=== block 1 ===
### Routed clock nets over the placement, block 1

The bar under the picture is 20 µm long.
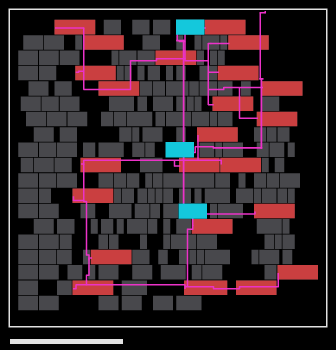

### config.mk
export PLATFORM = sky130hd
export DESIGN_NAME = eth_tx_arbiter
export DESIGN_NICKNAME = d
export VERILOG_FILES = /design/src/rtl/eth_types_pkg.sv /design/src/rtl/eth_rr_pick.sv /design/src/rtl/eth_tx_arbiter.sv
export SDC_FILE = /design/constraint.sdc
export NUM_CORES = 1
export LEC_CHECK = 0
export ABC_CLOCK_PERIOD_IN_PS = 2300
export CAP_MARGIN = 25
export CORE_MARGIN = 1
export CORE_UTILIZATION = 48
export CTS_BUF_LIST = sky130_fd_sc_hd__clkbuf_8
export CTS_CLUSTER_DIAMETER = 80
export DETAILED_ROUTE_END_ITERATION = 12
export PLACE_DENSITY = 0.8
export SLEW_MARGIN = 25
export SYNTH_ARGS = -nofsm -noshare
export SYNTH_HDL_FRONTEND = slang
export SYNTH_SLANG_ARGS = --single-unit
### constraint.sdc
create_clock -name i_clk -period 2.3 [get_ports i_clk]
set_input_delay 0.23 -clock i_clk [delete_from_list [all_inputs] [get_ports i_clk]]
set_output_delay 0.23 -clock i_clk [all_outputs]
set_load 0.02 [all_outputs]
### src/rtl/eth_types_pkg.sv
// eth_types_pkg: shared Ethernet tx-path types and default timing constants
package eth_types_pkg;
  localparam int ETH_IFG_CYCLES = 48;
  localparam int ETH_MAX_FRAME_BYTES = 1514;
  typedef enum logic [1:0] {TXA_IDLE, TXA_SEND, TXA_DRAIN, TXA_GAP} tx_arb_state;
endpackage

### src/rtl/eth_rr_pick.sv
// eth_rr_pick: one-hot round-robin select of the first requester at or after i_ptr
module eth_rr_pick #(
  parameter int NUM_SRC = 2,
  localparam int PW = $clog2(NUM_SRC)
) (
  input  logic [NUM_SRC-1:0] i_req,
  input  logic [PW-1:0]      i_ptr,
  output logic [NUM_SRC-1:0] o_gnt
);
  logic [2*NUM_SRC-1:0] w_rot;
  logic [2*NUM_SRC-1:0] w_back;
  logic [NUM_SRC-1:0]   w_low;
  logic [NUM_SRC-1:0]   w_off;
  // rotate so i_ptr sits at bit 0, keep lowest set bit, rotate back
  always_comb begin
    w_rot  = {i_req, i_req} >> i_ptr;
    w_low  = w_rot[NUM_SRC-1:0];
    w_off  = w_low & (~w_low + NUM_SRC'(1));
    w_back = {w_off, w_off} << i_ptr;
    o_gnt  = w_back[2*NUM_SRC-1:NUM_SRC];
  end
endmodule

### src/rtl/eth_tx_arbiter.sv
// eth_tx_arbiter: frame-atomic round-robin sharing of the MAC tx byte path with IFG and length cap
module eth_tx_arbiter
  import eth_types_pkg::*;
#(
  parameter int NUM_SRC         = 2,
  parameter int IFG_CYCLES      = ETH_IFG_CYCLES,
  parameter int MAX_FRAME_BYTES = ETH_MAX_FRAME_BYTES
) (
  input  logic                 i_clk,
  input  logic                 i_resetn,
  input  logic [8*NUM_SRC-1:0] i_src_data,
  input  logic [NUM_SRC-1:0]   i_src_valid,
  input  logic [NUM_SRC-1:0]   i_src_last,
  output logic [NUM_SRC-1:0]   o_src_ready,
  output logic [7:0]           o_tx_data,
  output logic                 o_tx_valid,
  output logic                 o_tx_last,
  input  logic                 i_tx_ready,
  output logic [NUM_SRC-1:0]   o_grant,
  output logic                 o_err_truncated
);
  localparam int PW = $clog2(NUM_SRC);
  localparam int BW = $clog2(MAX_FRAME_BYTES + 1);
  localparam int GW = $clog2(IFG_CYCLES + 1);
  tx_arb_state        r_state;
  logic [NUM_SRC-1:0] r_grant;
  logic [PW-1:0]      r_rr_ptr;
  logic [BW-1:0]      r_byte_cnt;
  logic [GW-1:0]      r_gap_cnt;
  logic               r_err;
  logic [NUM_SRC-1:0] w_pick;
  logic [PW-1:0]      w_gidx;
  logic [PW-1:0]      w_next_ptr;
  logic [7:0]         w_data;
  logic               w_vld, w_last, w_send, w_drain, w_cap, w_xfer;
  eth_rr_pick #(.NUM_SRC(NUM_SRC)) u_pick (
    .i_req(i_src_valid),
    .i_ptr(r_rr_ptr),
    .o_gnt(w_pick)
  );
  always_comb begin
    w_gidx = '0;
    w_data = '0;
    for (int k = 0; k < NUM_SRC; k++)
      if (r_grant[k]) begin
        w_gidx = PW'(k);
        w_data = i_src_data[8*k +: 8];
      end
    w_vld      = |(i_src_valid & r_grant);
    w_last     = |(i_src_last & r_grant);
    w_send     = r_state == TXA_SEND;
    w_drain    = r_state == TXA_DRAIN;
    w_cap      = r_byte_cnt == BW'(MAX_FRAME_BYTES - 1);
    w_next_ptr = (w_gidx == PW'(NUM_SRC - 1)) ? '0 : w_gidx + PW'(1);
    w_xfer     = w_vld & ((w_send & i_tx_ready) | w_drain);
  end
  assign o_tx_data       = w_data;
  assign o_tx_valid      = w_send & w_vld;
  assign o_tx_last       = w_send & w_vld & (w_last | w_cap);
  assign o_src_ready     = ((w_send & i_tx_ready) | w_drain) ? r_grant : '0;
  assign o_grant         = r_grant;
  assign o_err_truncated = r_err;
  always_ff @(posedge i_clk) begin
    if (!i_resetn) begin
      r_state    <= TXA_IDLE;
      r_grant    <= '0;
      r_rr_ptr   <= '0;
      r_byte_cnt <= '0;
      r_gap_cnt  <= '0;
      r_err      <= 1'b0;
    end else begin
      r_err <= 1'b0;
      case (r_state)
        TXA_IDLE:
          if (|i_src_valid) begin
            r_grant <= w_pick;
            r_state <= TXA_SEND;
          end
        TXA_SEND:
          if (w_xfer) begin
            if (w_last) begin
              r_state    <= TXA_GAP;
              r_grant    <= '0;
              r_rr_ptr   <= w_next_ptr;
              r_byte_cnt <= '0;
            end else if (w_cap) begin
              r_state    <= TXA_DRAIN;
              r_err      <= 1'b1;
              r_byte_cnt <= '0;
            end else begin
              r_byte_cnt <= r_byte_cnt + BW'(1);
            end
          end
        TXA_DRAIN:
          if (w_xfer && w_last) begin
            r_state  <= TXA_GAP;
            r_grant  <= '0;
            r_rr_ptr <= w_next_ptr;
          end
        TXA_GAP:
          if (r_gap_cnt == GW'(IFG_CYCLES - 1)) begin
            r_state   <= TXA_IDLE;
            r_gap_cnt <= '0;
          end else begin
            r_gap_cnt <= r_gap_cnt + GW'(1);
          end
        default: r_state <= TXA_IDLE;
      endcase
    end
  end
endmodule

=== block 2 ===
--- config.mk ---
export PLATFORM = sky130hd
export DESIGN_NAME = cnn_layer_sequencer
export DESIGN_NICKNAME = d
export VERILOG_FILES = /design/src/rtl/cnn_layer_sequencer.sv
export SDC_FILE = /design/constraint.sdc
export NUM_CORES = 2
export LEC_CHECK = 0
export CAP_MARGIN = 20
export CORE_AREA = 2 2 390 392
export CTS_CLUSTER_SIZE = 16
export DETAILED_ROUTE_END_ITERATION = 10
export DIE_AREA = 0 0 392 394
export GPL_ROUTABILITY_DRIVEN = 1
export HOLD_SLACK_MARGIN = 0.08
export REMOVE_ABC_BUFFERS = 1
export SLEW_MARGIN = 40
export SYNTH_ARGS = -nofsm -noshare
export SYNTH_HDL_FRONTEND = slang
export SYNTH_SLANG_ARGS = --single-unit
--- constraint.sdc ---
create_clock -name clk -period 9.1 [get_ports clk]
set_input_delay 2.275 -clock clk [delete_from_list [all_inputs] [get_ports clk]]
set_output_delay 2.275 -clock clk [all_outputs]
set_load 0.01 [all_outputs]
--- src/rtl/cnn_layer_sequencer.sv ---
// Layer sequencer for a CNN accelerator: holds per-layer descriptors, launches
// the conv/FC controller once per layer and tracks completion until the last
// layer of the run retires. The output-channel field is exposed as do_ch since
// "do" is a reserved word.
module cnn_layer_sequencer #(
    parameter int MAX_LAYERS = 8,
    parameter int LIDW       = 3,
    parameter int ADDRW      = 20
) (
    input  logic             clk,
    input  logic             rst,
    input  logic             cfg_we,
    input  logic [LIDW-1:0]  cfg_layer,
    input  logic [3:0]       cfg_field,
    input  logic [ADDRW-1:0] cfg_data,
    input  logic [LIDW:0]    num_layers,
    input  logic             cnn_start,
    input  logic             cnn_abort,
    input  logic             pic_finish,
    input  logic             mp_finish,
    output logic             start,
    output logic [LIDW-1:0]  layer_idx,
    output logic [ADDRW-1:0] do_ch,
    output logic [ADDRW-1:0] di,
    output logic [ADDRW-1:0] dr,
    output logic [ADDRW-1:0] dc,
    output logic [ADDRW-1:0] dkr,
    output logic [ADDRW-1:0] dkc,
    output logic [ADDRW-1:0] inaddr,
    output logic [ADDRW-1:0] waddr,
    output logic [ADDRW-1:0] outaddr,
    output logic [ADDRW-1:0] mp_outaddr,
    output logic [ADDRW-1:0] dr_out,
    output logic [ADDRW-1:0] dc_out,
    output logic [ADDRW-1:0] mp_dr_out,
    output logic [ADDRW-1:0] mp_dc_out,
    output logic [2:0]       step,
    output logic             relu,
    output logic             maxpool_en,
    output logic             busy,
    output logic             cnn_finish,
    output logic             aborted,
    output logic             cfg_err
);

    typedef enum logic [2:0] {
        StIdle,
        StLaunch1,
        StLaunch2,
        StRun,
        StAdvance
    } state_t;

    state_t            state_q, state_d;
    logic [LIDW-1:0]   layer_q, layer_d;
    logic [LIDW:0]     count_q, count_d;
    logic              cnn_start_q;
    logic              pic_q;
    logic              mp_q;

    // Descriptor storage; deliberately not reset so programming survives rst.
    logic [ADDRW-1:0]  do_mem     [MAX_LAYERS];
    logic [ADDRW-1:0]  di_mem     [MAX_LAYERS];
    logic [ADDRW-1:0]  dr_mem     [MAX_LAYERS];
    logic [ADDRW-1:0]  dc_mem     [MAX_LAYERS];
    logic [ADDRW-1:0]  dkr_mem    [MAX_LAYERS];
    logic [ADDRW-1:0]  dkc_mem    [MAX_LAYERS];
    logic [ADDRW-1:0]  in_mem     [MAX_LAYERS];
    logic [ADDRW-1:0]  w_mem      [MAX_LAYERS];
    logic [ADDRW-1:0]  out_mem    [MAX_LAYERS];
    logic [ADDRW-1:0]  mpout_mem  [MAX_LAYERS];
    logic [2:0]        flags_mem  [MAX_LAYERS];

    logic              start_edge;
    logic              num_ok;
    logic              wr_ok;
    logic              launch_err;
    logic              layer_done;
    logic              is_last;
    logic              step2;
    logic [ADDRW-1:0]  r_diff;
    logic [ADDRW-1:0]  c_diff;

    assign start_edge = cnn_start & ~cnn_start_q;
    assign num_ok     = (num_layers != '0) && (32'(num_layers) <= 32'(MAX_LAYERS));
    assign wr_ok      = rst && cfg_we && (state_q == StIdle) &&
                        (32'(cfg_layer) < 32'(MAX_LAYERS)) && (cfg_field <= 4'd10);
    assign is_last    = (32'(layer_q) + 32'd1) == 32'(count_q);
    // Max-pool layers retire on the pool engine's edge, others on the conv edge.
    assign layer_done = maxpool_en ? (mp_q & ~mp_finish) : (pic_q & ~pic_finish);
    assign busy       = (state_q != StIdle);
    assign layer_idx  = layer_q;
    assign cfg_err    = rst & ((cfg_we & ~wr_ok) | launch_err);

    // State, layer index, latched count and input edge registers.
    always_ff @(posedge clk or negedge rst) begin
        if (!rst) begin
            state_q     <= StIdle;
            layer_q     <= '0;
            count_q     <= '0;
            cnn_start_q <= 1'b0;
            pic_q       <= 1'b0;
            mp_q        <= 1'b0;
        end else begin
            state_q     <= state_d;
            layer_q     <= layer_d;
            count_q     <= count_d;
            cnn_start_q <= cnn_start;
            pic_q       <= pic_finish;
            mp_q        <= mp_finish;
        end
    end

    // Next-state logic and the start/finish/abort pulses.
    always_comb begin
        state_d    = state_q;
        layer_d    = layer_q;
        count_d    = count_q;
        start      = 1'b0;
        cnn_finish = 1'b0;
        aborted    = 1'b0;
        launch_err = 1'b0;
        unique case (state_q)
            StIdle: begin
                if (start_edge) begin
                    if (num_ok) begin
                        count_d = num_layers;
                        layer_d = '0;
                        state_d = StLaunch1;
                    end else begin
                        launch_err = 1'b1;
                    end
                end
            end
            StLaunch1: begin
                if (cnn_abort) begin
                    aborted = 1'b1;
                    state_d = StIdle;
                end else begin
                    state_d = StLaunch2;
                end
            end
            StLaunch2, StAdvance: begin
                if (cnn_abort) begin
                    aborted = 1'b1;
                    state_d = StIdle;
                end else begin
                    start   = 1'b1;
                    state_d = StRun;
                end
            end
            StRun: begin
                // Abort takes priority over a coincident completion edge.
                if (cnn_abort) begin
                    aborted = 1'b1;
                    state_d = StIdle;
                end else if (layer_done) begin
                    if (is_last) begin
                        cnn_finish = 1'b1;
                        state_d    = StIdle;
                    end else begin
                        layer_d = layer_q + LIDW'(1);
                        state_d = StAdvance;
                    end
                end
            end
            default: state_d = StIdle;
        endcase
        if (state_d == StIdle) begin
            layer_d = '0;
        end
    end

    // Descriptor writes, accepted only in IDLE for an existing slot and field.
    always_ff @(posedge clk) begin
        if (wr_ok) begin
            case (cfg_field)
                4'd0:    do_mem[cfg_layer]    <= cfg_data;
                4'd1:    di_mem[cfg_layer]    <= cfg_data;
                4'd2:    dr_mem[cfg_layer]    <= cfg_data;
                4'd3:    dc_mem[cfg_layer]    <= cfg_data;
                4'd4:    dkr_mem[cfg_layer]   <= cfg_data;
                4'd5:    dkc_mem[cfg_layer]   <= cfg_data;
                4'd6:    in_mem[cfg_layer]    <= cfg_data;
                4'd7:    w_mem[cfg_layer]     <= cfg_data;
                4'd8:    out_mem[cfg_layer]   <= cfg_data;
                4'd9:    mpout_mem[cfg_layer] <= cfg_data;
                4'd10:   flags_mem[cfg_layer] <= cfg_data[2:0];
                default: ;
            endcase
        end
    end

    // Active descriptor readout; IDLE presents zeros with ReLU defaulting on.
    always_comb begin
        do_ch      = '0;
        di         = '0;
        dr         = '0;
        dc         = '0;
        dkr        = '0;
        dkc        = '0;
        inaddr     = '0;
        waddr      = '0;
        outaddr    = '0;
        mp_outaddr = '0;
        relu       = 1'b1;
        maxpool_en = 1'b0;
        step2      = 1'b0;
        step       = 3'd0;
        if (busy) begin
            do_ch      = do_mem[layer_q];
            di         = di_mem[layer_q];
            dr         = dr_mem[layer_q];
            dc         = dc_mem[layer_q];
            dkr        = dkr_mem[layer_q];
            dkc        = dkc_mem[layer_q];
            inaddr     = in_mem[layer_q];
            waddr      = w_mem[layer_q];
            outaddr    = out_mem[layer_q];
            mp_outaddr = mpout_mem[layer_q];
            relu       = flags_mem[layer_q][0];
            maxpool_en = flags_mem[layer_q][1];
            step2      = flags_mem[layer_q][2];
            step       = step2 ? 3'd2 : 3'd1;
        end
    end

    // Derived output dimensions; zero in IDLE, pool dims zero without max-pool.
    always_comb begin
        r_diff    = dr - dkr;
        c_diff    = dc - dkc;
        dr_out    = '0;
        dc_out    = '0;
        mp_dr_out = '0;
        mp_dc_out = '0;
        if (busy) begin
            dr_out = (step2 ? (r_diff >> 1) : r_diff) + ADDRW'(1);
            dc_out = (step2 ? (c_diff >> 1) : c_diff) + ADDRW'(1);
            if (maxpool_en) begin
                mp_dr_out = dr_out >> 1;
                mp_dc_out = dc_out >> 1;
            end
        end
    end

endmodule

=== block 3 ===
**src/rtl/waterfall_ctrl_if.sv**
```systemverilog
// Bundle between the waterfall sequencer and its FFT source, display scanner and BRAM.
// slave is the sequencer side; master is the surrounding-system side.
interface waterfall_ctrl_if #(
  parameter int BIN_W  = 5,
  parameter int ROW_W  = 4,
  parameter int DATA_W = 8
);
  logic                   fft_start;
  logic                   fft_valid;
  logic [DATA_W-1:0]      fft_data;
  logic                   fft_ready;
  logic                   row_done;
  logic [ROW_W-1:0]       rows_filled;
  logic                   disp_req;
  logic [BIN_W-1:0]       disp_x;
  logic [ROW_W-1:0]       disp_y;
  logic                   disp_busy;
  logic                   disp_ack;
  logic [DATA_W-1:0]      disp_data;
  logic [ROW_W+BIN_W-1:0] bram_w_addr;
  logic [ROW_W+BIN_W-1:0] bram_r_addr;
  logic                   bram_w_en;
  logic                   bram_r_en;
  logic [DATA_W-1:0]      bram_d_in;
  logic [DATA_W-1:0]      bram_d_out;

  modport slave (
    input  fft_start, fft_valid, fft_data, disp_req, disp_x, disp_y, bram_d_out,
    output fft_ready, row_done, rows_filled, disp_busy, disp_ack, disp_data,
           bram_w_addr, bram_r_addr, bram_w_en, bram_r_en, bram_d_in
  );

  modport master (
    output fft_start, fft_valid, fft_data, disp_req, disp_x, disp_y, bram_d_out,
    input  fft_ready, row_done, rows_filled, disp_busy, disp_ack, disp_data,
           bram_w_addr, bram_r_addr, bram_w_en, bram_r_en, bram_d_in
  );
endinterface

```
**src/rtl/waterfall_ctrl.sv**
```systemverilog
// Waterfall history sequencer: writes FFT rows into a circular BRAM buffer and maps (bin, age) reads.
// Optional macro WATERFALL_BLANK_EN: ages not yet filled return 0 without touching the BRAM.
module waterfall_ctrl #(
  parameter int BIN_W  = 5,
  parameter int ROW_W  = 4,
  parameter int DATA_W = 8
) (
  input logic             clk,
  input logic             reset,
  waterfall_ctrl_if.slave bus
);
  localparam int ADDR_W = ROW_W + BIN_W;
  localparam logic [BIN_W-1:0] LAST_BIN = '1;
  localparam logic [ROW_W-1:0] ROW_MAX  = '1;

  typedef enum logic [1:0] {IDLE, FILL, COMMIT} state_t;

  state_t             state, state_nxt;
  logic [BIN_W-1:0]   bin;
  logic [ROW_W-1:0]   write_row;
  logic [ROW_W-1:0]   head_row;
  logic [ROW_W-1:0]   rows_filled;
  logic               fft_ready;
  logic               row_done;
  logic               w_en;

  logic               accept;
  logic               blank_req;
  logic [ROW_W-1:0]   phys_row;
  logic               vld_p1, vld_p2;
  logic               blank_p1, blank_p2;
  logic [ADDR_W-1:0]  r_addr_p1;

  function automatic logic [ROW_W-1:0] sat_inc(input logic [ROW_W-1:0] v);
    return (v == ROW_MAX) ? v : v + 1'b1;
  endfunction

  always_ff @(posedge clk or posedge reset) begin
    if (reset) state <= IDLE;
    else       state <= state_nxt;
  end

  // A start pulse inside FILL restarts the same row; COMMIT ignores it.
  always_comb begin
    state_nxt = state;
    case (state)
      IDLE:    if (bus.fft_start) state_nxt = FILL;
      FILL:    if (!bus.fft_start && bus.fft_valid && bin == LAST_BIN) state_nxt = COMMIT;
      COMMIT:  state_nxt = IDLE;
      default: state_nxt = IDLE;
    endcase
  end

  always_comb begin
    fft_ready = 1'b0;
    row_done  = 1'b0;
    w_en      = 1'b0;
    case (state)
      FILL: begin
        fft_ready = 1'b1;
        w_en      = bus.fft_valid & ~bus.fft_start;
      end
      COMMIT:  row_done = 1'b1;
      default: ;
    endcase
  end

  always_ff @(posedge clk or posedge reset) begin
    if (reset) begin
      bin         <= '0;
      write_row   <= '0;
      head_row    <= ROW_MAX;
      rows_filled <= '0;
    end else begin
      case (state)
        IDLE: if (bus.fft_start) bin <= '0;
        FILL: begin
          if (bus.fft_start)      bin <= '0;
          else if (bus.fft_valid) bin <= bin + 1'b1;
        end
        COMMIT: begin
          head_row    <= write_row;
          write_row   <= write_row + 1'b1;
          rows_filled <= sat_inc(rows_filled);
        end
        default: ;
      endcase
    end
  end

  assign bus.fft_ready   = fft_ready;
  assign bus.row_done    = row_done;
  assign bus.rows_filled = rows_filled;
  assign bus.bram_w_en   = w_en;
  assign bus.bram_w_addr = {write_row, bin};
  assign bus.bram_d_in   = w_en ? bus.fft_data : '0;

  assign phys_row = head_row - bus.disp_y;
  assign accept   = bus.disp_req & ~(vld_p1 | vld_p2);

`ifdef WATERFALL_BLANK_EN
  assign blank_req = (bus.disp_y >= rows_filled);
`else
  assign blank_req = 1'b0;
`endif

  // p1: address presented to BRAM; p2: BRAM data returned and acknowledged.
  always_ff @(posedge clk or posedge reset) begin
    if (reset) begin
      vld_p1    <= 1'b0;
      vld_p2    <= 1'b0;
      blank_p1  <= 1'b0;
      blank_p2  <= 1'b0;
      r_addr_p1 <= '0;
    end else begin
      vld_p1   <= accept;
      vld_p2   <= vld_p1;
      blank_p2 <= blank_p1;
      if (accept) begin
        blank_p1  <= blank_req;
        r_addr_p1 <= {phys_row, bus.disp_x};
      end
    end
  end

  assign bus.disp_busy   = vld_p1 | vld_p2;
  assign bus.bram_r_en   = vld_p1 & ~blank_p1;
  assign bus.bram_r_addr = r_addr_p1;
  assign bus.disp_ack    = vld_p2;
  assign bus.disp_data   = (vld_p2 & ~blank_p2) ? bus.bram_d_out : '0;
endmodule

```
**src/flat_wrapper.sv**
```systemverilog
// flat-port wrapper written by rule: the top's interface ports become plain ports
module waterfall_ctrl_flat 
#(
  parameter int BIN_W  = 5,
  parameter int ROW_W  = 4,
  parameter int DATA_W = 8
)
  (clk, reset, bus_fft_start, bus_fft_valid, bus_fft_data, bus_disp_req, bus_disp_x, bus_disp_y, bus_bram_d_out, bus_fft_ready, bus_row_done, bus_rows_filled, bus_disp_busy, bus_disp_ack, bus_disp_data, bus_bram_w_addr, bus_bram_r_addr, bus_bram_w_en, bus_bram_r_en, bus_bram_d_in);
  waterfall_ctrl_if #(.BIN_W(BIN_W), .ROW_W(ROW_W), .DATA_W(DATA_W)) bus_i ();
  input logic clk;
  input logic reset;
  input wire logic [$bits(bus_i.fft_start)-1:0] bus_fft_start;
  input wire logic [$bits(bus_i.fft_valid)-1:0] bus_fft_valid;
  input wire logic [$bits(bus_i.fft_data)-1:0] bus_fft_data;
  input wire logic [$bits(bus_i.disp_req)-1:0] bus_disp_req;
  input wire logic [$bits(bus_i.disp_x)-1:0] bus_disp_x;
  input wire logic [$bits(bus_i.disp_y)-1:0] bus_disp_y;
  input wire logic [$bits(bus_i.bram_d_out)-1:0] bus_bram_d_out;
  output wire logic [$bits(bus_i.fft_ready)-1:0] bus_fft_ready;
  output wire logic [$bits(bus_i.row_done)-1:0] bus_row_done;
  output wire logic [$bits(bus_i.rows_filled)-1:0] bus_rows_filled;
  output wire logic [$bits(bus_i.disp_busy)-1:0] bus_disp_busy;
  output wire logic [$bits(bus_i.disp_ack)-1:0] bus_disp_ack;
  output wire logic [$bits(bus_i.disp_data)-1:0] bus_disp_data;
  output wire logic [$bits(bus_i.bram_w_addr)-1:0] bus_bram_w_addr;
  output wire logic [$bits(bus_i.bram_r_addr)-1:0] bus_bram_r_addr;
  output wire logic [$bits(bus_i.bram_w_en)-1:0] bus_bram_w_en;
  output wire logic [$bits(bus_i.bram_r_en)-1:0] bus_bram_r_en;
  output wire logic [$bits(bus_i.bram_d_in)-1:0] bus_bram_d_in;
  assign bus_i.fft_start = bus_fft_start;
  assign bus_i.fft_valid = bus_fft_valid;
  assign bus_i.fft_data = bus_fft_data;
  assign bus_i.disp_req = bus_disp_req;
  assign bus_i.disp_x = bus_disp_x;
  assign bus_i.disp_y = bus_disp_y;
  assign bus_i.bram_d_out = bus_bram_d_out;
  assign bus_fft_ready = bus_i.fft_ready;
  assign bus_row_done = bus_i.row_done;
  assign bus_rows_filled = bus_i.rows_filled;
  assign bus_disp_busy = bus_i.disp_busy;
  assign bus_disp_ack = bus_i.disp_ack;
  assign bus_disp_data = bus_i.disp_data;
  assign bus_bram_w_addr = bus_i.bram_w_addr;
  assign bus_bram_r_addr = bus_i.bram_r_addr;
  assign bus_bram_w_en = bus_i.bram_w_en;
  assign bus_bram_r_en = bus_i.bram_r_en;
  assign bus_bram_d_in = bus_i.bram_d_in;
  waterfall_ctrl #(.BIN_W(BIN_W), .ROW_W(ROW_W), .DATA_W(DATA_W)) u_core (.clk(clk), .reset(reset), .bus(bus_i));
endmodule
```
**config.mk**
```make
export PLATFORM = sky130hd
export DESIGN_NAME = waterfall_ctrl_flat
export DESIGN_NICKNAME = d
export VERILOG_FILES = /design/src/rtl/waterfall_ctrl_if.sv /design/src/rtl/waterfall_ctrl.sv /design/src/flat_wrapper.sv
export SDC_FILE = /design/constraint.sdc
export NUM_CORES = 1
export LEC_CHECK = 0
export CAP_MARGIN = 15
export CORE_MARGIN = 2
export CORE_UTILIZATION = 40
export DETAILED_ROUTE_END_ITERATION = 6
export PLACE_DENSITY = 0.87
export SYNTH_ARGS = -nofsm -noshare
export SYNTH_HDL_FRONTEND = slang
export SYNTH_SLANG_ARGS = --single-unit
```
**constraint.sdc**
```tcl
create_clock -name clk -period 2.2 [get_ports clk]
set_input_delay 0.44 -clock clk [delete_from_list [all_inputs] [get_ports clk]]
set_output_delay 0.44 -clock clk [all_outputs]
set_load 0.03 [all_outputs]
```
=== block 4 ===
### src/rtl/game_pkg.sv
// Shared arena constants for the game's motion and rendering blocks.
package game_pkg;

  // Visible raster
  localparam int ARENA_W = 640;
  localparam int ARENA_H = 480;

  // Inclusive playfield clamp limits per axis
  localparam int X_MIN_DEF = 0;
  localparam int X_MAX_DEF = 576;
  localparam int Y_MIN_DEF = 100;
  localparam int Y_MAX_DEF = 448;

  // Default pixels per detent and the |acc| that doubles it when acceleration is built in
  localparam int STEP_DEF     = 4;
  localparam int ACCEL_THRESH = 4;

endpackage

### src/rtl/quad_decoder.sv
// Quadrature synchronizer + decoder for one rotary channel.
// Ports:
//   clk, reset    : clock, asynchronous active-high reset
//   rota, rotb    : raw asynchronous quadrature phases
//   det           : one-cycle pulse, one legal transition seen (registered)
//   dir_up        : direction of that transition, 1 = +1 (valid with det)
//   err           : one-cycle pulse, both phases changed together (registered)
module quad_decoder (
  input  logic clk,
  input  logic reset,
  input  logic rota,
  input  logic rotb,
  output logic det,
  output logic dir_up,
  output logic err
);

  localparam logic [1:0] ARM_DONE = 2'd3;

  logic [2:0] sync_a_q, sync_a_d;
  logic [2:0] sync_b_q, sync_b_d;
  logic [1:0] arm_q, arm_d;
  logic       det_q, det_d;
  logic       dir_q, dir_d;
  logic       err_q, err_d;
  logic       chg_a, chg_b, armed;

  // Stage [1] is the newest settled sample, stage [2] the previous one.
  // Compares stay off until the chain holds only post-reset samples, so the
  // zeroed history can never be mistaken for a detent or an error.
  always_comb begin
    sync_a_d = {sync_a_q[1:0], rota};
    sync_b_d = {sync_b_q[1:0], rotb};
    arm_d    = (arm_q == ARM_DONE) ? arm_q : arm_q + 2'd1;
    armed    = (arm_q == ARM_DONE);
    chg_a    = sync_a_q[2] ^ sync_a_q[1];
    chg_b    = sync_b_q[2] ^ sync_b_q[1];
    det_d    = armed & (chg_a ^ chg_b);
    dir_d    = sync_a_q[2] ^ sync_b_q[1];
    err_d    = armed & chg_a & chg_b;
  end

  always_ff @(posedge clk or posedge reset) begin
    if (reset) begin
      sync_a_q <= '0;
      sync_b_q <= '0;
      arm_q    <= '0;
      det_q    <= 1'b0;
      dir_q    <= 1'b0;
      err_q    <= 1'b0;
    end else begin
      sync_a_q <= sync_a_d;
      sync_b_q <= sync_b_d;
      arm_q    <= arm_d;
      det_q    <= det_d;
      dir_q    <= dir_d;
      err_q    <= err_d;
    end
  end

  assign det    = det_q;
  assign dir_up = dir_q;
  assign err    = err_q;

endmodule

### src/rtl/ship_motion_ctrl.sv
// Per-frame ship motion from rotary quadrature controls.
// Detents accumulate (saturating) during a frame; on frame_tick the position
// moves by acc*STEP and is clamped to the channel's axis limits.
// Build option: define SHIP_ACCEL_EN to double the per-detent step when
// |acc| >= 4 at frame_tick.
// Ports:
//   clk, reset  : clock, asynchronous active-high reset
//   rota, rotb  : [N_CH] raw quadrature phases
//   frame_tick  : one-cycle end-of-frame strobe
//   enable      : movement enable (low on title screen)
//   pos         : [N_CH*POS_W] registered positions, channel 0 in LSBs
//   moved       : [N_CH] pulse, position changed on the last tick
//   quad_err    : [N_CH] pulse, illegal quadrature transition
module ship_motion_ctrl
  import game_pkg::*;
#(
  parameter int unsigned          N_CH     = 2,
  parameter int unsigned          POS_W    = 10,
  parameter int unsigned          STEP     = STEP_DEF,
  parameter logic [N_CH-1:0]      AXIS_Y   = 2'b10,
  parameter int                   X_MIN    = X_MIN_DEF,
  parameter int                   X_MAX    = X_MAX_DEF,
  parameter int                   Y_MIN    = Y_MIN_DEF,
  parameter int                   Y_MAX    = Y_MAX_DEF,
  parameter logic [N_CH*POS_W-1:0] INIT_POS = {10'd224, 10'd288},
  parameter int                   ACC_MAX  = 7
) (
  input  logic                   clk,
  input  logic                   reset,
  input  logic [N_CH-1:0]        rota,
  input  logic [N_CH-1:0]        rotb,
  input  logic                   frame_tick,
  input  logic                   enable,
  output logic [N_CH*POS_W-1:0]  pos,
  output logic [N_CH-1:0]        moved,
  output logic [N_CH-1:0]        quad_err
);

  localparam int unsigned CALC_W = POS_W + 5;
  localparam int unsigned ACC_W  = $clog2(ACC_MAX + 1) + 1;

  logic [N_CH-1:0] det, dir_up, err;

  logic signed [ACC_W-1:0] acc_q [N_CH];
  logic signed [ACC_W-1:0] acc_d [N_CH];
  logic [POS_W-1:0]        pos_q [N_CH];
  logic [POS_W-1:0]        pos_d [N_CH];
  logic [N_CH-1:0]         moved_q, moved_d;

  // One synchronizer/decoder per channel
  for (genvar g = 0; g < N_CH; g++) begin : g_ch
    quad_decoder u_dec (
      .clk    (clk),
      .reset  (reset),
      .rota   (rota[g]),
      .rotb   (rotb[g]),
      .det    (det[g]),
      .dir_up (dir_up[g]),
      .err    (err[g])
    );
    assign pos[g*POS_W +: POS_W] = pos_q[g];
  end

  // Saturating +/-1 on the frame accumulator
  function automatic logic signed [ACC_W-1:0] acc_step(
    input logic signed [ACC_W-1:0] a,
    input logic                    up
  );
    logic signed [ACC_W-1:0] lim;
    lim = ACC_W'(ACC_MAX);
    if (up) acc_step = (a >= lim)  ? a : a + ACC_W'(1);
    else    acc_step = (a <= -lim) ? a : a - ACC_W'(1);
  endfunction

  // New position in widened signed math so over/underflow clamps instead of wrapping
  function automatic logic [POS_W-1:0] next_pos(
    input logic [POS_W-1:0]        p,
    input logic signed [ACC_W-1:0] a,
    input logic                    is_y
  );
    logic signed [CALC_W-1:0] p_x, a_x, s_x, lo, hi, sum;
    p_x = $signed(CALC_W'(p));
    a_x = CALC_W'(a);
    s_x = $signed(CALC_W'(STEP));
`ifdef SHIP_ACCEL_EN
    if ((a_x >= $signed(CALC_W'(ACCEL_THRESH))) || (a_x <= -$signed(CALC_W'(ACCEL_THRESH))))
      s_x = s_x + s_x;
`endif
    lo  = is_y ? CALC_W'(Y_MIN) : CALC_W'(X_MIN);
    hi  = is_y ? CALC_W'(Y_MAX) : CALC_W'(X_MAX);
    sum = p_x + a_x * s_x;
    if (sum < lo)      sum = lo;
    else if (sum > hi) sum = hi;
    next_pos = POS_W'(sum);
  endfunction

  // Frame accumulation and tick-time position update
  always_comb begin
    moved_d = '0;
    for (int i = 0; i < N_CH; i++) begin
      acc_d[i] = acc_q[i];
      pos_d[i] = pos_q[i];
      if (!enable) begin
        acc_d[i] = '0;
      end else if (frame_tick) begin
        pos_d[i]   = next_pos(pos_q[i], acc_q[i], AXIS_Y[i]);
        moved_d[i] = (pos_d[i] != pos_q[i]);
        // A detent landing on the tick seeds the next frame
        acc_d[i]   = det[i] ? (dir_up[i] ? ACC_W'(1) : -ACC_W'(1)) : '0;
      end else if (det[i]) begin
        acc_d[i] = acc_step(acc_q[i], dir_up[i]);
      end
    end
  end

  always_ff @(posedge clk or posedge reset) begin
    if (reset) begin
      for (int i = 0; i < N_CH; i++) begin
        acc_q[i] <= '0;
        pos_q[i] <= INIT_POS[i*POS_W +: POS_W];
      end
      moved_q <= '0;
    end else begin
      for (int i = 0; i < N_CH; i++) begin
        acc_q[i] <= acc_d[i];
        pos_q[i] <= pos_d[i];
      end
      moved_q <= moved_d;
    end
  end

  assign moved    = moved_q;
  assign quad_err = err;

endmodule

### config.mk
export PLATFORM = sky130hd
export DESIGN_NAME = ship_motion_ctrl
export DESIGN_NICKNAME = d
export VERILOG_FILES = /design/src/rtl/game_pkg.sv /design/src/rtl/quad_decoder.sv /design/src/rtl/ship_motion_ctrl.sv
export SDC_FILE = /design/constraint.sdc
export NUM_CORES = 1
export LEC_CHECK = 0
export CORE_ASPECT_RATIO = 0.7
export CORE_UTILIZATION = 52
export DETAILED_ROUTE_END_ITERATION = 8
export PLACE_DENSITY = 0.76
export SLEW_MARGIN = 20
export SYNTH_ARGS = -nofsm -noshare
export SYNTH_HDL_FRONTEND = slang
export SYNTH_SLANG_ARGS = --single-unit
### constraint.sdc
create_clock -name clk -period 4.58 [get_ports clk]
set_clock_uncertainty 0.15 [all_clocks]
set_input_delay 1.374 -clock clk [delete_from_list [all_inputs] [get_ports clk]]
set_output_delay 1.374 -clock clk [all_outputs]
set_load 0.02 [all_outputs]
### Clock nets, block 3

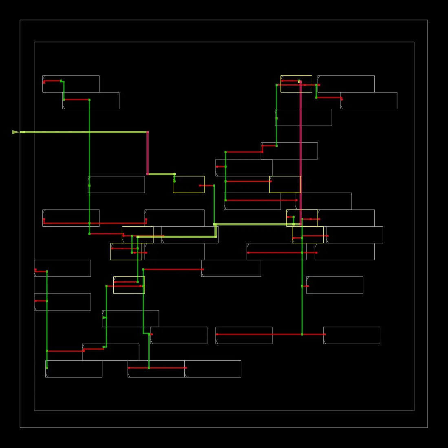
clock-net power: 0.511 mW
Worst Skew: 3.883 ps
flip-flops: 30
insertion delay at the late pin of the worst-skew pair: 280 ps
CTS buffer count: 5

==> impl_metrics.yaml, block 3 <==
# physical design summary
worst_setup_path:
  startpoint: "bus_bram_d_out[4]"
  worstSetupPathType: "primary input to output pin"
  critPathTopFamily: "buffers and inverters"
  crit_chain: "clkdlybuf4s50_1 > and2_2 > clkdlybuf4s50_1"
  timing.reg2reg.setup_slack_ps: 610
  cp-end-kind: "output pin"
logic_synthesis:
  yosysTopAreaCellShare: 0.4214
  fp_nets: 173
  synth.area.mux_share: 0.1005
  yosys_warnings: 0
  syn_inst: 135
  yosysChipArea_um2: 1544
min_path:
  hold_depth: 0
  hold_end: "u_core.bus.disp_ack"
run_status:
  status: "complete, no violations"
route:
  met1Wirelength_mm: 1.439
  dr_wl_met3_um: 129
  ant_nets: 0
  wirelength_mm: 3.239
  wl_met2_mm: 1.640
finish:
  syn_to_final_growth_pct: 56.73
  comb_share: 0.3025
  clkCellAreaFrac: 0.04550
  sh_seq_area: 0.3128
  clkbuf_count: 8
floorplan:
  core_util_floorplan: 0.4186
  die_x_um: 66.13
  core-area_um2: 3689
clocking:
  cts_hold_buf: 0
  ctsLongestPathBuffers: 2
timing:
  relSlewSlack: 0.7519
  fmax_mhz: 466.6
power_and_ir_drop:
  p_per_area_nw_per_um2: 642.6
global_route:
  grt_pass1_vias: 1191
placement:
  place_congestion: 0.8168
block 3: layout by cell type (no fill, tap or decap), types with 5 or more instances in the layout:
| master | instances |
|---|---|
| a21oi_1 | 5 |
| and2_1 | 9 |
| and2_2 | 8 |
| buf_4 | 13 |
| clkbuf_8 | 8 |
| clkdlybuf4s50_1 | 64 |
| dfrtp_1 | 25 |
| ha_1 | 7 |
| inv_1 | 6 |
| mux2_2 | 12 |
| nand2_1 | 10 |
| o21ai_0 | 6 |
| xnor2_1 | 5 |
block 3: power by group:
part | internal (mW) | switching [mW]
Combinational | 0.205 | 0.211
Sequential | 0.597 | 0.0310
Clock | 0.315 | 0.195
block 3: state kept, by name, summed over array words and instances (netlist names):
register / cells
u_core.bus.bram_r_addr: 9
u_core.bin: 5
u_core.bus.rows_filled: 4
u_core.head_row: 4
u_core.write_row: 4
u_core.state: 2
u_core.bus.disp_ack: 1
u_core.vld_p1: 1
block 3: worst reg2reg max path: cells and delay by family, from the launching register on:
| kind | cells | cell delay [ps] |
|---|---|---|
| AND-OR/OR-AND | 2 | 320 |
| adder cells (fa/ha/maj) | 1 | 260 |
| flip-flops | 1 | 530 |
| AND/OR/NAND/NOR | 1 | 350 |
### Cells coloured by class, block 4

Fill, decap, tap and diode cells in grey.
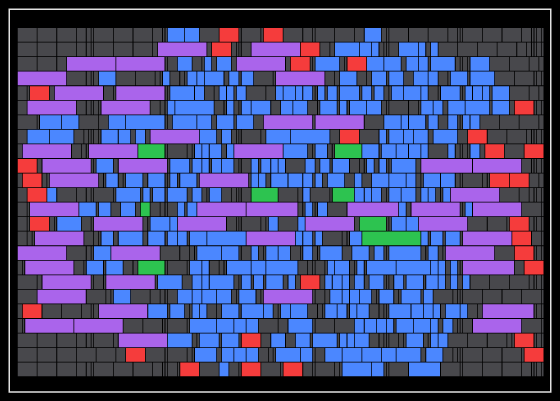
| class | colour | cells | share of their area |
|---|---|---|---|
| clock drivers and dummy loads | green | 8 | 2.9% |
| other buffers and delay cells | red | 31 | 7.9% |
| all other logic | blue | 312 | 56% |
| flops | purple | 52 | 33% |
FP Rows: 24
flop share of the area: 0.3219
end-of-flow core utilization: 0.6320
Core Box Area: 6426 µm²

==> impl_metrics.yaml, block 4 <==
# physical design summary
logic_synthesis:
  ys_cells: 374
  fp_nets: 410
  edf_count: 0
worst_setup_path:
  crit_path_max_fanout: 7
  cp.buffers_inverters: 0
  critPathLaunchType: "flip-flop"
  critPathTopFamily: "AND-OR/OR-AND gates"
  worstPathArrival_ps: 3910
floorplan:
  taps: 91
  die_y_um: 71.29
global_route:
  antenna_found_initial: 0
clocking:
  root_buffer: "clkbuf_8"
  cts_tree: "done"
run_status:
  status: "complete, no violations"
timing:
  final_hold_viol_count: 0
  period_minus_slack_ps: 3840
  holdWs_ps: 199.5
  relSlewSlack: 0.3688
min_path:
  hold_end: "g_ch[0].u_dec.sync_a_q[1]"
  hp-start: "g_ch[0].u_dec.sync_a_q[0]"
finish:
  syn_to_final_growth_pct: 13.89
  mostFrequentLayoutCells: "47 x dfrtp_1, 40 x nand2_1, 31 x clkdlybuf4s50_1"
  comb_share: 0.5339
  largest_reg_flops: 20
  fillers: 563
  biggestCellCategory: "logic gates"
  seq_cell_count: 52
route:
  drc: 0
power_and_ir_drop:
  powerComb_mw: 1.39
  switchingPower_mw: 1.099
placement:
  dp_slack_ps: 969.8
==> block 4: kinds of logic (layout without fill, tap and decap cells) <==
family	count (synthesis)	in the layout	synth area share
AOI/OAI and AO/OA	103	103	0.2088
buffers and inverters	22	51	0.02526
and+or+nand+nor	125	125	0.1782
xor gates and xnor gates	38	38	0.09544
adders and majority gates	28	28	0.1067
muxes	6	6	0.01895
DFF	52	52	0.3667
==> block 4: worst max-delay path by stage <==
stage	end	slack (ps)	depth (start not counted)	startpoint
floorplan	moved[1]	1370	10	pos[12]
global placement	moved[1]	930	9	pos[12]
detailed placement	moved[1]	970	9	pos[12]
CTS	moved[1]	890	9	pos[12]
global route	moved[1]	630	10	pos[12]
finish	moved[1]	740	10	pos[12]
==> block 4: worst register-to-register path: cells and delay by family, from the launching register on <==
kind	cells	cell delay [ps]
adder cells (fa/ha/maj)	2	700
flip-flops	1	490
AND-OR/OR-AND	7	2140
AND/OR/NAND/NOR	1	270
==> block 4: Yosys cell counts (all sizes together), types with 7 or more instances <==
cell type,n
a31oi,8
a21oi,20
clkbuf,8
ha,24
xor2,15
inv,12
nand2,40
nor3,10
dfrtp,47
xnor2,23
nor2,25
nand3,7
and2,9
o21ai,21
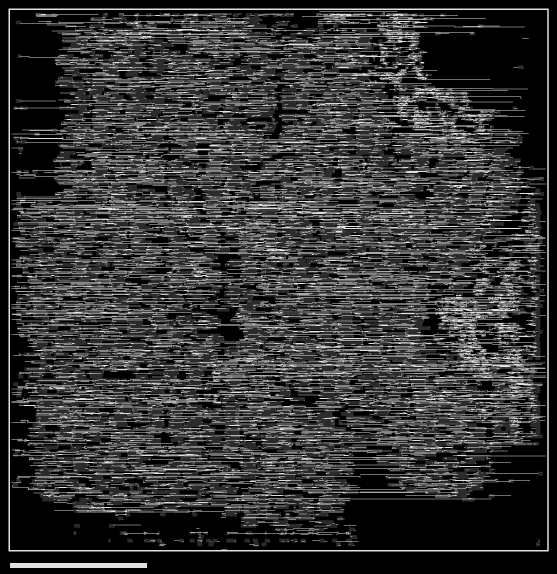
*Metal 1, block 2*
The bar under the picture is 100 µm long.
share of all routed wire: 43%
main direction: horizontal
routed vias: 34,870
met1 usage: 0.3148
Routed WL: 170.9 mm

### Routed clock nets over the placement, block 2

The bar under the picture is 100 µm long.
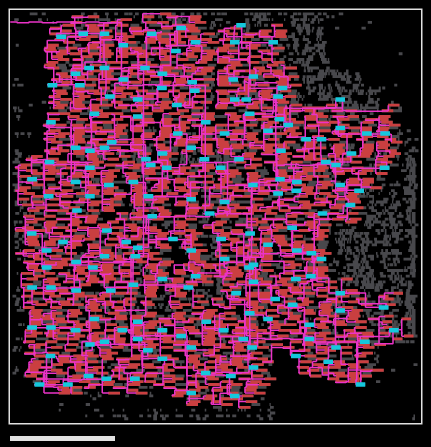
[clock wires] magenta | length: 18,300 µm
[flip-flops] red | count: 1,637
[cells driving clock nets] cyan | count: 166
flops lie: all over the die
Worst Skew: 17.92 ps
Clock Power Share: 0.386
clock-net power: 6.55 mW

==> impl_metrics.yaml, block 2 <==
# physical design summary
finish:
  syn_to_final_growth_pct: 17.95
  clkbuf_count: 204
min_path:
  holdCritPathClass: "flip-flop to flip-flop"
placement:
  placed_area_um2: 73860
timing:
  tightest_slew_ps: 884.3
  setup_viol: 0
  final_hold_viol_count: 0
floorplan:
  die_y_um: 394
  core_util_floorplan: 0.4463
clocking:
  ctsLongestPathBuffers: 3
worst_setup_path:
  startpoint: "layer_idx[0]"
  crit_path_max_fanout: 29
logic_synthesis:
  synth_cell_types: 102
run_status:
  status: "complete, no violations"
power_and_ir_drop:
  p_per_area_nw_per_um2: 214.0
route:
  drt_pass1_iterations: 6
## block 2: power breakdown
part | switching, mW | internal [mW] | total, mW
Clock | 2.78 | 3.77 | 6.55
Sequential | 0.00975 | 8.30 | 8.31
Combinational | 1.32 | 0.781 | 2.10
Total | 4.11 | 12.9 | 17.0
## block 2: Yosys cell counts (9+ instances only)
master | number | area [µm²]
a211oi_1 | 12 | 90.09
a21o_1 | 14 | 105.1
a21oi_1 | 56 | 280.3
a31oi_1 | 13 | 81.33
and2_1 | 11 | 68.82
buf_1 | 73 | 274.0
buf_2 | 9 | 45.04
clkbuf_1 | 95 | 356.6
dfrtp_1 | 13 | 325.3
edfxtp_1 | 1624 | 48770
ha_1 | 41 | 513.0
inv_1 | 52 | 195.2
mux2_2 | 10 | 112.6
mux2i_1 | 180 | 1802
mux4_2 | 404 | 9099
nand2_1 | 190 | 713.2
nand2b_1 | 49 | 306.5
nand3_1 | 18 | 90.09
nor2_1 | 348 | 1306
nor2b_1 | 20 | 125.1
nor3_1 | 54 | 270.3
o21a_1 | 11 | 82.58
o21ai_0 | 29 | 145.1
xnor2_1 | 32 | 280.3
xor2_1 | 29 | 254.0
### Clock nets, block 1

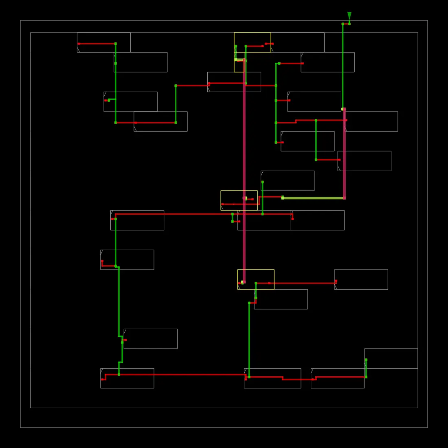
clock-net power: 0.251 mW
CTS buffer count: 3

### Where the registers sit, block 1

The bar under the picture is 20 µm long.
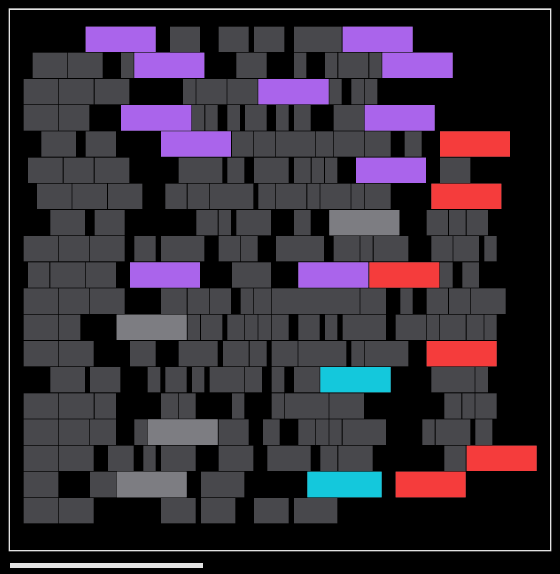
| netlist name | colour | sequential cells |
|---|---|---|
| `r_gap_cnt` | red | 6 |
| `r_byte_cnt` | purple | 11 |
| `r_state` | cyan | 2 |
not coloured: 4

About 'Routed clock nets over the placement' of block 1:
[cells driving clock nets] cyan | count: 3
[flip-flops] red | count: 23
[clock wires] magenta | length: 295 µm
routed clock nets: 4
Worst Skew: 10.50 ps
Clock Power Share: 0.186
insertion delay at the late pin of the worst-skew pair: 270 ps

==> impl_metrics.yaml, block 1 <==
# physical design summary
timing:
  rsz0062_at_grt: "no"
  fin_crit_sh: 0.9620
  setup-tns-final_ps: 0
  tightest_slew_ps: 570.5
logic_synthesis:
  top_cells_by_area: "dfxtp_1 33%, ha_1 8.0%, a22o_1 6.2%"
  syn_area_per_cell_um2: 8.406
  yosysTopAreaCellShare: 0.3280
  top_area_cell: "dfxtp_1"
  syn_inst: 167
  yosysChipArea_um2: 1404
  fp_nets: 199
floorplan:
  io_pins: 38
power_and_ir_drop:
  powerSeq_mw: 0.473
finish:
  clkCellAreaFrac: 0.02386
  buffer_area_frac: 0.2194
  seq_area_um2: 461.7
  sh_seq_area: 0.2445
worst_setup_path:
  critPathTopFamily: "buffers and inverters"
  max_stage_delay_ps: 530
  worstPathArrival_ps: 1980
  critPathLaunchType: "flip-flop"
  crit_path_max_fanout: 7
  worstSetupPathType: "flip-flop to output pin"
route:
  dr_wl_met3_um: 112
  drt_pass1_iterations: 4
  wire_per_inst_um: 14.44
clocking:
  cts_tree: "done"
  cts.htree.levels: 1
placement:
  dp_slack_ps: 193.0
run_status:
  status: "complete, no violations"
job:
  drv_cap: 0
global_route:
  antenna_found_initial: 0
  grtUsageMet3: 0.01860
==> block 1: worst paths after layout <==
kind,to,slack [ps],start,cells after the start
worst max-delay path,o_src_ready[1],90,r_state[0],5
worst max register to register,o_grant[1],450,o_grant[1],6
worst min-delay path,r_gap_cnt[0],510,r_gap_cnt[0],2
worst min register to register,r_gap_cnt[0],510,r_gap_cnt[0],2
==> block 1: cell families (layout without fill, tap and decap cells) <==
kind of cell | after synthesis | in the layout | share of synthesized area
mux | 6 | 6 | 0.04367
flops | 23 | 23 | 0.3280
fa+ha+maj | 9 | 9 | 0.08022
buf+inv | 11 | 52 | 0.03297
xor+xnor | 9 | 9 | 0.05615
compound gates | 32 | 32 | 0.1676
simple gates | 77 | 77 | 0.2914
==> block 1: state kept, by name, indices dropped and copies added, names as in the netlist <==
signal / count
o_err_truncated: 1
r_gap_cnt: 6
r_state: 2
r_byte_cnt: 11
o_grant: 2
r_rr_ptr: 1
==> block 1: timing repair <==
item / 4_1_cts / 5_1_grt
resized: 2 / 2
endpoints found under the setup margin: 3 / 2
pin swaps: 0 / 0
hold buffers: 0 / 0

=== block 5 ===
### Where the registers sit, block 5

The bar under the picture is 50 µm long.
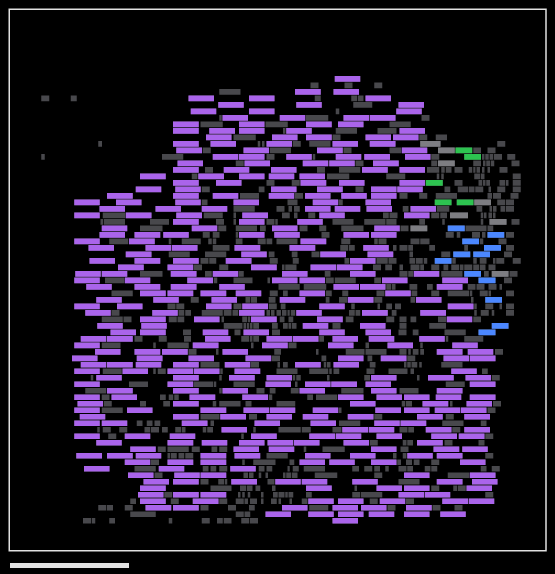

File: config.mk
export PLATFORM = sky130hd
export DESIGN_NAME = prog_sequencer
export DESIGN_NICKNAME = d
export VERILOG_FILES = /design/src/rtl/prog_sequencer.sv
export SDC_FILE = /design/constraint.sdc
export NUM_CORES = 1
export LEC_CHECK = 0
export CAP_MARGIN = 20
export CORE_AREA = 10 10 214 216
export DETAILED_ROUTE_END_ITERATION = 8
export DIE_AREA = 0 0 224 226
export PLACE_DENSITY = 0.58
export SLEW_MARGIN = 30
export SYNTH_ARGS = -nofsm -noshare
export SYNTH_HDL_FRONTEND = slang
export SYNTH_SLANG_ARGS = --single-unit
File: constraint.sdc
create_clock -name clk -period 7.39 [get_ports clk]
set_clock_uncertainty 0.15 [all_clocks]
set_input_delay 1.8475 -clock clk [delete_from_list [all_inputs] [get_ports clk]]
set_output_delay 1.8475 -clock clk [all_outputs]
set_load 0.03 [all_outputs]
File: src/rtl/prog_sequencer.sv
// -----------------------------------------------------------------------------
// prog_sequencer
//   Program sequencer: program counter, writable program memory and a
//   registered fetch stage. Each cycle in RUN it loads mem[addr] into instr
//   and advances addr. It also supports stall, conditional jump,
//   halt-word detection and an end-of-memory policy. The fetched word feeds
//   the control decoder.
//
//   Optional feature macro: CALL_STACK_EN
//     When defined, a return stack (STACK_D entries) is added, together with
//     the call_valid / ret_valid inputs and the stk_err output.
//
// Ports
//   clk          in   1        rising-edge clock
//   rst_n        in   1        synchronous reset, active low
//   run          in   1        1: advance, 0: stall
//   jmp_valid    in   1        jump request (only honoured with run=1)
//   jmp_addr     in   ADDR_W   jump / call target
//   cond_en      in   1        1: jump only when cond_flag=1
//   cond_flag    in   1        jump condition
//   prog_we      in   1        program memory write strobe
//   prog_waddr   in   ADDR_W   program memory write address
//   prog_wdata   in   INSTR_W  program memory write data
//   addr         out  ADDR_W   current fetch address (PC)
//   instr        out  INSTR_W  registered fetched word
//   instr_valid  out  1        instr is valid for decode this cycle
//   call_valid   in   1        (CALL_STACK_EN) push addr+1, jump to jmp_addr
//   ret_valid    in   1        (CALL_STACK_EN) pop return address into addr
//   stk_err      out  1        (CALL_STACK_EN) stack overflow/underflow seen
//   halted       out  1        sequencer is in HALT
// -----------------------------------------------------------------------------
module prog_sequencer #(
    parameter int                 ADDR_W    = 5,
    parameter int                 INSTR_W   = 12,
    parameter logic [INSTR_W-1:0] HALT_CODE = {INSTR_W{1'b1}},
    parameter bit                 WRAP      = 1'b1
`ifdef CALL_STACK_EN
    ,
    parameter int                 STACK_D   = 4
`endif
) (
    input  logic               clk,
    input  logic               rst_n,
    input  logic               run,
    input  logic               jmp_valid,
    input  logic [ADDR_W-1:0]  jmp_addr,
    input  logic               cond_en,
    input  logic               cond_flag,
    input  logic               prog_we,
    input  logic [ADDR_W-1:0]  prog_waddr,
    input  logic [INSTR_W-1:0] prog_wdata,
    output logic [ADDR_W-1:0]  addr,
    output logic [INSTR_W-1:0] instr,
    output logic               instr_valid,
`ifdef CALL_STACK_EN
    input  logic               call_valid,
    input  logic               ret_valid,
    output logic               stk_err,
`endif
    output logic               halted
);

    localparam int DEPTH = 2**ADDR_W;

    // S_LAST: the final word of a non-wrapping memory was just presented;
    // the next edge enters HALT unconditionally.
    typedef enum logic [1:0] {S_IDLE, S_RUN, S_LAST, S_HALT} state_t;

    state_t              state, state_nx;
    logic [INSTR_W-1:0]  mem [DEPTH];
    logic [INSTR_W-1:0]  fetch_word;
    logic                halt_word;
    logic                jump_taken;
    logic                redirect;
    logic                stk_fault;
    logic                at_end;
    logic                advance;
    logic [ADDR_W-1:0]   target;

    // Writes are allowed in every state. A read of the same address in the
    // same cycle sees the old word because the write lands at the edge.
    always_ff @(posedge clk) begin
        if (prog_we)
            mem[prog_waddr] <= prog_wdata;
    end

    assign fetch_word = mem[addr];
    assign halt_word  = (fetch_word == HALT_CODE);
    assign jump_taken = run && jmp_valid && (!cond_en || cond_flag);
    assign at_end     = &addr;

`ifdef CALL_STACK_EN
    localparam int SP_W  = $clog2(STACK_D + 1);
    localparam int IDX_W = (STACK_D > 1) ? $clog2(STACK_D) : 1;

    logic [ADDR_W-1:0] stk [STACK_D];
    logic [SP_W-1:0]   sp;
    logic              do_call, do_ret, stk_full, stk_empty;
    logic [IDX_W-1:0]  push_idx, top_idx;

    // A call in the same cycle as a return wins; the return is dropped.
    assign do_call   = run && call_valid;
    assign do_ret    = run && ret_valid && !call_valid;
    assign stk_full  = (sp == SP_W'(STACK_D));
    assign stk_empty = (sp == '0);
    assign push_idx  = IDX_W'(sp);
    assign top_idx   = IDX_W'(sp - SP_W'(1));
    assign stk_fault = (do_call && stk_full) || (do_ret && stk_empty);

    // call/ret outrank a plain jump; a call targets jmp_addr like a jump.
    always_comb begin
        redirect = do_call || do_ret || jump_taken;
        target   = jmp_addr;
        if (do_ret)
            target = stk[top_idx];
    end

    always_ff @(posedge clk) begin
        if (!rst_n) begin
            sp      <= '0;
            stk_err <= 1'b0;
        end else if (advance) begin
            if (stk_fault) begin
                stk_err <= 1'b1;
            end else if (do_call) begin
                stk[push_idx] <= addr + ADDR_W'(1);
                sp            <= sp + SP_W'(1);
            end else if (do_ret) begin
                sp <= sp - SP_W'(1);
            end
        end
    end
`else
    assign stk_fault = 1'b0;
    assign redirect  = jump_taken;
    assign target    = jmp_addr;
`endif

    // A halt word outranks every redirect; the fetch slot is otherwise live.
    assign advance = (state == S_RUN) && run && !halt_word;

    // State register
    always_ff @(posedge clk) begin
        if (!rst_n)
            state <= S_IDLE;
        else
            state <= state_nx;
    end

    // Next-state logic
    always_comb begin
        state_nx = state;
        case (state)
            S_IDLE: if (run) state_nx = S_RUN;
            S_RUN: begin
                if (run) begin
                    if (halt_word || stk_fault)
                        state_nx = S_HALT;
                    else if (!redirect && at_end && !WRAP)
                        state_nx = S_LAST;
                end
            end
            S_LAST: state_nx = S_HALT;
            S_HALT: state_nx = S_HALT;
            default: state_nx = S_HALT;
        endcase
    end

    // Output logic
    always_comb begin
        halted = (state == S_HALT);
    end

    // Fetch datapath. A redirect discards the current fetch (one bubble).
    // Without WRAP the PC parks on the last address while that word is
    // presented; the FSM then moves to HALT.
    always_ff @(posedge clk) begin
        if (!rst_n) begin
            addr        <= '0;
            instr       <= '0;
            instr_valid <= 1'b0;
        end else begin
            instr_valid <= 1'b0;
            if (advance && !stk_fault) begin
                if (redirect) begin
                    addr <= target;
                end else begin
                    instr       <= fetch_word;
                    instr_valid <= 1'b1;
                    if (WRAP || !at_end)
                        addr <= addr + ADDR_W'(1);
                end
            end
        end
    end

endmodule

=== block 6 ===
File: config.mk
export PLATFORM = sky130hd
export DESIGN_NAME = match_ctrl
export DESIGN_NICKNAME = d
export VERILOG_FILES = /design/src/rtl/match_ctrl.sv
export SDC_FILE = /design/constraint.sdc
export NUM_CORES = 1
export LEC_CHECK = 0
export ABC_AREA = 1
export ABC_CLOCK_PERIOD_IN_PS = 2320
export CAP_MARGIN = 25
export CORE_AREA = 2 2 106 108
export DETAILED_ROUTE_END_ITERATION = 8
export DIE_AREA = 0 0 108 110
export PLACE_DENSITY = 0.9
export SKIP_LAST_GASP = 1
export SYNTH_ARGS = -nofsm -noshare
export SYNTH_HDL_FRONTEND = slang
export SYNTH_SLANG_ARGS = --single-unit
File: constraint.sdc
create_clock -name clock -period 2.32 [get_ports clock]
set_clock_uncertainty 0.15 [all_clocks]
set_input_delay 0.232 -clock clock [delete_from_list [all_inputs] [get_ports clock]]
set_output_delay 0.232 -clock clock [all_outputs]
set_load 0.02 [all_outputs]
File: src/rtl/match_ctrl.sv
// Memory-match game control: two picks, value compare, found/miss handling.
// Optional MISS_LIMIT_EN ends the game after MAX_MISSES mismatched pairs.
module match_ctrl #(
  parameter int CELLS       = 36,
  parameter int POS_W       = 6,
  parameter int VAL_W       = 5,
  parameter int HOLD_CYCLES = 25000000,
  parameter int TRY_W       = 8,
  parameter int MAX_MISSES  = 10
) (
  input  logic             clock,
  input  logic             reset_n,
  input  logic             sel_pulse,
  input  logic [POS_W-1:0] cursor,
  output logic [POS_W-1:0] mem_addr,
  input  logic [VAL_W-1:0] mem_rdata,
  output logic [POS_W-1:0] card1_pos,
  output logic [POS_W-1:0] card2_pos,
  output logic             card1_valid,
  output logic             card2_valid,
  output logic             found_n,
  output logic [CELLS-1:0] found_map,
  output logic [POS_W-1:0] pairs_found,
  output logic [TRY_W-1:0] tries,
  output logic             busy,
  output logic             game_over
);

  localparam int MAP_W = 2 ** POS_W;
  localparam int TW = (HOLD_CYCLES > 1) ? $clog2(HOLD_CYCLES) : 1;
  localparam logic [POS_W:0] CELLS_X = (POS_W + 1)'(CELLS);
  localparam logic [POS_W-1:0] HALF = POS_W'(CELLS / 2);

  typedef enum logic [3:0] {
    IDLE, FETCH1, CAPT1, WAIT2, FETCH2, CAPT2, MATCH, MISS, DONE
  } state_t;

  state_t state, state_d;

  logic [POS_W-1:0] addr_d, c1_d, c2_d, pairs_d;
  logic             v1_d, v2_d, fn_d;
  logic [CELLS-1:0] map_d, hit;
  logic [TRY_W-1:0] tries_d;
  logic [VAL_W-1:0] val1, val1_d;
  logic [TW-1:0]    timer, timer_d;
  logic [MAP_W-1:0] map_ext;
  logic             legal;

`ifdef MISS_LIMIT_EN
  localparam int MW = $clog2(MAX_MISSES + 1);
  logic [MW-1:0] misses, misses_d;
`endif

  // zero-extended map lets any cursor value index safely
  assign map_ext = MAP_W'(found_map);
  assign legal = sel_pulse && ({1'b0, cursor} < CELLS_X)
                 && !map_ext[cursor];
  assign hit = (CELLS'(1) << card1_pos) | (CELLS'(1) << card2_pos);

  assign busy = (state != IDLE) && (state != WAIT2);
  assign game_over = (state == DONE);

  always_comb begin
    state_d = state;
    addr_d  = mem_addr;
    c1_d    = card1_pos;
    c2_d    = card2_pos;
    v1_d    = card1_valid;
    v2_d    = card2_valid;
    fn_d    = 1'b1;
    map_d   = found_map;
    pairs_d = pairs_found;
    tries_d = tries;
    val1_d  = val1;
    timer_d = timer;
`ifdef MISS_LIMIT_EN
    misses_d = misses;
`endif
    unique case (state)
      IDLE: begin
        if (legal) begin
          c1_d    = cursor;
          addr_d  = cursor;
          v1_d    = 1'b1;
          state_d = FETCH1;
        end
      end
      FETCH1: state_d = CAPT1;
      CAPT1: begin
        val1_d  = mem_rdata;
        state_d = WAIT2;
      end
      WAIT2: begin
        if (legal && cursor != card1_pos) begin
          c2_d    = cursor;
          addr_d  = cursor;
          v2_d    = 1'b1;
          state_d = FETCH2;
        end
      end
      FETCH2: state_d = CAPT2;
      CAPT2: begin
        if (tries != '1) tries_d = tries + 1'b1;
        if (mem_rdata == val1) begin
          fn_d    = 1'b0;
          map_d   = found_map | hit;
          pairs_d = pairs_found + 1'b1;
          state_d = MATCH;
        end else begin
          timer_d = TW'(HOLD_CYCLES - 1);
`ifdef MISS_LIMIT_EN
          misses_d = misses + 1'b1;
`endif
          state_d = MISS;
        end
      end
      MATCH: begin
        v1_d    = 1'b0;
        v2_d    = 1'b0;
        state_d = (pairs_found == HALF) ? DONE : IDLE;
      end
      MISS: begin
        if (timer == '0) begin
          v1_d    = 1'b0;
          v2_d    = 1'b0;
`ifdef MISS_LIMIT_EN
          state_d = (misses == MW'(MAX_MISSES)) ? DONE : IDLE;
`else
          state_d = IDLE;
`endif
        end else begin
          timer_d = timer - 1'b1;
        end
      end
      DONE: state_d = DONE;
      default: state_d = IDLE;
    endcase
  end

  always_ff @(posedge clock or negedge reset_n) begin
    if (!reset_n) begin
      state       <= IDLE;
      mem_addr    <= '0;
      card1_pos   <= '0;
      card2_pos   <= '0;
      card1_valid <= 1'b0;
      card2_valid <= 1'b0;
      found_n     <= 1'b1;
      found_map   <= '0;
      pairs_found <= '0;
      tries       <= '0;
      val1        <= '0;
      timer       <= '0;
`ifdef MISS_LIMIT_EN
      misses      <= '0;
`endif
    end else begin
      state       <= state_d;
      mem_addr    <= addr_d;
      card1_pos   <= c1_d;
      card2_pos   <= c2_d;
      card1_valid <= v1_d;
      card2_valid <= v2_d;
      found_n     <= fn_d;
      found_map   <= map_d;
      pairs_found <= pairs_d;
      tries       <= tries_d;
      val1        <= val1_d;
      timer       <= timer_d;
`ifdef MISS_LIMIT_EN
      misses      <= misses_d;
`endif
    end
  end

endmodule

=== block 7 ===
[src/rtl/reg_scoreboard_pkg.sv]
// Shared types and sizing for the register scoreboard: register indexing,
// counter width and the issue-control FSM states.
package reg_scoreboard_pkg;

  localparam int NUM_REGS  = 32;
  localparam int REG_IDX_W = 5;
  localparam int CNT_W     = 2;

  typedef logic [REG_IDX_W-1:0] reg_idx_t;

  typedef enum logic [0:0] {
    ST_RUN   = 1'b0,
    ST_DRAIN = 1'b1
  } sb_state_e;

  function automatic logic [NUM_REGS-1:0] idx_onehot(input reg_idx_t idx);
    idx_onehot = {{(NUM_REGS-1){1'b0}}, 1'b1} << idx;
  endfunction

endpackage

[src/rtl/reg_scoreboard_if.sv]
// Decode/write-back side bundle of the scoreboard; master drives requests,
// slave is the scoreboard itself.
interface reg_scoreboard_if;
  import reg_scoreboard_pkg::*;

  logic                issue_valid;
  reg_idx_t            issue_rs1;
  reg_idx_t            issue_rs2;
  logic                issue_use_rs1;
  logic                issue_use_rs2;
  logic                issue_rw;
  reg_idx_t            issue_rd;
  logic                wb_valid;
  reg_idx_t            wb_rd;
  logic                flush;
  logic                stall;
  logic                issue_fire;
  logic [NUM_REGS-1:0] busy_mask;
  logic                draining;
  logic                err_underflow;

  modport master (
    output issue_valid, issue_rs1, issue_rs2, issue_use_rs1, issue_use_rs2,
           issue_rw, issue_rd, wb_valid, wb_rd, flush,
    input  stall, issue_fire, busy_mask, draining, err_underflow
  );

  modport slave (
    input  issue_valid, issue_rs1, issue_rs2, issue_use_rs1, issue_use_rs2,
           issue_rw, issue_rd, wb_valid, wb_rd, flush,
    output stall, issue_fire, busy_mask, draining, err_underflow
  );

endinterface

[src/rtl/reg_scoreboard_sb_counter.sv]
// One in-flight write counter: saturating up/down with clear, exposing zero,
// max and the zero-ness of the value about to be loaded.
module sb_counter
  import reg_scoreboard_pkg::*;
#(
  parameter int W = CNT_W
) (
  input  logic clk,
  input  logic reset,
  input  logic clear,
  input  logic inc,
  input  logic dec,
  output logic zero,
  output logic max,
  output logic next_zero
);

  localparam logic [W-1:0] ZERO_VAL = {W{1'b0}};
  localparam logic [W-1:0] ONE_VAL  = {{(W-1){1'b0}}, 1'b1};
  localparam logic [W-1:0] MAX_VAL  = {W{1'b1}};

  logic [W-1:0] cnt_r;
  logic [W-1:0] cnt_next_s;

  // Next count; simultaneous inc and dec cancel, ends never wrap
  always_comb begin
    cnt_next_s = cnt_r;
    if (clear) begin
      cnt_next_s = ZERO_VAL;
    end else if (inc && !dec && (cnt_r != MAX_VAL)) begin
      cnt_next_s = cnt_r + ONE_VAL;
    end else if (dec && !inc && (cnt_r != ZERO_VAL)) begin
      cnt_next_s = cnt_r - ONE_VAL;
    end else begin
      cnt_next_s = cnt_r;
    end
  end

  // Count register
  always_ff @(posedge clk) begin
    if (reset) begin
      cnt_r <= ZERO_VAL;
    end else begin
      cnt_r <= cnt_next_s;
    end
  end

  assign zero      = (cnt_r == ZERO_VAL);
  assign max       = (cnt_r == MAX_VAL);
  assign next_zero = (cnt_next_s == ZERO_VAL);

endmodule

[src/rtl/reg_scoreboard.sv]
// Issue-side scoreboard: per-register in-flight counters, RAW/saturation stall
// and a post-flush drain before issue re-opens.
module reg_scoreboard
  import reg_scoreboard_pkg::*;
#(
  parameter bit X0_HARDWIRED = 1'b1
) (
  input logic              clk,
  input logic              reset,
  reg_scoreboard_if.slave  sb
);

  localparam logic [NUM_REGS-1:0] TRACK_MASK =
    X0_HARDWIRED ? ~{{(NUM_REGS-1){1'b0}}, 1'b1} : {NUM_REGS{1'b1}};

  sb_state_e           state_r;
  sb_state_e           state_next_s;
  logic                err_r;
  logic [NUM_REGS-1:0] zero_s;
  logic [NUM_REGS-1:0] max_s;
  logic [NUM_REGS-1:0] next_zero_s;
  logic [NUM_REGS-1:0] inc_s;
  logic [NUM_REGS-1:0] dec_s;
  logic                draining_s;
  logic                stall_s;
  logic                fire_s;
  logic                underflow_s;

  // Register 0 is held at zero when hardwired, so it never reads busy
  for (genvar i = 0; i < NUM_REGS; i++) begin : g_cnt
    sb_counter #(.W(CNT_W)) u_cnt (
      .clk       (clk),
      .reset     (reset),
      .clear     (X0_HARDWIRED && (i == 0)),
      .inc       (inc_s[i]),
      .dec       (dec_s[i]),
      .zero      (zero_s[i]),
      .max       (max_s[i]),
      .next_zero (next_zero_s[i])
    );
  end

  // Hazard, fire and per-register update terms from registered counts only
  always_comb begin
    draining_s  = (state_r == ST_DRAIN);
    stall_s     = sb.issue_valid &&
                  (draining_s ||
                   (sb.issue_use_rs1 && !zero_s[sb.issue_rs1]) ||
                   (sb.issue_use_rs2 && !zero_s[sb.issue_rs2]) ||
                   (sb.issue_rw && max_s[sb.issue_rd]));
    fire_s      = sb.issue_valid && !stall_s;
    inc_s       = {NUM_REGS{1'b0}};
    dec_s       = {NUM_REGS{1'b0}};
    underflow_s = 1'b0;
    if (fire_s && sb.issue_rw) begin
      inc_s = idx_onehot(sb.issue_rd) & TRACK_MASK;
    end else begin
      inc_s = {NUM_REGS{1'b0}};
    end
    if (sb.wb_valid) begin
      dec_s       = idx_onehot(sb.wb_rd) & ~zero_s;
      underflow_s = zero_s[sb.wb_rd] && !(X0_HARDWIRED && (sb.wb_rd == 5'd0));
    end else begin
      dec_s       = {NUM_REGS{1'b0}};
      underflow_s = 1'b0;
    end
  end

  // Next-state logic; drain exits once every counter is about to be zero
  always_comb begin
    state_next_s = state_r;
    case (state_r)
      ST_RUN: begin
        if (sb.flush) begin
          state_next_s = ST_DRAIN;
        end else begin
          state_next_s = ST_RUN;
        end
      end
      ST_DRAIN: begin
        if (sb.flush) begin
          state_next_s = ST_DRAIN;
        end else if (&next_zero_s) begin
          state_next_s = ST_RUN;
        end else begin
          state_next_s = ST_DRAIN;
        end
      end
      default: state_next_s = ST_RUN;
    endcase
  end

  // FSM state and sticky underflow flag
  always_ff @(posedge clk) begin
    if (reset) begin
      state_r <= ST_RUN;
      err_r   <= 1'b0;
    end else begin
      state_r <= state_next_s;
      err_r   <= err_r | underflow_s;
    end
  end

  assign sb.stall         = stall_s;
  assign sb.issue_fire    = fire_s;
  assign sb.busy_mask     = ~zero_s;
  assign sb.draining      = draining_s;
  assign sb.err_underflow = err_r;

endmodule

[src/flat_wrapper.sv]
// flat-port wrapper written by rule: the top's interface ports become plain ports
module reg_scoreboard_flat import reg_scoreboard_pkg::*;
#(
  parameter bit X0_HARDWIRED = 1'b1
)
  (clk, reset, sb_issue_valid, sb_issue_rs1, sb_issue_rs2, sb_issue_use_rs1, sb_issue_use_rs2, sb_issue_rw, sb_issue_rd, sb_wb_valid, sb_wb_rd, sb_flush, sb_stall, sb_issue_fire, sb_busy_mask, sb_draining, sb_err_underflow);
  reg_scoreboard_if sb_i ();
  input logic clk;
  input logic reset;
  input wire logic [$bits(sb_i.issue_valid)-1:0] sb_issue_valid;
  input wire logic [$bits(sb_i.issue_rs1)-1:0] sb_issue_rs1;
  input wire logic [$bits(sb_i.issue_rs2)-1:0] sb_issue_rs2;
  input wire logic [$bits(sb_i.issue_use_rs1)-1:0] sb_issue_use_rs1;
  input wire logic [$bits(sb_i.issue_use_rs2)-1:0] sb_issue_use_rs2;
  input wire logic [$bits(sb_i.issue_rw)-1:0] sb_issue_rw;
  input wire logic [$bits(sb_i.issue_rd)-1:0] sb_issue_rd;
  input wire logic [$bits(sb_i.wb_valid)-1:0] sb_wb_valid;
  input wire logic [$bits(sb_i.wb_rd)-1:0] sb_wb_rd;
  input wire logic [$bits(sb_i.flush)-1:0] sb_flush;
  output wire logic [$bits(sb_i.stall)-1:0] sb_stall;
  output wire logic [$bits(sb_i.issue_fire)-1:0] sb_issue_fire;
  output wire logic [$bits(sb_i.busy_mask)-1:0] sb_busy_mask;
  output wire logic [$bits(sb_i.draining)-1:0] sb_draining;
  output wire logic [$bits(sb_i.err_underflow)-1:0] sb_err_underflow;
  assign sb_i.issue_valid = sb_issue_valid;
  assign sb_i.issue_rs1 = sb_issue_rs1;
  assign sb_i.issue_rs2 = sb_issue_rs2;
  assign sb_i.issue_use_rs1 = sb_issue_use_rs1;
  assign sb_i.issue_use_rs2 = sb_issue_use_rs2;
  assign sb_i.issue_rw = sb_issue_rw;
  assign sb_i.issue_rd = sb_issue_rd;
  assign sb_i.wb_valid = sb_wb_valid;
  assign sb_i.wb_rd = sb_wb_rd;
  assign sb_i.flush = sb_flush;
  assign sb_stall = sb_i.stall;
  assign sb_issue_fire = sb_i.issue_fire;
  assign sb_busy_mask = sb_i.busy_mask;
  assign sb_draining = sb_i.draining;
  assign sb_err_underflow = sb_i.err_underflow;
  reg_scoreboard #(.X0_HARDWIRED(X0_HARDWIRED)) u_core (.clk(clk), .reset(reset), .sb(sb_i));
endmodule
[config.mk]
export PLATFORM = sky130hd
export DESIGN_NAME = reg_scoreboard_flat
export DESIGN_NICKNAME = d
export VERILOG_FILES = /design/src/rtl/reg_scoreboard_pkg.sv /design/src/rtl/reg_scoreboard_if.sv /design/src/rtl/reg_scoreboard_sb_counter.sv /design/src/rtl/reg_scoreboard.sv /design/src/flat_wrapper.sv
export SDC_FILE = /design/constraint.sdc
export NUM_CORES = 1
export LEC_CHECK = 0
export CORE_UTILIZATION = 44
export DETAILED_ROUTE_END_ITERATION = 12
export MAX_ROUTING_LAYER = met4
export PLACE_DENSITY_LB_ADDON = 0.08
export SYNTH_ARGS = -nofsm -noshare
export SYNTH_HDL_FRONTEND = slang
export SYNTH_SLANG_ARGS = --single-unit
[constraint.sdc]
create_clock -name clk -period 5.6 [get_ports clk]
set_input_delay 1.12 -clock clk [delete_from_list [all_inputs] [get_ports clk]]
set_output_delay 1.12 -clock clk [all_outputs]
set_load 0.005 [all_outputs]
=== block 8 ===
$ cat src/rtl/path_reader.sv
// path_reader: reads a DTW warping path back from SRAM after the core finishes.
// Word 0 carries the DTW distance and the first path point; each later word
// carries one more point. Points are streamed out over a valid/ready handshake
// until a (0,0) point or MAX_LEN words have been read.
//
// Ports:
//   clk_i, rst_i          clock, synchronous active-high reset
//   start_i               one-cycle pulse that starts a readback run
//   rdata_i               SRAM read data, valid the cycle after a read is issued
//   addr_o, CS_o, WR_o    SRAM address, active-low chip select, write enable (tied 0)
//   out_valid_o/ready_i   point handshake
//   x_o, y_o, last_o      presented path point and end-of-run flag
//   dtw_o, dtw_valid_o    DTW distance latched from word 0
//   busy_o                run in progress
module path_reader #(
  parameter int unsigned DTW_W     = 12,
  parameter logic [9:0]  BASE_ADDR = 10'h014,
  parameter int unsigned MAX_LEN   = 63
) (
  input  logic             clk_i,
  input  logic             rst_i,
  input  logic             start_i,
  input  logic [31:0]      rdata_i,
  output logic [9:0]       addr_o,
  output logic             CS_o,
  output logic             WR_o,
  output logic             out_valid_o,
  input  logic             out_ready_i,
  output logic [4:0]       x_o,
  output logic [4:0]       y_o,
  output logic             last_o,
  output logic [DTW_W-1:0] dtw_o,
  output logic             dtw_valid_o,
  output logic             busy_o
);

  localparam int unsigned ADDR_W = 10;
  localparam int unsigned K_W    = 6;
  localparam int unsigned CRD_W  = 5;

  // Read index of the final word a run may fetch.
  localparam logic [K_W-1:0] K_LAST = K_W'(MAX_LEN - 1);

  typedef enum logic [1:0] {
    S_IDLE    = 2'd0,
    S_ISSUE   = 2'd1,
    S_CAPT    = 2'd2,
    S_PRESENT = 2'd3
  } state_e;

  state_e              state_q, state_d;
  logic [K_W-1:0]      k_q, k_d;
  logic [ADDR_W-1:0]   addr_q, addr_d;
  logic                cs_q, cs_d;
  logic                valid_q, valid_d;
  logic [CRD_W-1:0]    x_q, x_d;
  logic [CRD_W-1:0]    y_q, y_d;
  logic                last_q, last_d;
  logic [DTW_W-1:0]    dtw_q, dtw_d;
  logic                dtw_valid_q, dtw_valid_d;
  logic                busy_q, busy_d;

  // Fields of the word currently on rdata_i.
  logic [CRD_W-1:0]    rd_x;
  logic [CRD_W-1:0]    rd_y;
  logic [DTW_W-1:0]    rd_dtw;
  logic                unused_rdata;

  assign rd_x         = rdata_i[20:16];
  assign rd_y         = rdata_i[28:24];
  assign rd_dtw       = rdata_i[DTW_W-1:0];
  assign unused_rdata = ^rdata_i;

  // Next-state and next-output logic. Outputs are computed for the state being
  // entered so every port comes straight from a flop.
  always_comb begin
    state_d     = state_q;
    k_d         = k_q;
    addr_d      = BASE_ADDR;
    cs_d        = 1'b1;
    valid_d     = 1'b0;
    x_d         = x_q;
    y_d         = y_q;
    last_d      = last_q;
    dtw_d       = dtw_q;
    dtw_valid_d = dtw_valid_q;
    busy_d      = busy_q;

    unique case (state_q)
      S_IDLE: begin
        k_d    = '0;
        busy_d = 1'b0;
        if (start_i) begin
          state_d     = S_ISSUE;
          dtw_valid_d = 1'b0;
          busy_d      = 1'b1;
          addr_d      = BASE_ADDR;
          cs_d        = 1'b0;
        end
      end

      S_ISSUE: begin
        state_d = S_CAPT;
      end

      S_CAPT: begin
        state_d = S_PRESENT;
        valid_d = 1'b1;
        x_d     = rd_x;
        y_d     = rd_y;
        last_d  = ((rd_x == '0) && (rd_y == '0)) || (k_q == K_LAST);
        if (k_q == '0) begin
          dtw_d       = rd_dtw;
          dtw_valid_d = 1'b1;
        end
      end

      S_PRESENT: begin
        valid_d = 1'b1;
        if (out_ready_i) begin
          valid_d = 1'b0;
          if (last_q) begin
            state_d = S_IDLE;
            busy_d  = 1'b0;
          end else begin
            // k never wraps: last_q is forced at K_LAST.
            k_d     = k_q + K_W'(1);
            state_d = S_ISSUE;
            addr_d  = BASE_ADDR + ADDR_W'(k_q + K_W'(1));
            cs_d    = 1'b0;
          end
        end
      end

      default: begin
        state_d = S_IDLE;
      end
    endcase
  end

  // State and output registers.
  always_ff @(posedge clk_i) begin
    if (rst_i) begin
      state_q     <= S_IDLE;
      k_q         <= '0;
      addr_q      <= BASE_ADDR;
      cs_q        <= 1'b1;
      valid_q     <= 1'b0;
      x_q         <= '0;
      y_q         <= '0;
      last_q      <= 1'b0;
      dtw_q       <= '0;
      dtw_valid_q <= 1'b0;
      busy_q      <= 1'b0;
    end else begin
      state_q     <= state_d;
      k_q         <= k_d;
      addr_q      <= addr_d;
      cs_q        <= cs_d;
      valid_q     <= valid_d;
      x_q         <= x_d;
      y_q         <= y_d;
      last_q      <= last_d;
      dtw_q       <= dtw_d;
      dtw_valid_q <= dtw_valid_d;
      busy_q      <= busy_d;
    end
  end

  assign addr_o      = addr_q;
  assign CS_o        = cs_q;
  assign WR_o        = 1'b0;
  assign out_valid_o = valid_q;
  assign x_o         = x_q;
  assign y_o         = y_q;
  assign last_o      = last_q;
  assign dtw_o       = dtw_q;
  assign dtw_valid_o = dtw_valid_q;
  assign busy_o      = busy_q;

endmodule

$ cat config.mk
export PLATFORM = sky130hd
export DESIGN_NAME = path_reader
export DESIGN_NICKNAME = d
export VERILOG_FILES = /design/src/rtl/path_reader.sv
export SDC_FILE = /design/constraint.sdc
export NUM_CORES = 1
export LEC_CHECK = 0
export CORE_MARGIN = 3
export CORE_UTILIZATION = 47
export DETAILED_ROUTE_END_ITERATION = 12
export PLACE_DENSITY = 0.91
export SKIP_CTS_REPAIR_TIMING = 1
export SYNTH_ARGS = -nofsm -noshare
export SYNTH_HDL_FRONTEND = slang
export SYNTH_SLANG_ARGS = --single-unit
$ cat constraint.sdc
create_clock -name clk_i -period 4.3 [get_ports clk_i]
set_input_delay 0.86 -clock clk_i [delete_from_list [all_inputs] [get_ports clk_i]]
set_output_delay 0.86 -clock clk_i [all_outputs]
set_load 0.01 [all_outputs]
### Wiring by layer, block 7

The bar under the picture is 50 µm long. Two of the layers only.
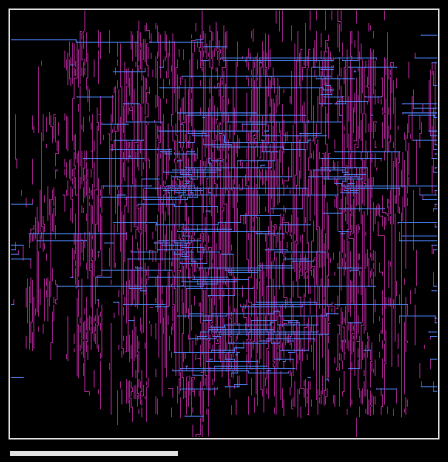
| layer | colour | wire length |
|---|---|---|
| met3 | blue | 2,420 µm |
| met2 | magenta | 12,000 µm |

==> impl_metrics.yaml, block 7 <==
# physical design summary
run_status:
  status: "complete, no violations"
route:
  wirelength_mm: 26.51
  dr_wl_met3_mm: 2.416
  wire_per_inst_um: 22.51
global_route:
  grt-ovfl-total: 0
power_and_ir_drop:
  p_per_area_nw_per_um2: 161.7
  power_clock_mw: 0.553
worst_setup_path:
  cp_slowest_cell: "clkdlybuf4s50_1"
  crit_chain: "clkdlybuf4s50_1 > mux4_2 > mux2i_1 > o21ai_1 > nand4b_1 > nand3_1 > a221o_1 > o31ai_1 > or4b_1 > nor4bb_1 > nor4b_1 > a311oi_1"
  worstPathArrival_ps: 5540
clocking:
  tritoncts.num_buffers: 9
finish:
  diodes: 0
  sh_seq_area: 0.1565
timing:
  rsz0062_at_grt: "no"
logic_synthesis:
  syn_area_um2: 6937
min_path:
  holdCritPathClass: "flip-flop to flip-flop"
floorplan:
  dieArea_um2: 16270
-- block 7: logic make-up (layout without fill, tap and decap cells) --
| kind of cell | after synthesis | count (layout) | synth area share |
|---|---|---|---|
| XOR/XNOR | 40 | 40 | 0.06043 |
| multiplexers | 55 | 55 | 0.1136 |
| AND/OR/NAND/NOR | 365 | 365 | 0.2798 |
| flip-flops | 64 | 64 | 0.1847 |
| adder cells (fa/ha/maj) | 68 | 68 | 0.1205 |
| buffers and inverters | 152 | 222 | 0.08712 |
| other | 1 | 1 | 0.0005406 |
| AND-OR/OR-AND | 152 | 152 | 0.1533 |
-- block 7: metrics by stage --
stage	cell area (µm²)	power [mW]
finish	8188	1.324
floorplan	6937	0.6426
global route	8188	1.366
global placement	7914	0.7677
CTS	8188	1.323
detailed placement	7914	0.7719
-- block 7: state kept, by name, indices dropped and copies added, names as in the netlist --
signal	flops
u_core.sb.draining	1
u_core.sb.err_underflow	1
u_core.g_cnt.u_cnt.cnt_r	62
-- block 7: critical path, delay by kind of cell --
family                 cells  cell delay [ps]
AND-OR/OR-AND              4              640
buffers and inverters      1              830
multiplexers               2              550
AND/OR/NAND/NOR            5             2390
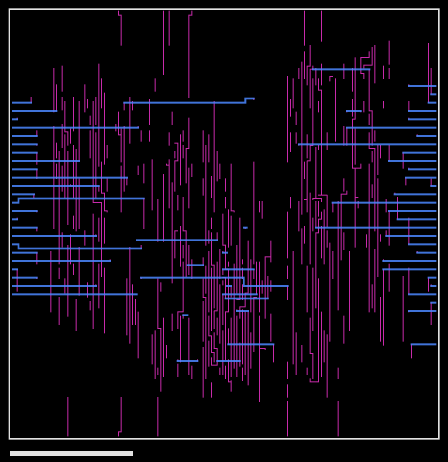
*Wiring by layer, block 8*
The bar under the picture is 20 µm long. Two of the layers only.
| layer | colour | wire length |
|---|---|---|
| met3 | blue | 510 µm |
| met2 | magenta | 1,930 µm |

==> impl_metrics.yaml, block 8 <==
# physical design summary
floorplan:
  io_pins: 74
  dieArea_um2: 4880
  die_x_um: 69.86
  die_y_um: 69.86
timing:
  setup-tns-final_ps: 0
  fin_skew_ps: 4.847
  drv_slew: 0
  final_hold_viol_count: 0
route:
  drc: 0
  met1Wirelength_mm: 1.794
  via_count: 1656
  drt_iter0_markers: 74
finish:
  final_cells: 310
  mostFrequentLayoutCells: "59 x clkdlybuf4s50_1, 42 x dfxtp_1, 20 x nand3_1, 20 x a21oi_1, 15 x nor2_1"
  largest_reg_flops: 12
power_and_ir_drop:
  clockPowerShare: 0.242
  seq_power_share: 0.398
  powerSeq_mw: 0.490
  power_clock_mw: 0.298
  powerComb_mw: 0.443
  maxPowerGroup: "registers"
global_route:
  gr-usage-met1: 0.2119
  grt_use_total: 0.1765
  antenna_found_initial: 0
  grt_max_degree: 22
  grtUsageMet3: 0.08201
logic_synthesis:
  synthFlopType: "dfxtp_1"
  compound_area_frac: 0.1534
  top_area_cell: "dfxtp_1"
  logic_family: "simple AND/OR/NAND/NOR gates"
  syn_inst: 207
  ys_sh_adder: 0.04569
  edf_count: 0
  synth_flop_count: 42
  syn_area_per_cell_um2: 9.260
  synth.area.mux_share: 0.06919
worst_setup_path:
  worstSetupPathType: "primary input to flip-flop"
  crit_path_max_fanout: 21
  worstPathArrival_ps: 2510
run_status:
  status: "complete, no violations"
clocking:
  cts_tree: "done"
  path_clk_slew_ps: 80
  cts.sinks: 42
job:
  drv_cap: 0
==> block 8: cells in the mapped netlist (3+ instances only) <==
master,instances
dfxtp_1,42
a21oi_1,20
nand3_1,20
nor2_1,15
mux2i_1,11
o21ai_2,10
nand2_1,8
ha_1,7
nand2b_1,7
nor3_1,6
buf_2,5
inv_1,5
nor2b_1,5
o21ai_0,5
buf_4,4
buf_1,3
==> block 8: area by class of cell <==
| cell class | instances | area, µm² |
|---|---|---|
| well taps | 48 | 60.06 |
| multi-input cells | 147 | 972.2 |
| clock buffers | 5 | 68.82 |
| repair buffers | 60 | 598.1 |
| fillers | 327 | 1200 |
| clock inverters | 3 | 40.04 |
| flip-flops and latches | 42 | 840.8 |
| inverters | 5 | 18.77 |
==> block 8: worst paths after layout <==
path	from	endpoint	cells past startpoint
worst max-delay path	rst_i	k_q[4]	4
worst min-delay path	dtw_o[8]	dtw_o[8]	2
worst max register to register	state_q[0]	dtw_valid_o	5
worst min register to register	dtw_o[8]	dtw_o[8]	2
==> block 8: critical path, stage by stage <==
cell             delay [ps]
clkdlybuf4s50_1         900
buf_4                   370
nor3b_1                  90
mux2_2                  280
### Routed clock nets over the placement, block 5

The bar under the picture is 50 µm long.
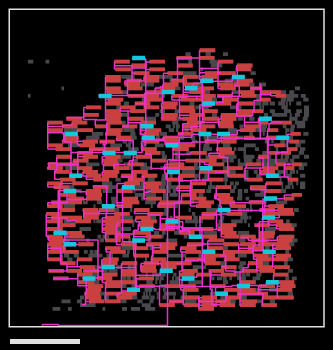
[cells driving clock nets] cyan | count: 43
[flip-flops] red | count: 409
[clock wires] magenta | length: 4,490 µm
routed clock nets: 44
Clock Power Share: 0.412
insertion delay at the late pin of the worst-skew pair: 530 ps
clock-net power: 1.99 mW

### Wiring by layer, block 5

The bar under the picture is 50 µm long. Two of the layers only.
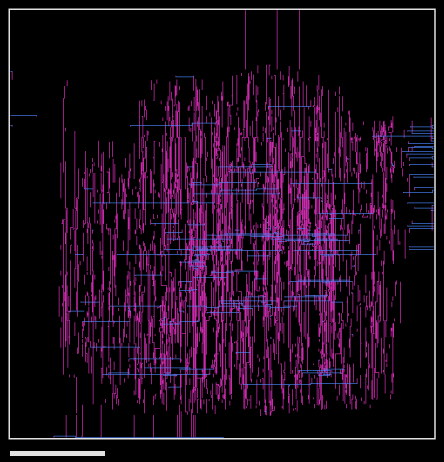
| layer | colour | wire length |
|---|---|---|
| met2 | magenta | 18,500 µm |
| met3 | blue | 2,190 µm |
Routed WL: 38.79 mm
WL/cell: 25.16 µm
gr usage total: 0.1518
routed vias: 8,470

## Picture notes: 'Where the registers sit' of block 5
| netlist name | colour | sequential cells |
|---|---|---|
| `mem` | purple | 384 |
| `addr` | green | 5 |
| `instr` | blue | 12 |
Flop area: 12,040 µm²
flop share of the area: 0.6447
end-of-flow core utilization: 0.4491
Sequential Power: 2.58 mW

==> impl_metrics.yaml, block 5 <==
# physical design summary
worst_setup_path:
  reg2reg_to: "instr[11]"
  crit_path_max_fanout: 56
  timing.reg2reg.setup_slack_ps: 2750
  max_stage_delay_ps: 950
floorplan:
  rows: 75
  core_util_floorplan: 0.3932
  core-area_um2: 41570
  die_y_um: 226
placement:
  placed_area_um2: 17370
logic_synthesis:
  ys_cells: 888
  syn_area_per_cell_um2: 18.41
  yosysSeqAreaShare: 0.7361
  yosysChipArea_um2: 16340
  syn_area_um2: 16340
  logic_family: "multiplexers"
  synth_cell_types: 60
finish:
  clkCellAreaFrac: 0.06990
  buffer_area_frac: 0.04115
  syn_to_final_growth_pct: 14.23
  comb_share: 0.2071
  postLayoutCellArea_um2: 18670
  fillers: 3575
  finalNetCount: 1002
global_route:
  grt_max_degree: 57
timing:
  setup_viol: 0
run_status:
  status: "complete, no violations"
clocking:
  cts_tree: "done"
==> block 5: metal layers <==
metal  vias to the layer above  global-route usage  wire (µm)  part of all wire
li1                       3764                   -          -                 -
met1                      4367              0.2068      17070              0.44
met2                       274              0.2462      18530              0.48
met3                        65             0.02244       2190             0.056
met4                         0             0.04827       1009             0.026
met5                         -                   0          0                 0
==> block 5: power breakdown <==
group	internal, mW	leakage [nW]	switching [mW]	total [mW]
Clock	1.16	0.645	0.830	1.99
Combinational	0.103	1.53	0.163	0.266
Sequential	2.56	3.66	0.0189	2.58
==> block 5: cells in the final DEF, fill, tap and decap left out, drive strengths merged, types with 4 or more instances in the layout <==
master | netlist | final
edfxtp | 384 | 384
mux2i | 121 | 121
clkbuf | 21 | 57
clkdlybuf4s50 | 1 | 43
buf | 25 | 43
nor2 | 43 | 43
a22oi | 41 | 41
nand2 | 40 | 40
mux4 | 40 | 40
dfxtp | 25 | 25
nand3 | 22 | 22
clkinv | 0 | 17
a21oi | 16 | 16
a221oi | 13 | 13
and3 | 12 | 12
nor3 | 11 | 11
nand3b | 6 | 6
o21ai | 6 | 6
inv | 5 | 6
and2 | 4 | 4
o211ai | 4 | 4
mux2 | 4 | 4
a211oi | 4 | 4
a22o | 4 | 4
### Routed clock nets over the placement, block 6

The bar under the picture is 20 µm long.
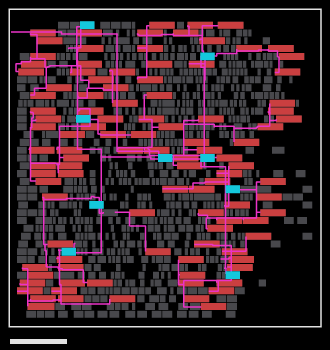
[clock wires] magenta | length: 1,200 µm
[flip-flops] red | count: 105
[cells driving clock nets] cyan | count: 9
flops lie: all over the die
routed clock nets: 10

==> impl_metrics.yaml, block 6 <==
# physical design summary
run_status:
  status: "complete, no violations"
placement:
  place_congestion: 0.9905
  dp_slack_ps: -62.69
finish:
  mostFrequentLayoutCells: "146 x nand2_1, 104 x dfrtp_1, 83 x inv_1, 83 x clkdlybuf4s50_1, 75 x nor2_1"
  biggestRegsByFlops: "found_map: 36 flops, timer: 25 flops, tries: 8 flops"
  seq_area_um2: 2629
power_and_ir_drop:
  clockPowerShare: 0.157
  seq_power_share: 0.385
logic_synthesis:
  synth.top_cells.by_count: "147 x nand2_1, 104 x dfrtp_1, 83 x inv_1"
  ys_sh_simple: 0.2597
  top_area_cell: "dfrtp_1"
  syn_area_per_cell_um2: 7.872
worst_setup_path:
  critPathCapture: "timer[19]"
  worstSetupPathType: "flip-flop to flip-flop"
  critPathLaunchType: "flip-flop"
clocking:
  cts.htree.levels: 3
route:
  drc: 0
global_route:
  grt_pass1_vias: 5204
  grt_max_degree: 56
timing:
  period_minus_slack_ps: 2140
floorplan:
  core_util_floorplan: 0.5430
[block 6: area by class of cell]
cell class                      count  share of cell area
Inverter                           87             0.04556
Timing Repair Buffer              118              0.1573
Tap cell                          140             0.02444
Clock inverter                      5            0.009426
Sequential cell                   105              0.3667
Multi-Input combinational cell    515              0.3783
Clock buffer                       11             0.01833
[block 6: per-layer routing]
| metal | wire [µm] | vias up | global-route usage |
|---|---|---|---|
| li1 | - | 2672 | - |
| met1 | 7132 | 2653 | 0.4005 |
| met2 | 7411 | 297 | 0.4380 |
| met3 | 1300 | 54 | 0.03645 |
| met4 | 509 | 0 | 0.1337 |
| met5 | 0 | - | 0 |
[block 6: logic make-up after synthesis]
family / after synthesis
simple gates: 344
compound gates: 140
buf+inv: 118
flops: 105
xor+xnor: 25
fa+ha+maj: 5
mux: 1
[block 6: through the flow]
step           std cells  utilization
2_1_floorplan        738            -
3_3_place_gp         964       0.6499
3_5_place_dp         964       0.6499
4_1_cts              981       0.6694
5_1_grt              981       0.6701
6_report             981       0.6701
[block 6: timing repair]
item,4_1_cts,5_1_grt
hold buffers,1,0
resized,1,3
gates cloned,0,0
setup endpoints to repair,1,21
hold endpoints to repair,27,0

==> layout pictures side by side <==
Clock nets.
(a)
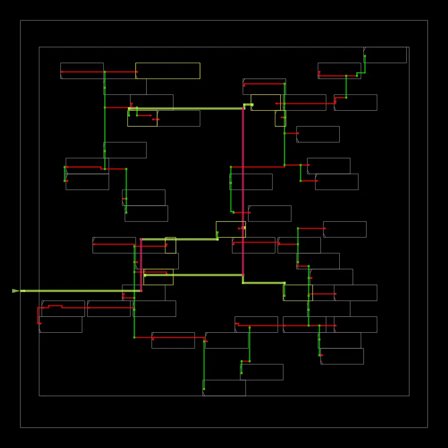
(b)
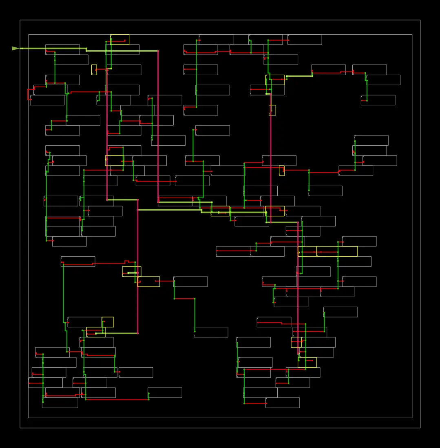
(c)
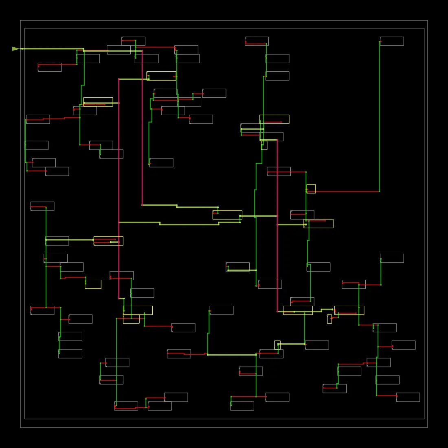
(d)
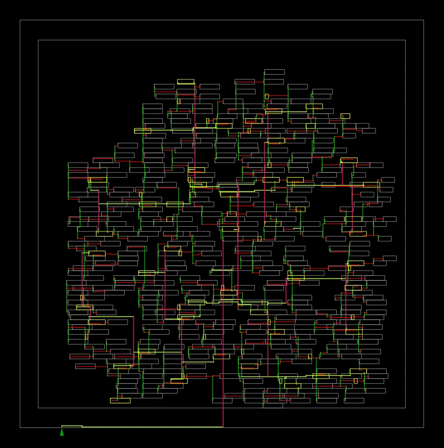
block 8 -> (a)
block 7 -> (c)
block 5 -> (d)
block 6 -> (b)
Of these, most sequential cells: (d)
Of these, fewest clock buffers: (a)


=== block 9 ===
### Where the registers sit, block 9

The bar under the picture is 50 µm long.
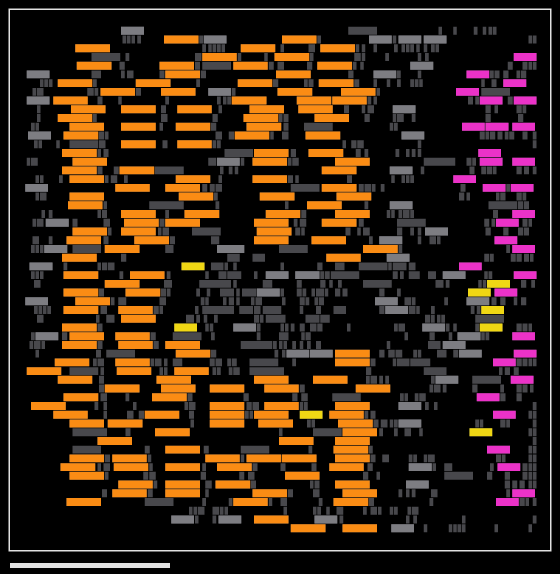

--- src/rtl/mm_cfg_pkg.sv ---
// Shared constants, command packing and FSM encoding for mm_cfg_master.
// Poll states are only present when MM_AUTOPOLL_EN is defined.
package mm_cfg_pkg;

   localparam logic [7:0] ADDR_CFG    = 8'h00;
   localparam logic [7:0] ADDR_STATUS = 8'h01;
   localparam logic [7:0] ADDR_ERRCNT = 8'h02;

   localparam int CMD_W = 41;

   typedef struct packed {
      logic        write;
      logic [7:0]  addr;
      logic [31:0] wdata;
   } cmd_t;

   typedef enum logic [2:0] {
      IDLE       = 3'd0,
      WR_ISSUE   = 3'd1,
      RD_ISSUE   = 3'd2,
      RD_WAIT    = 3'd3,
      RESP       = 3'd4
`ifdef MM_AUTOPOLL_EN
      ,
      POLL_ISSUE = 3'd5,
      POLL_WAIT  = 3'd6
`endif
   } state_t;

   // Only the config register is writable; config, status and error counts are readable.
   function automatic logic cmd_legal(input cmd_t c);
      if (c.write) begin
         return (c.addr == ADDR_CFG);
      end else begin
         return (c.addr <= ADDR_ERRCNT);
      end
   endfunction

endpackage

--- src/rtl/mm_cmd_fifo.sv ---
// Synchronous command FIFO with extra-bit wrap-around pointers. The ready flag is
// registered so it reads 0 while in reset and tracks !full afterwards.
module mm_cmd_fifo
   import mm_cfg_pkg::*;
#(
   parameter int CMD_DEPTH = 4
) (
   input  logic             clk,
   input  logic             rst,
   input  logic             push,
   input  logic             pop,
   input  logic [CMD_W-1:0] din,
   output logic [CMD_W-1:0] dout,
   output logic             ready,
   output logic             empty
);
   localparam int AW = $clog2(CMD_DEPTH);

   logic [CMD_W-1:0] mem [CMD_DEPTH];
   logic [AW:0]      wr_ptr, rd_ptr, wr_ptr_next, rd_ptr_next;
   logic             do_push, do_pop, full_next;

   assign do_push = push && ready;
   assign do_pop  = pop && !empty;
   assign empty   = (wr_ptr == rd_ptr);
   assign dout    = mem[rd_ptr[AW-1:0]];

   always_comb begin
      if (do_push) begin
         wr_ptr_next = wr_ptr + {{AW{1'b0}}, 1'b1};
      end else begin
         wr_ptr_next = wr_ptr;
      end
      if (do_pop) begin
         rd_ptr_next = rd_ptr + {{AW{1'b0}}, 1'b1};
      end else begin
         rd_ptr_next = rd_ptr;
      end
      full_next = (wr_ptr_next[AW] != rd_ptr_next[AW]) &&
                  (wr_ptr_next[AW-1:0] == rd_ptr_next[AW-1:0]);
   end

   always_ff @(posedge clk) begin
      if (rst) begin
         wr_ptr <= '0;
         rd_ptr <= '0;
         ready  <= 1'b0;
      end else begin
         wr_ptr <= wr_ptr_next;
         rd_ptr <= rd_ptr_next;
         ready  <= !full_next;
      end
   end

   always_ff @(posedge clk) begin
      if (do_push) begin
         mem[wr_ptr[AW-1:0]] <= din;
      end
   end

endmodule

--- src/rtl/mm_cfg_master.sv ---
// Register-bus initiator: queues host commands and issues each as one mm_* transaction.
// Define MM_AUTOPOLL_EN to add periodic polling of the status and error-count registers.
module mm_cfg_master
   import mm_cfg_pkg::*;
#(
   parameter int CMD_DEPTH   = 4,
   parameter int RD_LATENCY  = 1,
   parameter int POLL_PERIOD = 1024
) (
   input  logic        clk,
   input  logic        rst,
   input  logic        cmd_valid,
   output logic        cmd_ready,
   input  logic        cmd_write,
   input  logic [7:0]  cmd_addr,
   input  logic [31:0] cmd_wdata,
   output logic        resp_valid,
   input  logic        resp_ready,
   output logic        resp_write,
   output logic        resp_err,
   output logic [31:0] resp_rdata,
   output logic        mm_write_en,
   output logic        mm_read_en,
   output logic [7:0]  mm_addr,
   output logic [31:0] mm_wdata,
   input  logic [31:0] mm_rdata,
   output logic [1:0]  status_active_channel,
   output logic [3:0]  status_signal_present,
   output logic [31:0] status_err_counts,
   output logic        status_update
);
   if (CMD_DEPTH < 2 || (CMD_DEPTH & (CMD_DEPTH - 1)) != 0) begin : g_bad_depth
      $error("mm_cfg_master: CMD_DEPTH must be a power of two >= 2");
   end
   if (RD_LATENCY < 1 || RD_LATENCY > 3) begin : g_bad_latency
      $error("mm_cfg_master: RD_LATENCY must be 1..3");
   end
   if (POLL_PERIOD < 2) begin : g_bad_period
      $error("mm_cfg_master: POLL_PERIOD must be >= 2");
   end

   state_t           state, state_next;
   logic [CMD_W-1:0] fifo_dout;
   cmd_t             head;
   logic             fifo_empty, pop, head_legal, lat_done, issue_rd, in_wait;
   logic [1:0]       lat_cnt;

   mm_cmd_fifo #(.CMD_DEPTH(CMD_DEPTH)) u_fifo (
      .clk   (clk),
      .rst   (rst),
      .push  (cmd_valid),
      .pop   (pop),
      .din   ({cmd_write, cmd_addr, cmd_wdata}),
      .dout  (fifo_dout),
      .ready (cmd_ready),
      .empty (fifo_empty)
   );

   assign head       = cmd_t'(fifo_dout);
   assign head_legal = cmd_legal(head);
   assign lat_done   = (lat_cnt == 2'(RD_LATENCY));

`ifdef MM_AUTOPOLL_EN
   localparam int PW = $clog2(POLL_PERIOD);

   logic [PW-1:0] poll_cnt;
   logic [5:0]    poll_status;
   logic          poll_pending, poll_second, poll_capture, poll_start, poll_next;

   assign poll_start   = (state == IDLE) && (state_next == POLL_ISSUE);
   assign poll_next    = (state == POLL_WAIT) && (state_next == POLL_ISSUE);
   assign poll_capture = (state == POLL_WAIT) && lat_done;
   assign issue_rd     = (state_next == RD_ISSUE) || (state_next == POLL_ISSUE);
   assign in_wait      = (state == RD_WAIT) || (state == POLL_WAIT);
`else
   assign issue_rd     = (state_next == RD_ISSUE);
   assign in_wait      = (state == RD_WAIT);
`endif

   // Next-state decode; queued host commands always win over a pending poll.
   always_comb begin
      state_next = state;
      pop        = 1'b0;
      case (state)
         IDLE: begin
            if (!fifo_empty) begin
               pop = 1'b1;
               if (!head_legal) begin
                  state_next = RESP;
               end else if (head.write) begin
                  state_next = WR_ISSUE;
               end else begin
                  state_next = RD_ISSUE;
               end
            end
`ifdef MM_AUTOPOLL_EN
            else if (poll_pending) begin
               state_next = POLL_ISSUE;
            end
`endif
            else begin
               state_next = IDLE;
            end
         end
         WR_ISSUE: state_next = RESP;
         RD_ISSUE: state_next = RD_WAIT;
         RD_WAIT: begin
            if (lat_done) begin
               state_next = RESP;
            end else begin
               state_next = RD_WAIT;
            end
         end
         RESP: begin
            if (resp_ready) begin
               state_next = IDLE;
            end else begin
               state_next = RESP;
            end
         end
`ifdef MM_AUTOPOLL_EN
         POLL_ISSUE: state_next = POLL_WAIT;
         POLL_WAIT: begin
            if (!lat_done) begin
               state_next = POLL_WAIT;
            end else if (poll_second) begin
               state_next = IDLE;
            end else begin
               state_next = POLL_ISSUE;
            end
         end
`endif
         default: state_next = IDLE;
      endcase
   end

   // State register plus bus and response outputs, all registered off the next state.
   always_ff @(posedge clk) begin
      if (rst) begin
         state       <= IDLE;
         lat_cnt     <= 2'd1;
         mm_write_en <= 1'b0;
         mm_read_en  <= 1'b0;
         mm_addr     <= 8'h00;
         mm_wdata    <= 32'h0000_0000;
         resp_valid  <= 1'b0;
         resp_write  <= 1'b0;
         resp_err    <= 1'b0;
         resp_rdata  <= 32'h0000_0000;
      end else begin
         state       <= state_next;
         mm_write_en <= (state_next == WR_ISSUE);
         mm_read_en  <= issue_rd;
         resp_valid  <= (state_next == RESP);
         if (in_wait) begin
            lat_cnt <= lat_cnt + 2'd1;
         end else begin
            lat_cnt <= 2'd1;
         end
         // Illegal commands leave the bus address/data untouched.
         if (pop && head_legal) begin
            mm_addr <= head.addr;
            if (head.write) begin
               mm_wdata <= head.wdata;
            end
         end
`ifdef MM_AUTOPOLL_EN
         else if (poll_start) begin
            mm_addr <= ADDR_STATUS;
         end else if (poll_next) begin
            mm_addr <= ADDR_ERRCNT;
         end
`endif
         if (pop) begin
            resp_write <= head.write;
            resp_err   <= !head_legal;
            resp_rdata <= 32'h0000_0000;
         end else if ((state == RD_WAIT) && lat_done) begin
            resp_rdata <= mm_rdata;
         end
      end
   end

`ifdef MM_AUTOPOLL_EN
   // Poll timer, two-read sequencing and status refresh after the second capture.
   always_ff @(posedge clk) begin
      if (rst) begin
         poll_cnt              <= '0;
         poll_pending          <= 1'b0;
         poll_second           <= 1'b0;
         poll_status           <= 6'd0;
         status_active_channel <= 2'd0;
         status_signal_present <= 4'd0;
         status_err_counts     <= 32'h0000_0000;
         status_update         <= 1'b0;
      end else begin
         status_update <= poll_capture && poll_second;
         if (poll_cnt == PW'(POLL_PERIOD - 1)) begin
            poll_cnt     <= '0;
            poll_pending <= 1'b1;
         end else begin
            poll_cnt <= poll_cnt + PW'(1);
            if (poll_capture && poll_second) begin
               poll_pending <= 1'b0;
            end
         end
         if (poll_start) begin
            poll_second <= 1'b0;
         end else if (poll_capture) begin
            poll_second <= 1'b1;
         end
         if (poll_capture && !poll_second) begin
            poll_status <= mm_rdata[5:0];
         end
         if (poll_capture && poll_second) begin
            status_active_channel <= poll_status[1:0];
            status_signal_present <= poll_status[5:2];
            status_err_counts     <= mm_rdata;
         end
      end
   end
`else
   assign status_active_channel = 2'd0;
   assign status_signal_present = 4'd0;
   assign status_err_counts     = 32'h0000_0000;
   assign status_update         = 1'b0;
`endif

endmodule
--- config.mk ---
export PLATFORM = sky130hd
export DESIGN_NAME = mm_cfg_master
export DESIGN_NICKNAME = d
export VERILOG_FILES = /design/src/rtl/mm_cfg_pkg.sv /design/src/rtl/mm_cmd_fifo.sv /design/src/rtl/mm_cfg_master.sv
export SDC_FILE = /design/constraint.sdc
export NUM_CORES = 1
export LEC_CHECK = 0
export ABC_AREA = 1
export CAP_MARGIN = 30
export CELL_PAD_IN_SITES_DETAIL_PLACEMENT = 0
export CELL_PAD_IN_SITES_GLOBAL_PLACEMENT = 1
export CORE_MARGIN = 4
export CORE_UTILIZATION = 39
export DETAILED_ROUTE_END_ITERATION = 7
export DONT_BUFFER_PORTS = 1
export PLACE_DENSITY_LB_ADDON = 0.1
export SLEW_MARGIN = 20
export SYNTH_ARGS = -nofsm -noshare
export SYNTH_HDL_FRONTEND = slang
export SYNTH_HIERARCHICAL = 1
export SYNTH_SLANG_ARGS = --single-unit
export TNS_END_PERCENT = 30
--- constraint.sdc ---
create_clock -name clk -period 7.56 [get_ports clk]
set_input_delay 1.512 -clock clk [delete_from_list [all_inputs] [get_ports clk]]
set_output_delay 1.512 -clock clk [all_outputs]
set_load 0.1 [all_outputs]
=== block 10 ===
### src/rtl/diff_pkg.sv
// Shared constants and signed clamping helper for the difference unit.
package diff_pkg;

  localparam int DATA_W    = 16;
  localparam int FRAC_BITS = 8;
  localparam int LANES     = 3;

  // Clamp a signed value into the range of a width-bit signed word.
  function automatic logic signed [63:0] sat_w(
    input logic signed [63:0] value,
    input int                 width
  );
    logic signed [63:0] hi;
    logic signed [63:0] lo;
    hi = (64'sd1 <<< (width - 1)) - 64'sd1;
    lo = -(64'sd1 <<< (width - 1));
    if (value > hi)
      sat_w = hi;
    else if (value < lo)
      sat_w = lo;
    else
      sat_w = value;
  endfunction

endpackage

### src/rtl/diff_lane.sv
// One lane: saturated delta stage, then
// weight- and activation-scaled products.
module diff_lane
  import diff_pkg::*;
#(
  parameter int DW = DATA_W
) (
  input  logic          clk,
  input  logic          rst_n,
  input  logic [DW-1:0] x,
  input  logic [DW-1:0] w,
  output logic [DW-1:0] start_o,
  output logic [DW-1:0] to_all_o,
  output logic [DW-1:0] dense_o
);

  logic signed [DW-1:0]   d_q, d_d;
  logic signed [DW-1:0]   xr_q, xr_d;
  logic signed [DW-1:0]   wr_q, wr_d;
  logic        [DW-1:0]   to_all_q, to_all_d;
  logic        [DW-1:0]   dense_q, dense_d;

  logic signed [DW:0]     sub;
  logic signed [2*DW-1:0] p_to, p_de;
  logic signed [2*DW-1:0] s_to, s_de;

  always_comb begin
    sub  = (DW+1)'($signed(x)) - (DW+1)'($signed(w));
    d_d  = DW'(sat_w(64'(sub), DW));
    xr_d = $signed(x);
    wr_d = $signed(w);

    // Full-width products; the arithmetic shift floors toward -inf.
    p_to = (2*DW)'(wr_q) * (2*DW)'(d_q);
    p_de = (2*DW)'(xr_q) * (2*DW)'(d_q);
    s_to = p_to >>> FRAC_BITS;
    s_de = p_de >>> FRAC_BITS;

    to_all_d = DW'(sat_w(64'(s_to), DW));
    dense_d  = DW'(sat_w(64'(s_de), DW));
  end

  always_ff @(posedge clk or negedge rst_n) begin
    if (!rst_n) begin
      d_q      <= '0;
      xr_q     <= '0;
      wr_q     <= '0;
      to_all_q <= '0;
      dense_q  <= '0;
    end else begin
      d_q      <= d_d;
      xr_q     <= xr_d;
      wr_q     <= wr_d;
      to_all_q <= to_all_d;
      dense_q  <= dense_d;
    end
  end

  assign start_o  = d_q;
  assign to_all_o = to_all_q;
  assign dense_o  = dense_q;

endmodule

### src/rtl/different.sv
// Per-lane gradient unit: packs/unpacks lanes
// around independent diff_lane pipelines.
module different
  import diff_pkg::*;
#(
  parameter int data_size = DATA_W,
  parameter int size      = LANES
) (
  input  logic                      clk,
  input  logic                      rst_n,
  input  logic [size*data_size-1:0] x,
  input  logic [size*data_size-1:0] weight,
  output logic [size*data_size-1:0] diff_start_out,
  output logic [size*data_size-1:0] diff_to_all_out,
  output logic [size*data_size-1:0] diff_dense_out
);

  for (genvar k = 0; k < size; k++) begin : g_lane
    diff_lane #(
      .DW(data_size)
    ) u_lane (
      .clk     (clk),
      .rst_n   (rst_n),
      .x       (x[(k+1)*data_size-1 -: data_size]),
      .w       (weight[(k+1)*data_size-1 -: data_size]),
      .start_o (diff_start_out[(k+1)*data_size-1 -: data_size]),
      .to_all_o(diff_to_all_out[(k+1)*data_size-1 -: data_size]),
      .dense_o (diff_dense_out[(k+1)*data_size-1 -: data_size])
    );
  end

endmodule

### config.mk
export PLATFORM = sky130hd
export DESIGN_NAME = different
export DESIGN_NICKNAME = d
export VERILOG_FILES = /design/src/rtl/diff_pkg.sv /design/src/rtl/diff_lane.sv /design/src/rtl/different.sv
export SDC_FILE = /design/constraint.sdc
export NUM_CORES = 2
export LEC_CHECK = 0
export CORE_MARGIN = 3
export CORE_UTILIZATION = 25
export DETAILED_ROUTE_END_ITERATION = 12
export GPL_TIMING_DRIVEN = 1
export PLACE_DENSITY = 0.36
export RECOVER_POWER = 25
export REMOVE_ABC_BUFFERS = 1
export SYNTH_ARGS = -nofsm -noshare
export SYNTH_HDL_FRONTEND = slang
export SYNTH_SLANG_ARGS = --single-unit
### constraint.sdc
create_clock -name clk -period 11.65 [get_ports clk]
set_clock_uncertainty 0.1 [all_clocks]
set_input_delay 2.33 -clock clk [delete_from_list [all_inputs] [get_ports clk]]
set_output_delay 2.33 -clock clk [all_outputs]
set_load 0.01 [all_outputs]
### Clock nets, block 9

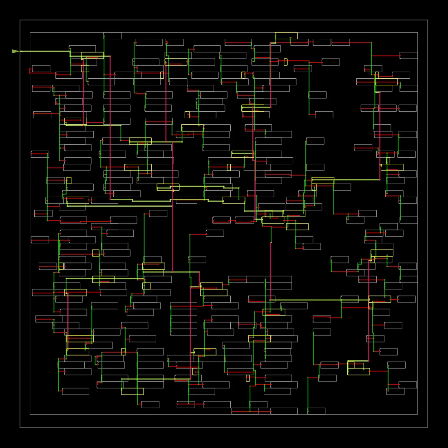
CTS buffer count: 28
Clock buffer cells: 33

## Picture notes: 'Where the registers sit' of block 9
| netlist name | colour | sequential cells |
|---|---|---|
| `resp_rdata` | magenta | 32 |
| `u_fifo/mem` | orange | 164 |
| `mm_addr` | yellow | 8 |
not coloured: 49

==> impl_metrics.yaml, block 9 <==
# physical design summary
route:
  drt_iter0_markers: 292
  dr_wl_met3_mm: 1.855
  met1Wirelength_mm: 9.684
worst_setup_path:
  reg2reg_to: "mm_wdata[22]"
  cp.required_ps: 7990
  crit_path_max_fanout: 73
logic_synthesis:
  logic_family: "simple AND/OR/NAND/NOR gates"
  top_cells_by_area: "edfxtp_1 49%, dfxtp_1 18%, nor2_1 6.4%"
  synthFlopType: "edfxtp_1"
  syn_area_um2: 10020
  syn_area_per_cell_um2: 10.60
  synth_xor_xnor_area_share: 0.004244
clocking:
  cts_resized: 0
  ctsLongestPathBuffers: 3
min_path:
  hold_end: "lat_cnt[0]"
  holdCritPathClass: "flip-flop to flip-flop"
timing:
  tightest_slew_ps: 1030
  relSlewSlack: 0.3122
run_status:
  status: "complete, no violations"
job:
  warning_count: 29
block 9: final cells by class:
| class | count | share of cell area |
|---|---|---|
| sequential | 253 | 0.5978 |
| clock buffer | 33 | 0.06598 |
| clock inverter | 19 | 0.01616 |
| timing repair buffer | 18 | 0.01895 |
| multi-input combinational | 550 | 0.2336 |
| tap | 330 | 0.03678 |
| inverter | 92 | 0.03076 |
block 9: sequential cells by signal, summed over array words and instances, names as in the netlist, 2 cells and up:
signal / flops
u_fifo/rd_ptr: 3
mm_wdata: 32
state: 3
resp_rdata: 32
mm_addr: 8
u_fifo/wr_ptr: 3
u_fifo/mem: 164
lat_cnt: 2
block 9: worst max-delay path, stage by stage (launching register included):
cell	delay, ps
dfxtp_4	340
inv_2	170
buf_4	670
o21ai_0	160
o22ai_1	390
o21ai_1	340
nand3_4	370
buf_12	280
nand2_1	80
nand2_1	60
nor2_1	50
### Clock nets, block 10

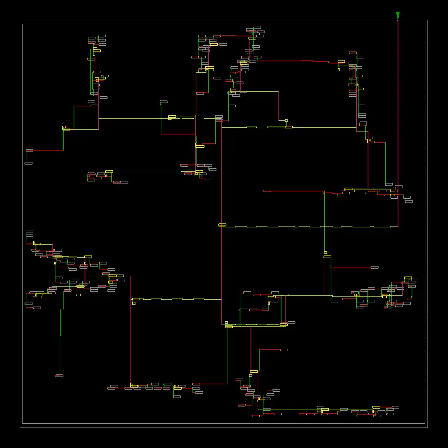
CTS buffer count: 39
Clock buffer cells: 48

==> impl_metrics.yaml, block 10 <==
# physical design summary
run_status:
  status: "finished with violations"
  violations: "max-capacitance violations, max-slew violations"
route:
  drt_pass1_iterations: 4
  via_count: 45110
  drt_iter0_markers: 1547
placement:
  portBuffers: 241
floorplan:
  dieArea_um2: 272700
  io_pins: 242
  rows: 188
  die_y_um: 522.2
finish:
  diodes: 16
  postLayoutCellArea_um2: 74240
  seq_cell_count: 240
  final_cells: 10690
  num-multi-input-gates: 4704
  drive_above_1_share: 0.02334
  comb_share: 0.7105
  nonClockBufferCount: 301
  n_all_inverters: 1838
  seq_area_um2: 6015
logic_synthesis:
  synth.area.mux_share: 0.0004695
  top_area_cell: "fa_1"
  ys_sh_simple: 0.1392
  syn_area_um2: 66630
  synth_cell_types: 78
  most_common_cell: "inv_1"
  synth_xor_xnor_area_share: 0.02932
  async_reset_ff_frac: 1.000
global_route:
  grt_max_degree: 56
  grt_use_total: 0.1439
  grt_pass1_wl_mm: 305.2
timing:
  drv_slew: 93
  tightest_slew_ps: 3053
  final_hold_viol_count: 0
  period_minus_slack_ps: 8460
  fin_crit_sh: 0.7262
clocking:
  cts.htree.levels: 2
  cts_hold_buf: 0
  cts_resized: 0
  cts_tree: "done"
  cts.sinks: 240
min_path:
  holdCritPathClass: "flip-flop to flip-flop"
  hold_end: "g_lane[1].u_lane.to_all_o[1]"
worst_setup_path:
  reg2regPathDepth: 22
  reg2reg_to: "g_lane[0].u_lane.to_all_o[8]"
  critPathTopFamily: "adder cells"
  worstSetupPathType: "flip-flop to flip-flop"
job:
  warning_count: 25
  drv_cap: 2
block 10: per-layer routing:
metal / part of all wire / vias up / GRT usage
met4: 0.015 / 0 / 0.02340
met1: 0.46 / 23790 / 0.1977
met2: 0.49 / 458 / 0.2469
met3: 0.028 / 97 / 0.01598
met5: 0 / - / 0
li1: - / 20760 / -
block 10: worst max path at each step:
stage	endpoint	slack, ps	cells after the start
floorplan	g_lane[0].u_lane.dense_o[10]	4400	24
global placement	g_lane[0].u_lane.to_all_o[1]	3310	22
detailed placement	g_lane[0].u_lane.to_all_o[11]	3170	22
CTS	g_lane[1].u_lane.to_all_o[10]	3200	21
global route	g_lane[1].u_lane.to_all_o[10]	2630	21
finish	g_lane[0].u_lane.to_all_o[8]	3190	22
block 10: metrics by stage:
stage	utilization	setup WS (ps)	hold WS [ps]
6_report	0.2815	3190	1434
4_1_cts	0.2814	3200	1429
3_3_place_gp	0.2766	3309	1484
3_5_place_dp	0.2766	3172	1452
5_1_grt	0.2814	2634	1515
2_1_floorplan	-	4400	999.3

=== block 11 ===
### Clock nets, block 11

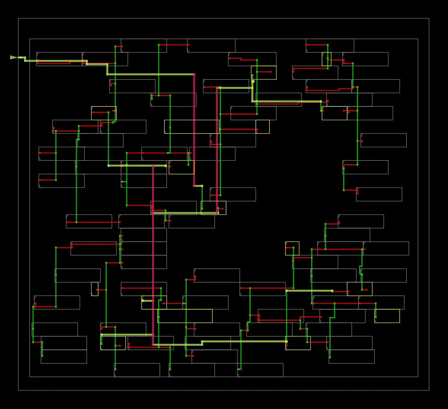
### Where the registers sit, block 11

The bar under the picture is 20 µm long.
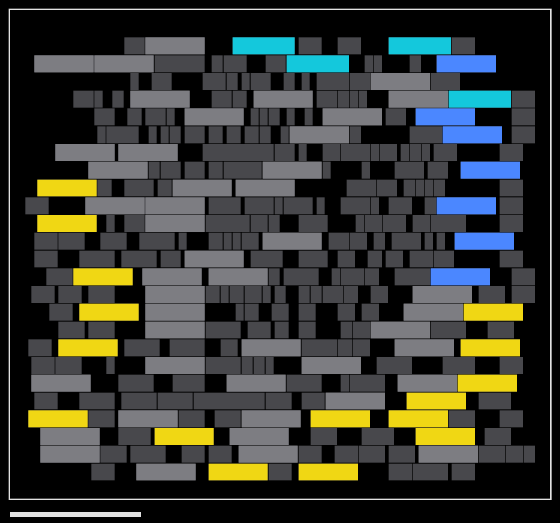
--- src/rtl/seg_scan_mux.sv ---
// rtl/seg_scan_mux.sv - multiplexed 7-segment scanner with frame-synchronous display update
// Shadow/pending capture keeps a frame from tearing; outputs lag the scan state by one cycle.
module seg_scan_mux #(
  parameter int NUM_DIGITS     = 4,
  parameter int REFRESH_DIV    = 50000,
  parameter int GUARD          = 2,
  parameter int SEG_ACTIVE_LOW = 0,
  parameter int DIG_ACTIVE_LOW = 1,
  parameter int LZ_SUPPRESS    = 1
) (
  input  logic                    clk,
  input  logic                    reset_n,
  input  logic                    load,
  input  logic [4*NUM_DIGITS-1:0] value,
  input  logic [NUM_DIGITS-1:0]   dp_in,
  input  logic                    blank,
  output logic [6:0]              sseg,
  output logic                    dp_out,
  output logic [NUM_DIGITS-1:0]   dig_en,
  output logic                    frame_done
);

  localparam int IW = (NUM_DIGITS > 1) ? $clog2(NUM_DIGITS) : 1;
  localparam int PW = $clog2(REFRESH_DIV);
  localparam logic [IW-1:0] LAST_IDX   = IW'(NUM_DIGITS - 1);
  localparam logic [PW-1:0] LAST_PRESC = PW'(REFRESH_DIV - 1);
  localparam logic [PW-1:0] GUARD_END  = PW'(GUARD);
  localparam logic [6:0]    SEG_OFF    = (SEG_ACTIVE_LOW != 0) ? 7'h7F : 7'h00;
  localparam logic [NUM_DIGITS-1:0] DIG_OFF = (DIG_ACTIVE_LOW != 0) ? '1 : '0;

  logic [PW-1:0]           r_presc;
  logic [IW-1:0]           r_idx;
  logic [4*NUM_DIGITS-1:0] r_shadow_val;
  logic [NUM_DIGITS-1:0]   r_shadow_dp;
  logic [4*NUM_DIGITS-1:0] r_disp_val;
  logic [NUM_DIGITS-1:0]   r_disp_dp;
  logic                    r_pending;

  logic                  w_tc;
  logic                  w_wrap;
  logic [3:0]            w_nib;
  logic                  w_dp;
  logic [NUM_DIGITS-1:0] w_onehot;
  logic [NUM_DIGITS-1:0] w_nz;
  logic                  w_lz_blank;
  logic [6:0]            w_seg;

  function automatic logic [6:0] hex7(input logic [3:0] h);
    case (h)
      4'h0: hex7 = 7'h3F;  4'h1: hex7 = 7'h06;  4'h2: hex7 = 7'h5B;  4'h3: hex7 = 7'h4F;
      4'h4: hex7 = 7'h66;  4'h5: hex7 = 7'h6D;  4'h6: hex7 = 7'h7D;  4'h7: hex7 = 7'h07;
      4'h8: hex7 = 7'h7F;  4'h9: hex7 = 7'h6F;  4'hA: hex7 = 7'h77;  4'hB: hex7 = 7'h7C;
      4'hC: hex7 = 7'h58;  4'hD: hex7 = 7'h5E;  4'hE: hex7 = 7'h79;  default: hex7 = 7'h71;
    endcase
  endfunction

  assign w_tc   = (r_presc == LAST_PRESC);
  assign w_wrap = w_tc && (r_idx == LAST_IDX);

  always_comb begin
    w_nib    = '0;
    w_dp     = 1'b0;
    w_onehot = '0;
    w_nz     = '0;
    for (int i = 0; i < NUM_DIGITS; i++) begin
      w_nz[i] = |r_disp_val[4*i +: 4];
      if (r_idx == IW'(i)) begin
        w_nib       = r_disp_val[4*i +: 4];
        w_dp        = r_disp_dp[i];
        w_onehot[i] = 1'b1;
      end
    end
  end

  // A digit is a leading zero when it and every digit above it are zero.
  assign w_lz_blank = (LZ_SUPPRESS != 0) && (r_idx != '0) && ((w_nz >> r_idx) == '0);
  assign w_seg      = w_lz_blank ? 7'h00 : hex7(w_nib);

  always_ff @(posedge clk or negedge reset_n) begin
    if (!reset_n) begin
      r_presc      <= '0;
      r_idx        <= '0;
      r_shadow_val <= '0;
      r_shadow_dp  <= '0;
      r_disp_val   <= '0;
      r_disp_dp    <= '0;
      r_pending    <= 1'b0;
      frame_done   <= 1'b0;
      sseg         <= SEG_OFF;
      dp_out       <= (SEG_ACTIVE_LOW != 0);
      dig_en       <= DIG_OFF;
    end else begin
      r_presc    <= w_tc ? '0 : r_presc + 1'b1;
      frame_done <= w_wrap;
      if (w_tc) begin
        r_idx <= (r_idx == LAST_IDX) ? '0 : r_idx + 1'b1;
      end
      if (load) begin
        r_shadow_val <= value;
        r_shadow_dp  <= dp_in;
      end
      // A load coinciding with the frame boundary bypasses the shadow.
      if (w_wrap) begin
        if (load) begin
          r_disp_val <= value;
          r_disp_dp  <= dp_in;
        end else if (r_pending) begin
          r_disp_val <= r_shadow_val;
          r_disp_dp  <= r_shadow_dp;
        end
        r_pending <= 1'b0;
      end else if (load) begin
        r_pending <= 1'b1;
      end
      sseg   <= (SEG_ACTIVE_LOW != 0) ? ~w_seg : w_seg;
      dp_out <= (SEG_ACTIVE_LOW != 0) ? ~w_dp : w_dp;
      dig_en <= (blank || (r_presc < GUARD_END)) ? DIG_OFF :
                ((DIG_ACTIVE_LOW != 0) ? ~w_onehot : w_onehot);
    end
  end

endmodule

--- config.mk ---
export PLATFORM = sky130hd
export DESIGN_NAME = seg_scan_mux
export DESIGN_NICKNAME = d
export VERILOG_FILES = /design/src/rtl/seg_scan_mux.sv
export SDC_FILE = /design/constraint.sdc
export NUM_CORES = 1
export LEC_CHECK = 0
export ABC_CLOCK_PERIOD_IN_PS = 7200
export CAP_MARGIN = 0
export CORE_ASPECT_RATIO = 0.9
export CORE_MARGIN = 2
export CORE_UTILIZATION = 60
export DETAILED_ROUTE_END_ITERATION = 7
export PLACE_DENSITY = 0.84
export SYNTH_ARGS = -nofsm -noshare
export SYNTH_HDL_FRONTEND = slang
export SYNTH_SLANG_ARGS = --single-unit
export TNS_END_PERCENT = 50
--- constraint.sdc ---
create_clock -name clk -period 7.2 [get_ports clk]
set_clock_uncertainty 0.2 [all_clocks]
set_input_delay 0.72 -clock clk [delete_from_list [all_inputs] [get_ports clk]]
set_output_delay 0.72 -clock clk [all_outputs]
set_load 0.005 [all_outputs]
==> impl_metrics.yaml <==
# physical design summary
logic_synthesis:
  top_cells_by_area: "dfrtp_1 51%, mux2_4 9.0%, mux2_2 6.7%"
  synth.top_cells.by_count: "68 x dfrtp_1, 20 x mux2_2, 20 x mux2_4"
  async_reset_ff_frac: 1.000
timing:
  final_hold_viol_count: 0
  period_minus_slack_ps: 3170
  fmax_mhz: 315.5
worst_setup_path:
  cp.required_ps: 7240
  timing.reg2reg.setup_slack_ps: 4030
  r2r-start: "r_idx[1]"
  reg2reg_to: "sseg[5]"
  cp-end-kind: "flip-flop"
  critPathCapture: "sseg[5]"
finish:
  final_cells: 373
  postLayoutCellArea_um2: 3965
  final_util: 0.7456
  layout_top_cell: "dfrtp_1"
  finalNetCount: 336
job:
  drv_cap: 0
floorplan:
  die_x_um: 82.74
placement:
  dp.cells: 357
  dp_slack_ps: 3908
  portBuffers: 36
global_route:
  grt_pass1_wl_mm: 10.58
  gr-usage-met1: 0.3266
clocking:
  ctsLongestPathBuffers: 2
  cts_hold_buf: 0
  cts_resized: 0
  cts_setup_buffers: 0
route:
  drt_iter0_markers: 106
run_status:
  status: "complete, no violations"
power_and_ir_drop:
  leakagePower_nw: 1.741
Notes on 'Clock nets' of block 11 above:
flip-flops: 72
clock sinks: 72
CTS buffer count: 9
Clock buffer cells: 11
insertion delay at the late pin of the worst-skew pair: 350 ps

Notes on 'Where the registers sit' of block 11 above:
| netlist name | colour | sequential cells |
|---|---|---|
| `r_shadow_val` | yellow | 16 |
| `sseg` | blue | 7 |
| `dig_en` | cyan | 4 |
not coloured: 45

## power breakdown
| group | internal (mW) | total [mW] | switching, mW | leakage, nW |
|---|---|---|---|---|
| clock | 0.204 | 0.352 | 0.148 | 0.106 |
| sequential | 0.416 | 0.419 | 0.00285 | 0.896 |
| combinational | 0.0223 | 0.0405 | 0.0183 | 0.740 |
| total | 0.642 | 0.812 | 0.170 | 1.74 |
## worst max-delay path: cells and delay by family, from the launching register on
kind | cells | cell delay (ps)
simple gates | 2 | 270
fa+ha+maj | 2 | 610
compound gates | 4 | 1230
buf+inv | 2 | 330
flops | 1 | 430
## logic make-up (layout without fill, tap and decap cells)
group	Yosys count	in the layout	share of synthesized area
simple gates	74	74	0.1226
flops	72	72	0.5396
xor+xnor	14	14	0.03662
buf+inv	17	61	0.02541
compound gates	30	30	0.06577
fa+ha+maj	11	11	0.04111
mux	44	44	0.1689
## cell type report
type | instances | area (µm²)
Fill cell | 368 | 1353
Sequential cell | 72 | 1807
Inverter | 7 | 26.28
Tap cell | 67 | 83.83
Clock inverter | 5 | 80.08
Clock buffer | 11 | 141.4
Timing Repair Buffer | 38 | 370.4
Multi-Input combinational cell | 173 | 1456


==> screenshots <==
Wiring by layer.
panel A
The bar under the picture is 20 µm long. Two of the layers only.
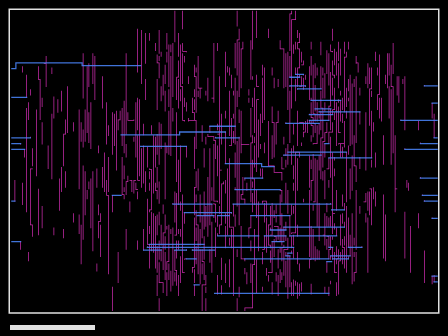
panel B
The bar under the picture is 20 µm long. Two of the layers only.
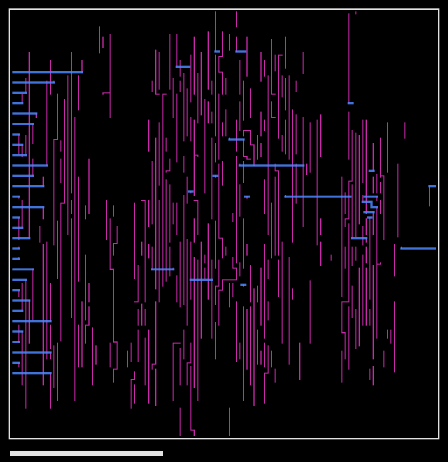
panel C
The bar under the picture is 20 µm long. Two of the layers only.
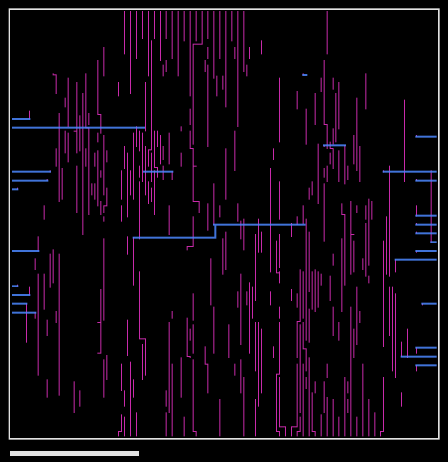
panel D
The bar under the picture is 200 µm long. Two of the layers only.
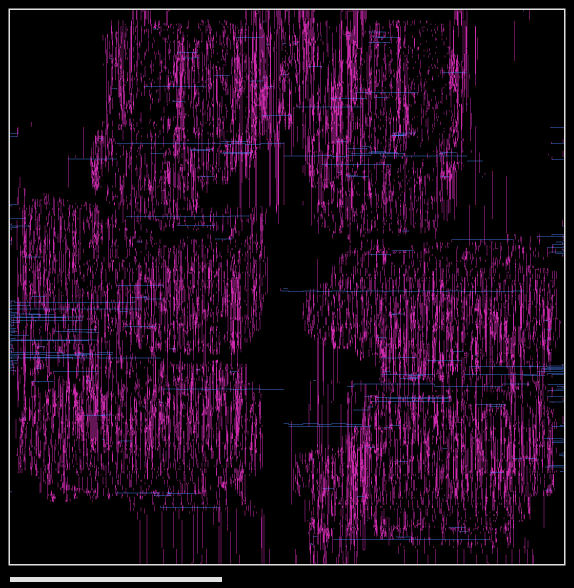
panel E
The bar under the picture is 20 µm long. Two of the layers only.
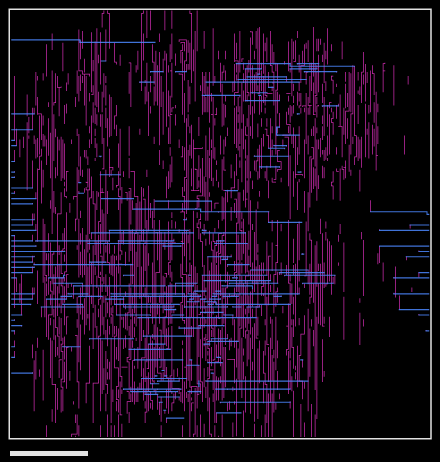
panel F
The bar under the picture is 50 µm long. Two of the layers only.
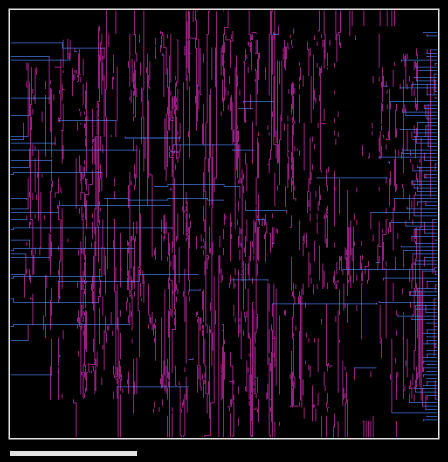
Panel C comes from block 3.
Panel D comes from block 10.
Panel F comes from block 9.
Panel A comes from block 4.
Panel B comes from block 1.
Panel E comes from block 6.
Of these, smallest die: panel B

Key to panel C:
| layer | colour | wire length |
|---|---|---|
| met3 | blue | 130 µm |
| met2 | magenta | 1,640 µm |


==> gallery <==
Where the registers sit.
The bar under the picture is 20 µm long.
shot_01.png
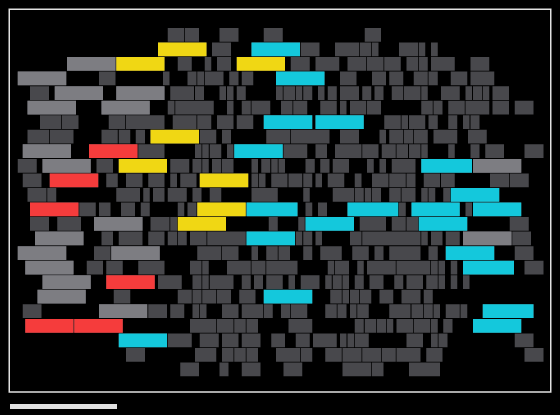
shot_02.png
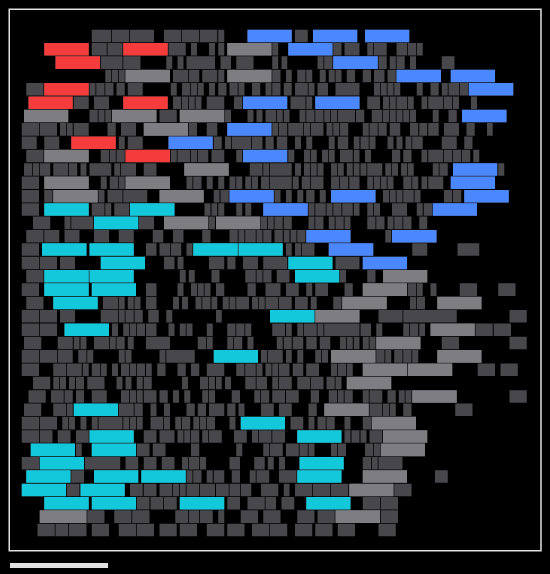
shot_03.png
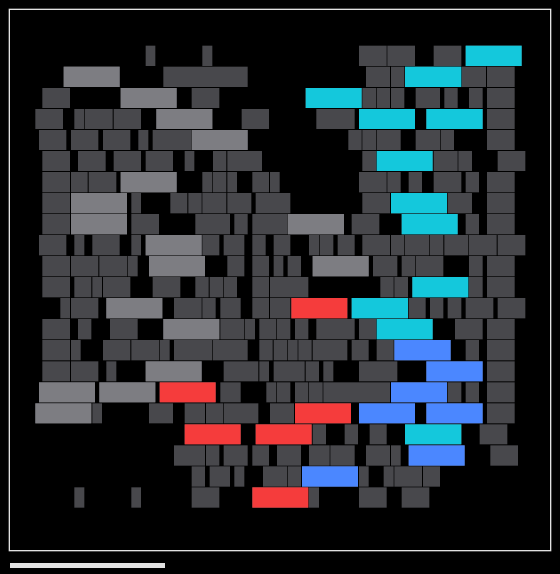
block 8: shot_03.png
block 6: shot_02.png
block 4: shot_01.png
Of these, most sequential cells: shot_02.png
Of these, fewest cells: shot_03.png

Key to shot_03.png:
| netlist name | colour | sequential cells |
|---|---|---|
| `addr_o` | blue | 7 |
| `k_q` | red | 6 |
| `dtw_o` | cyan | 12 |
not coloured: 17

No activity file was given, so power comes from the tool's default toggle rates.
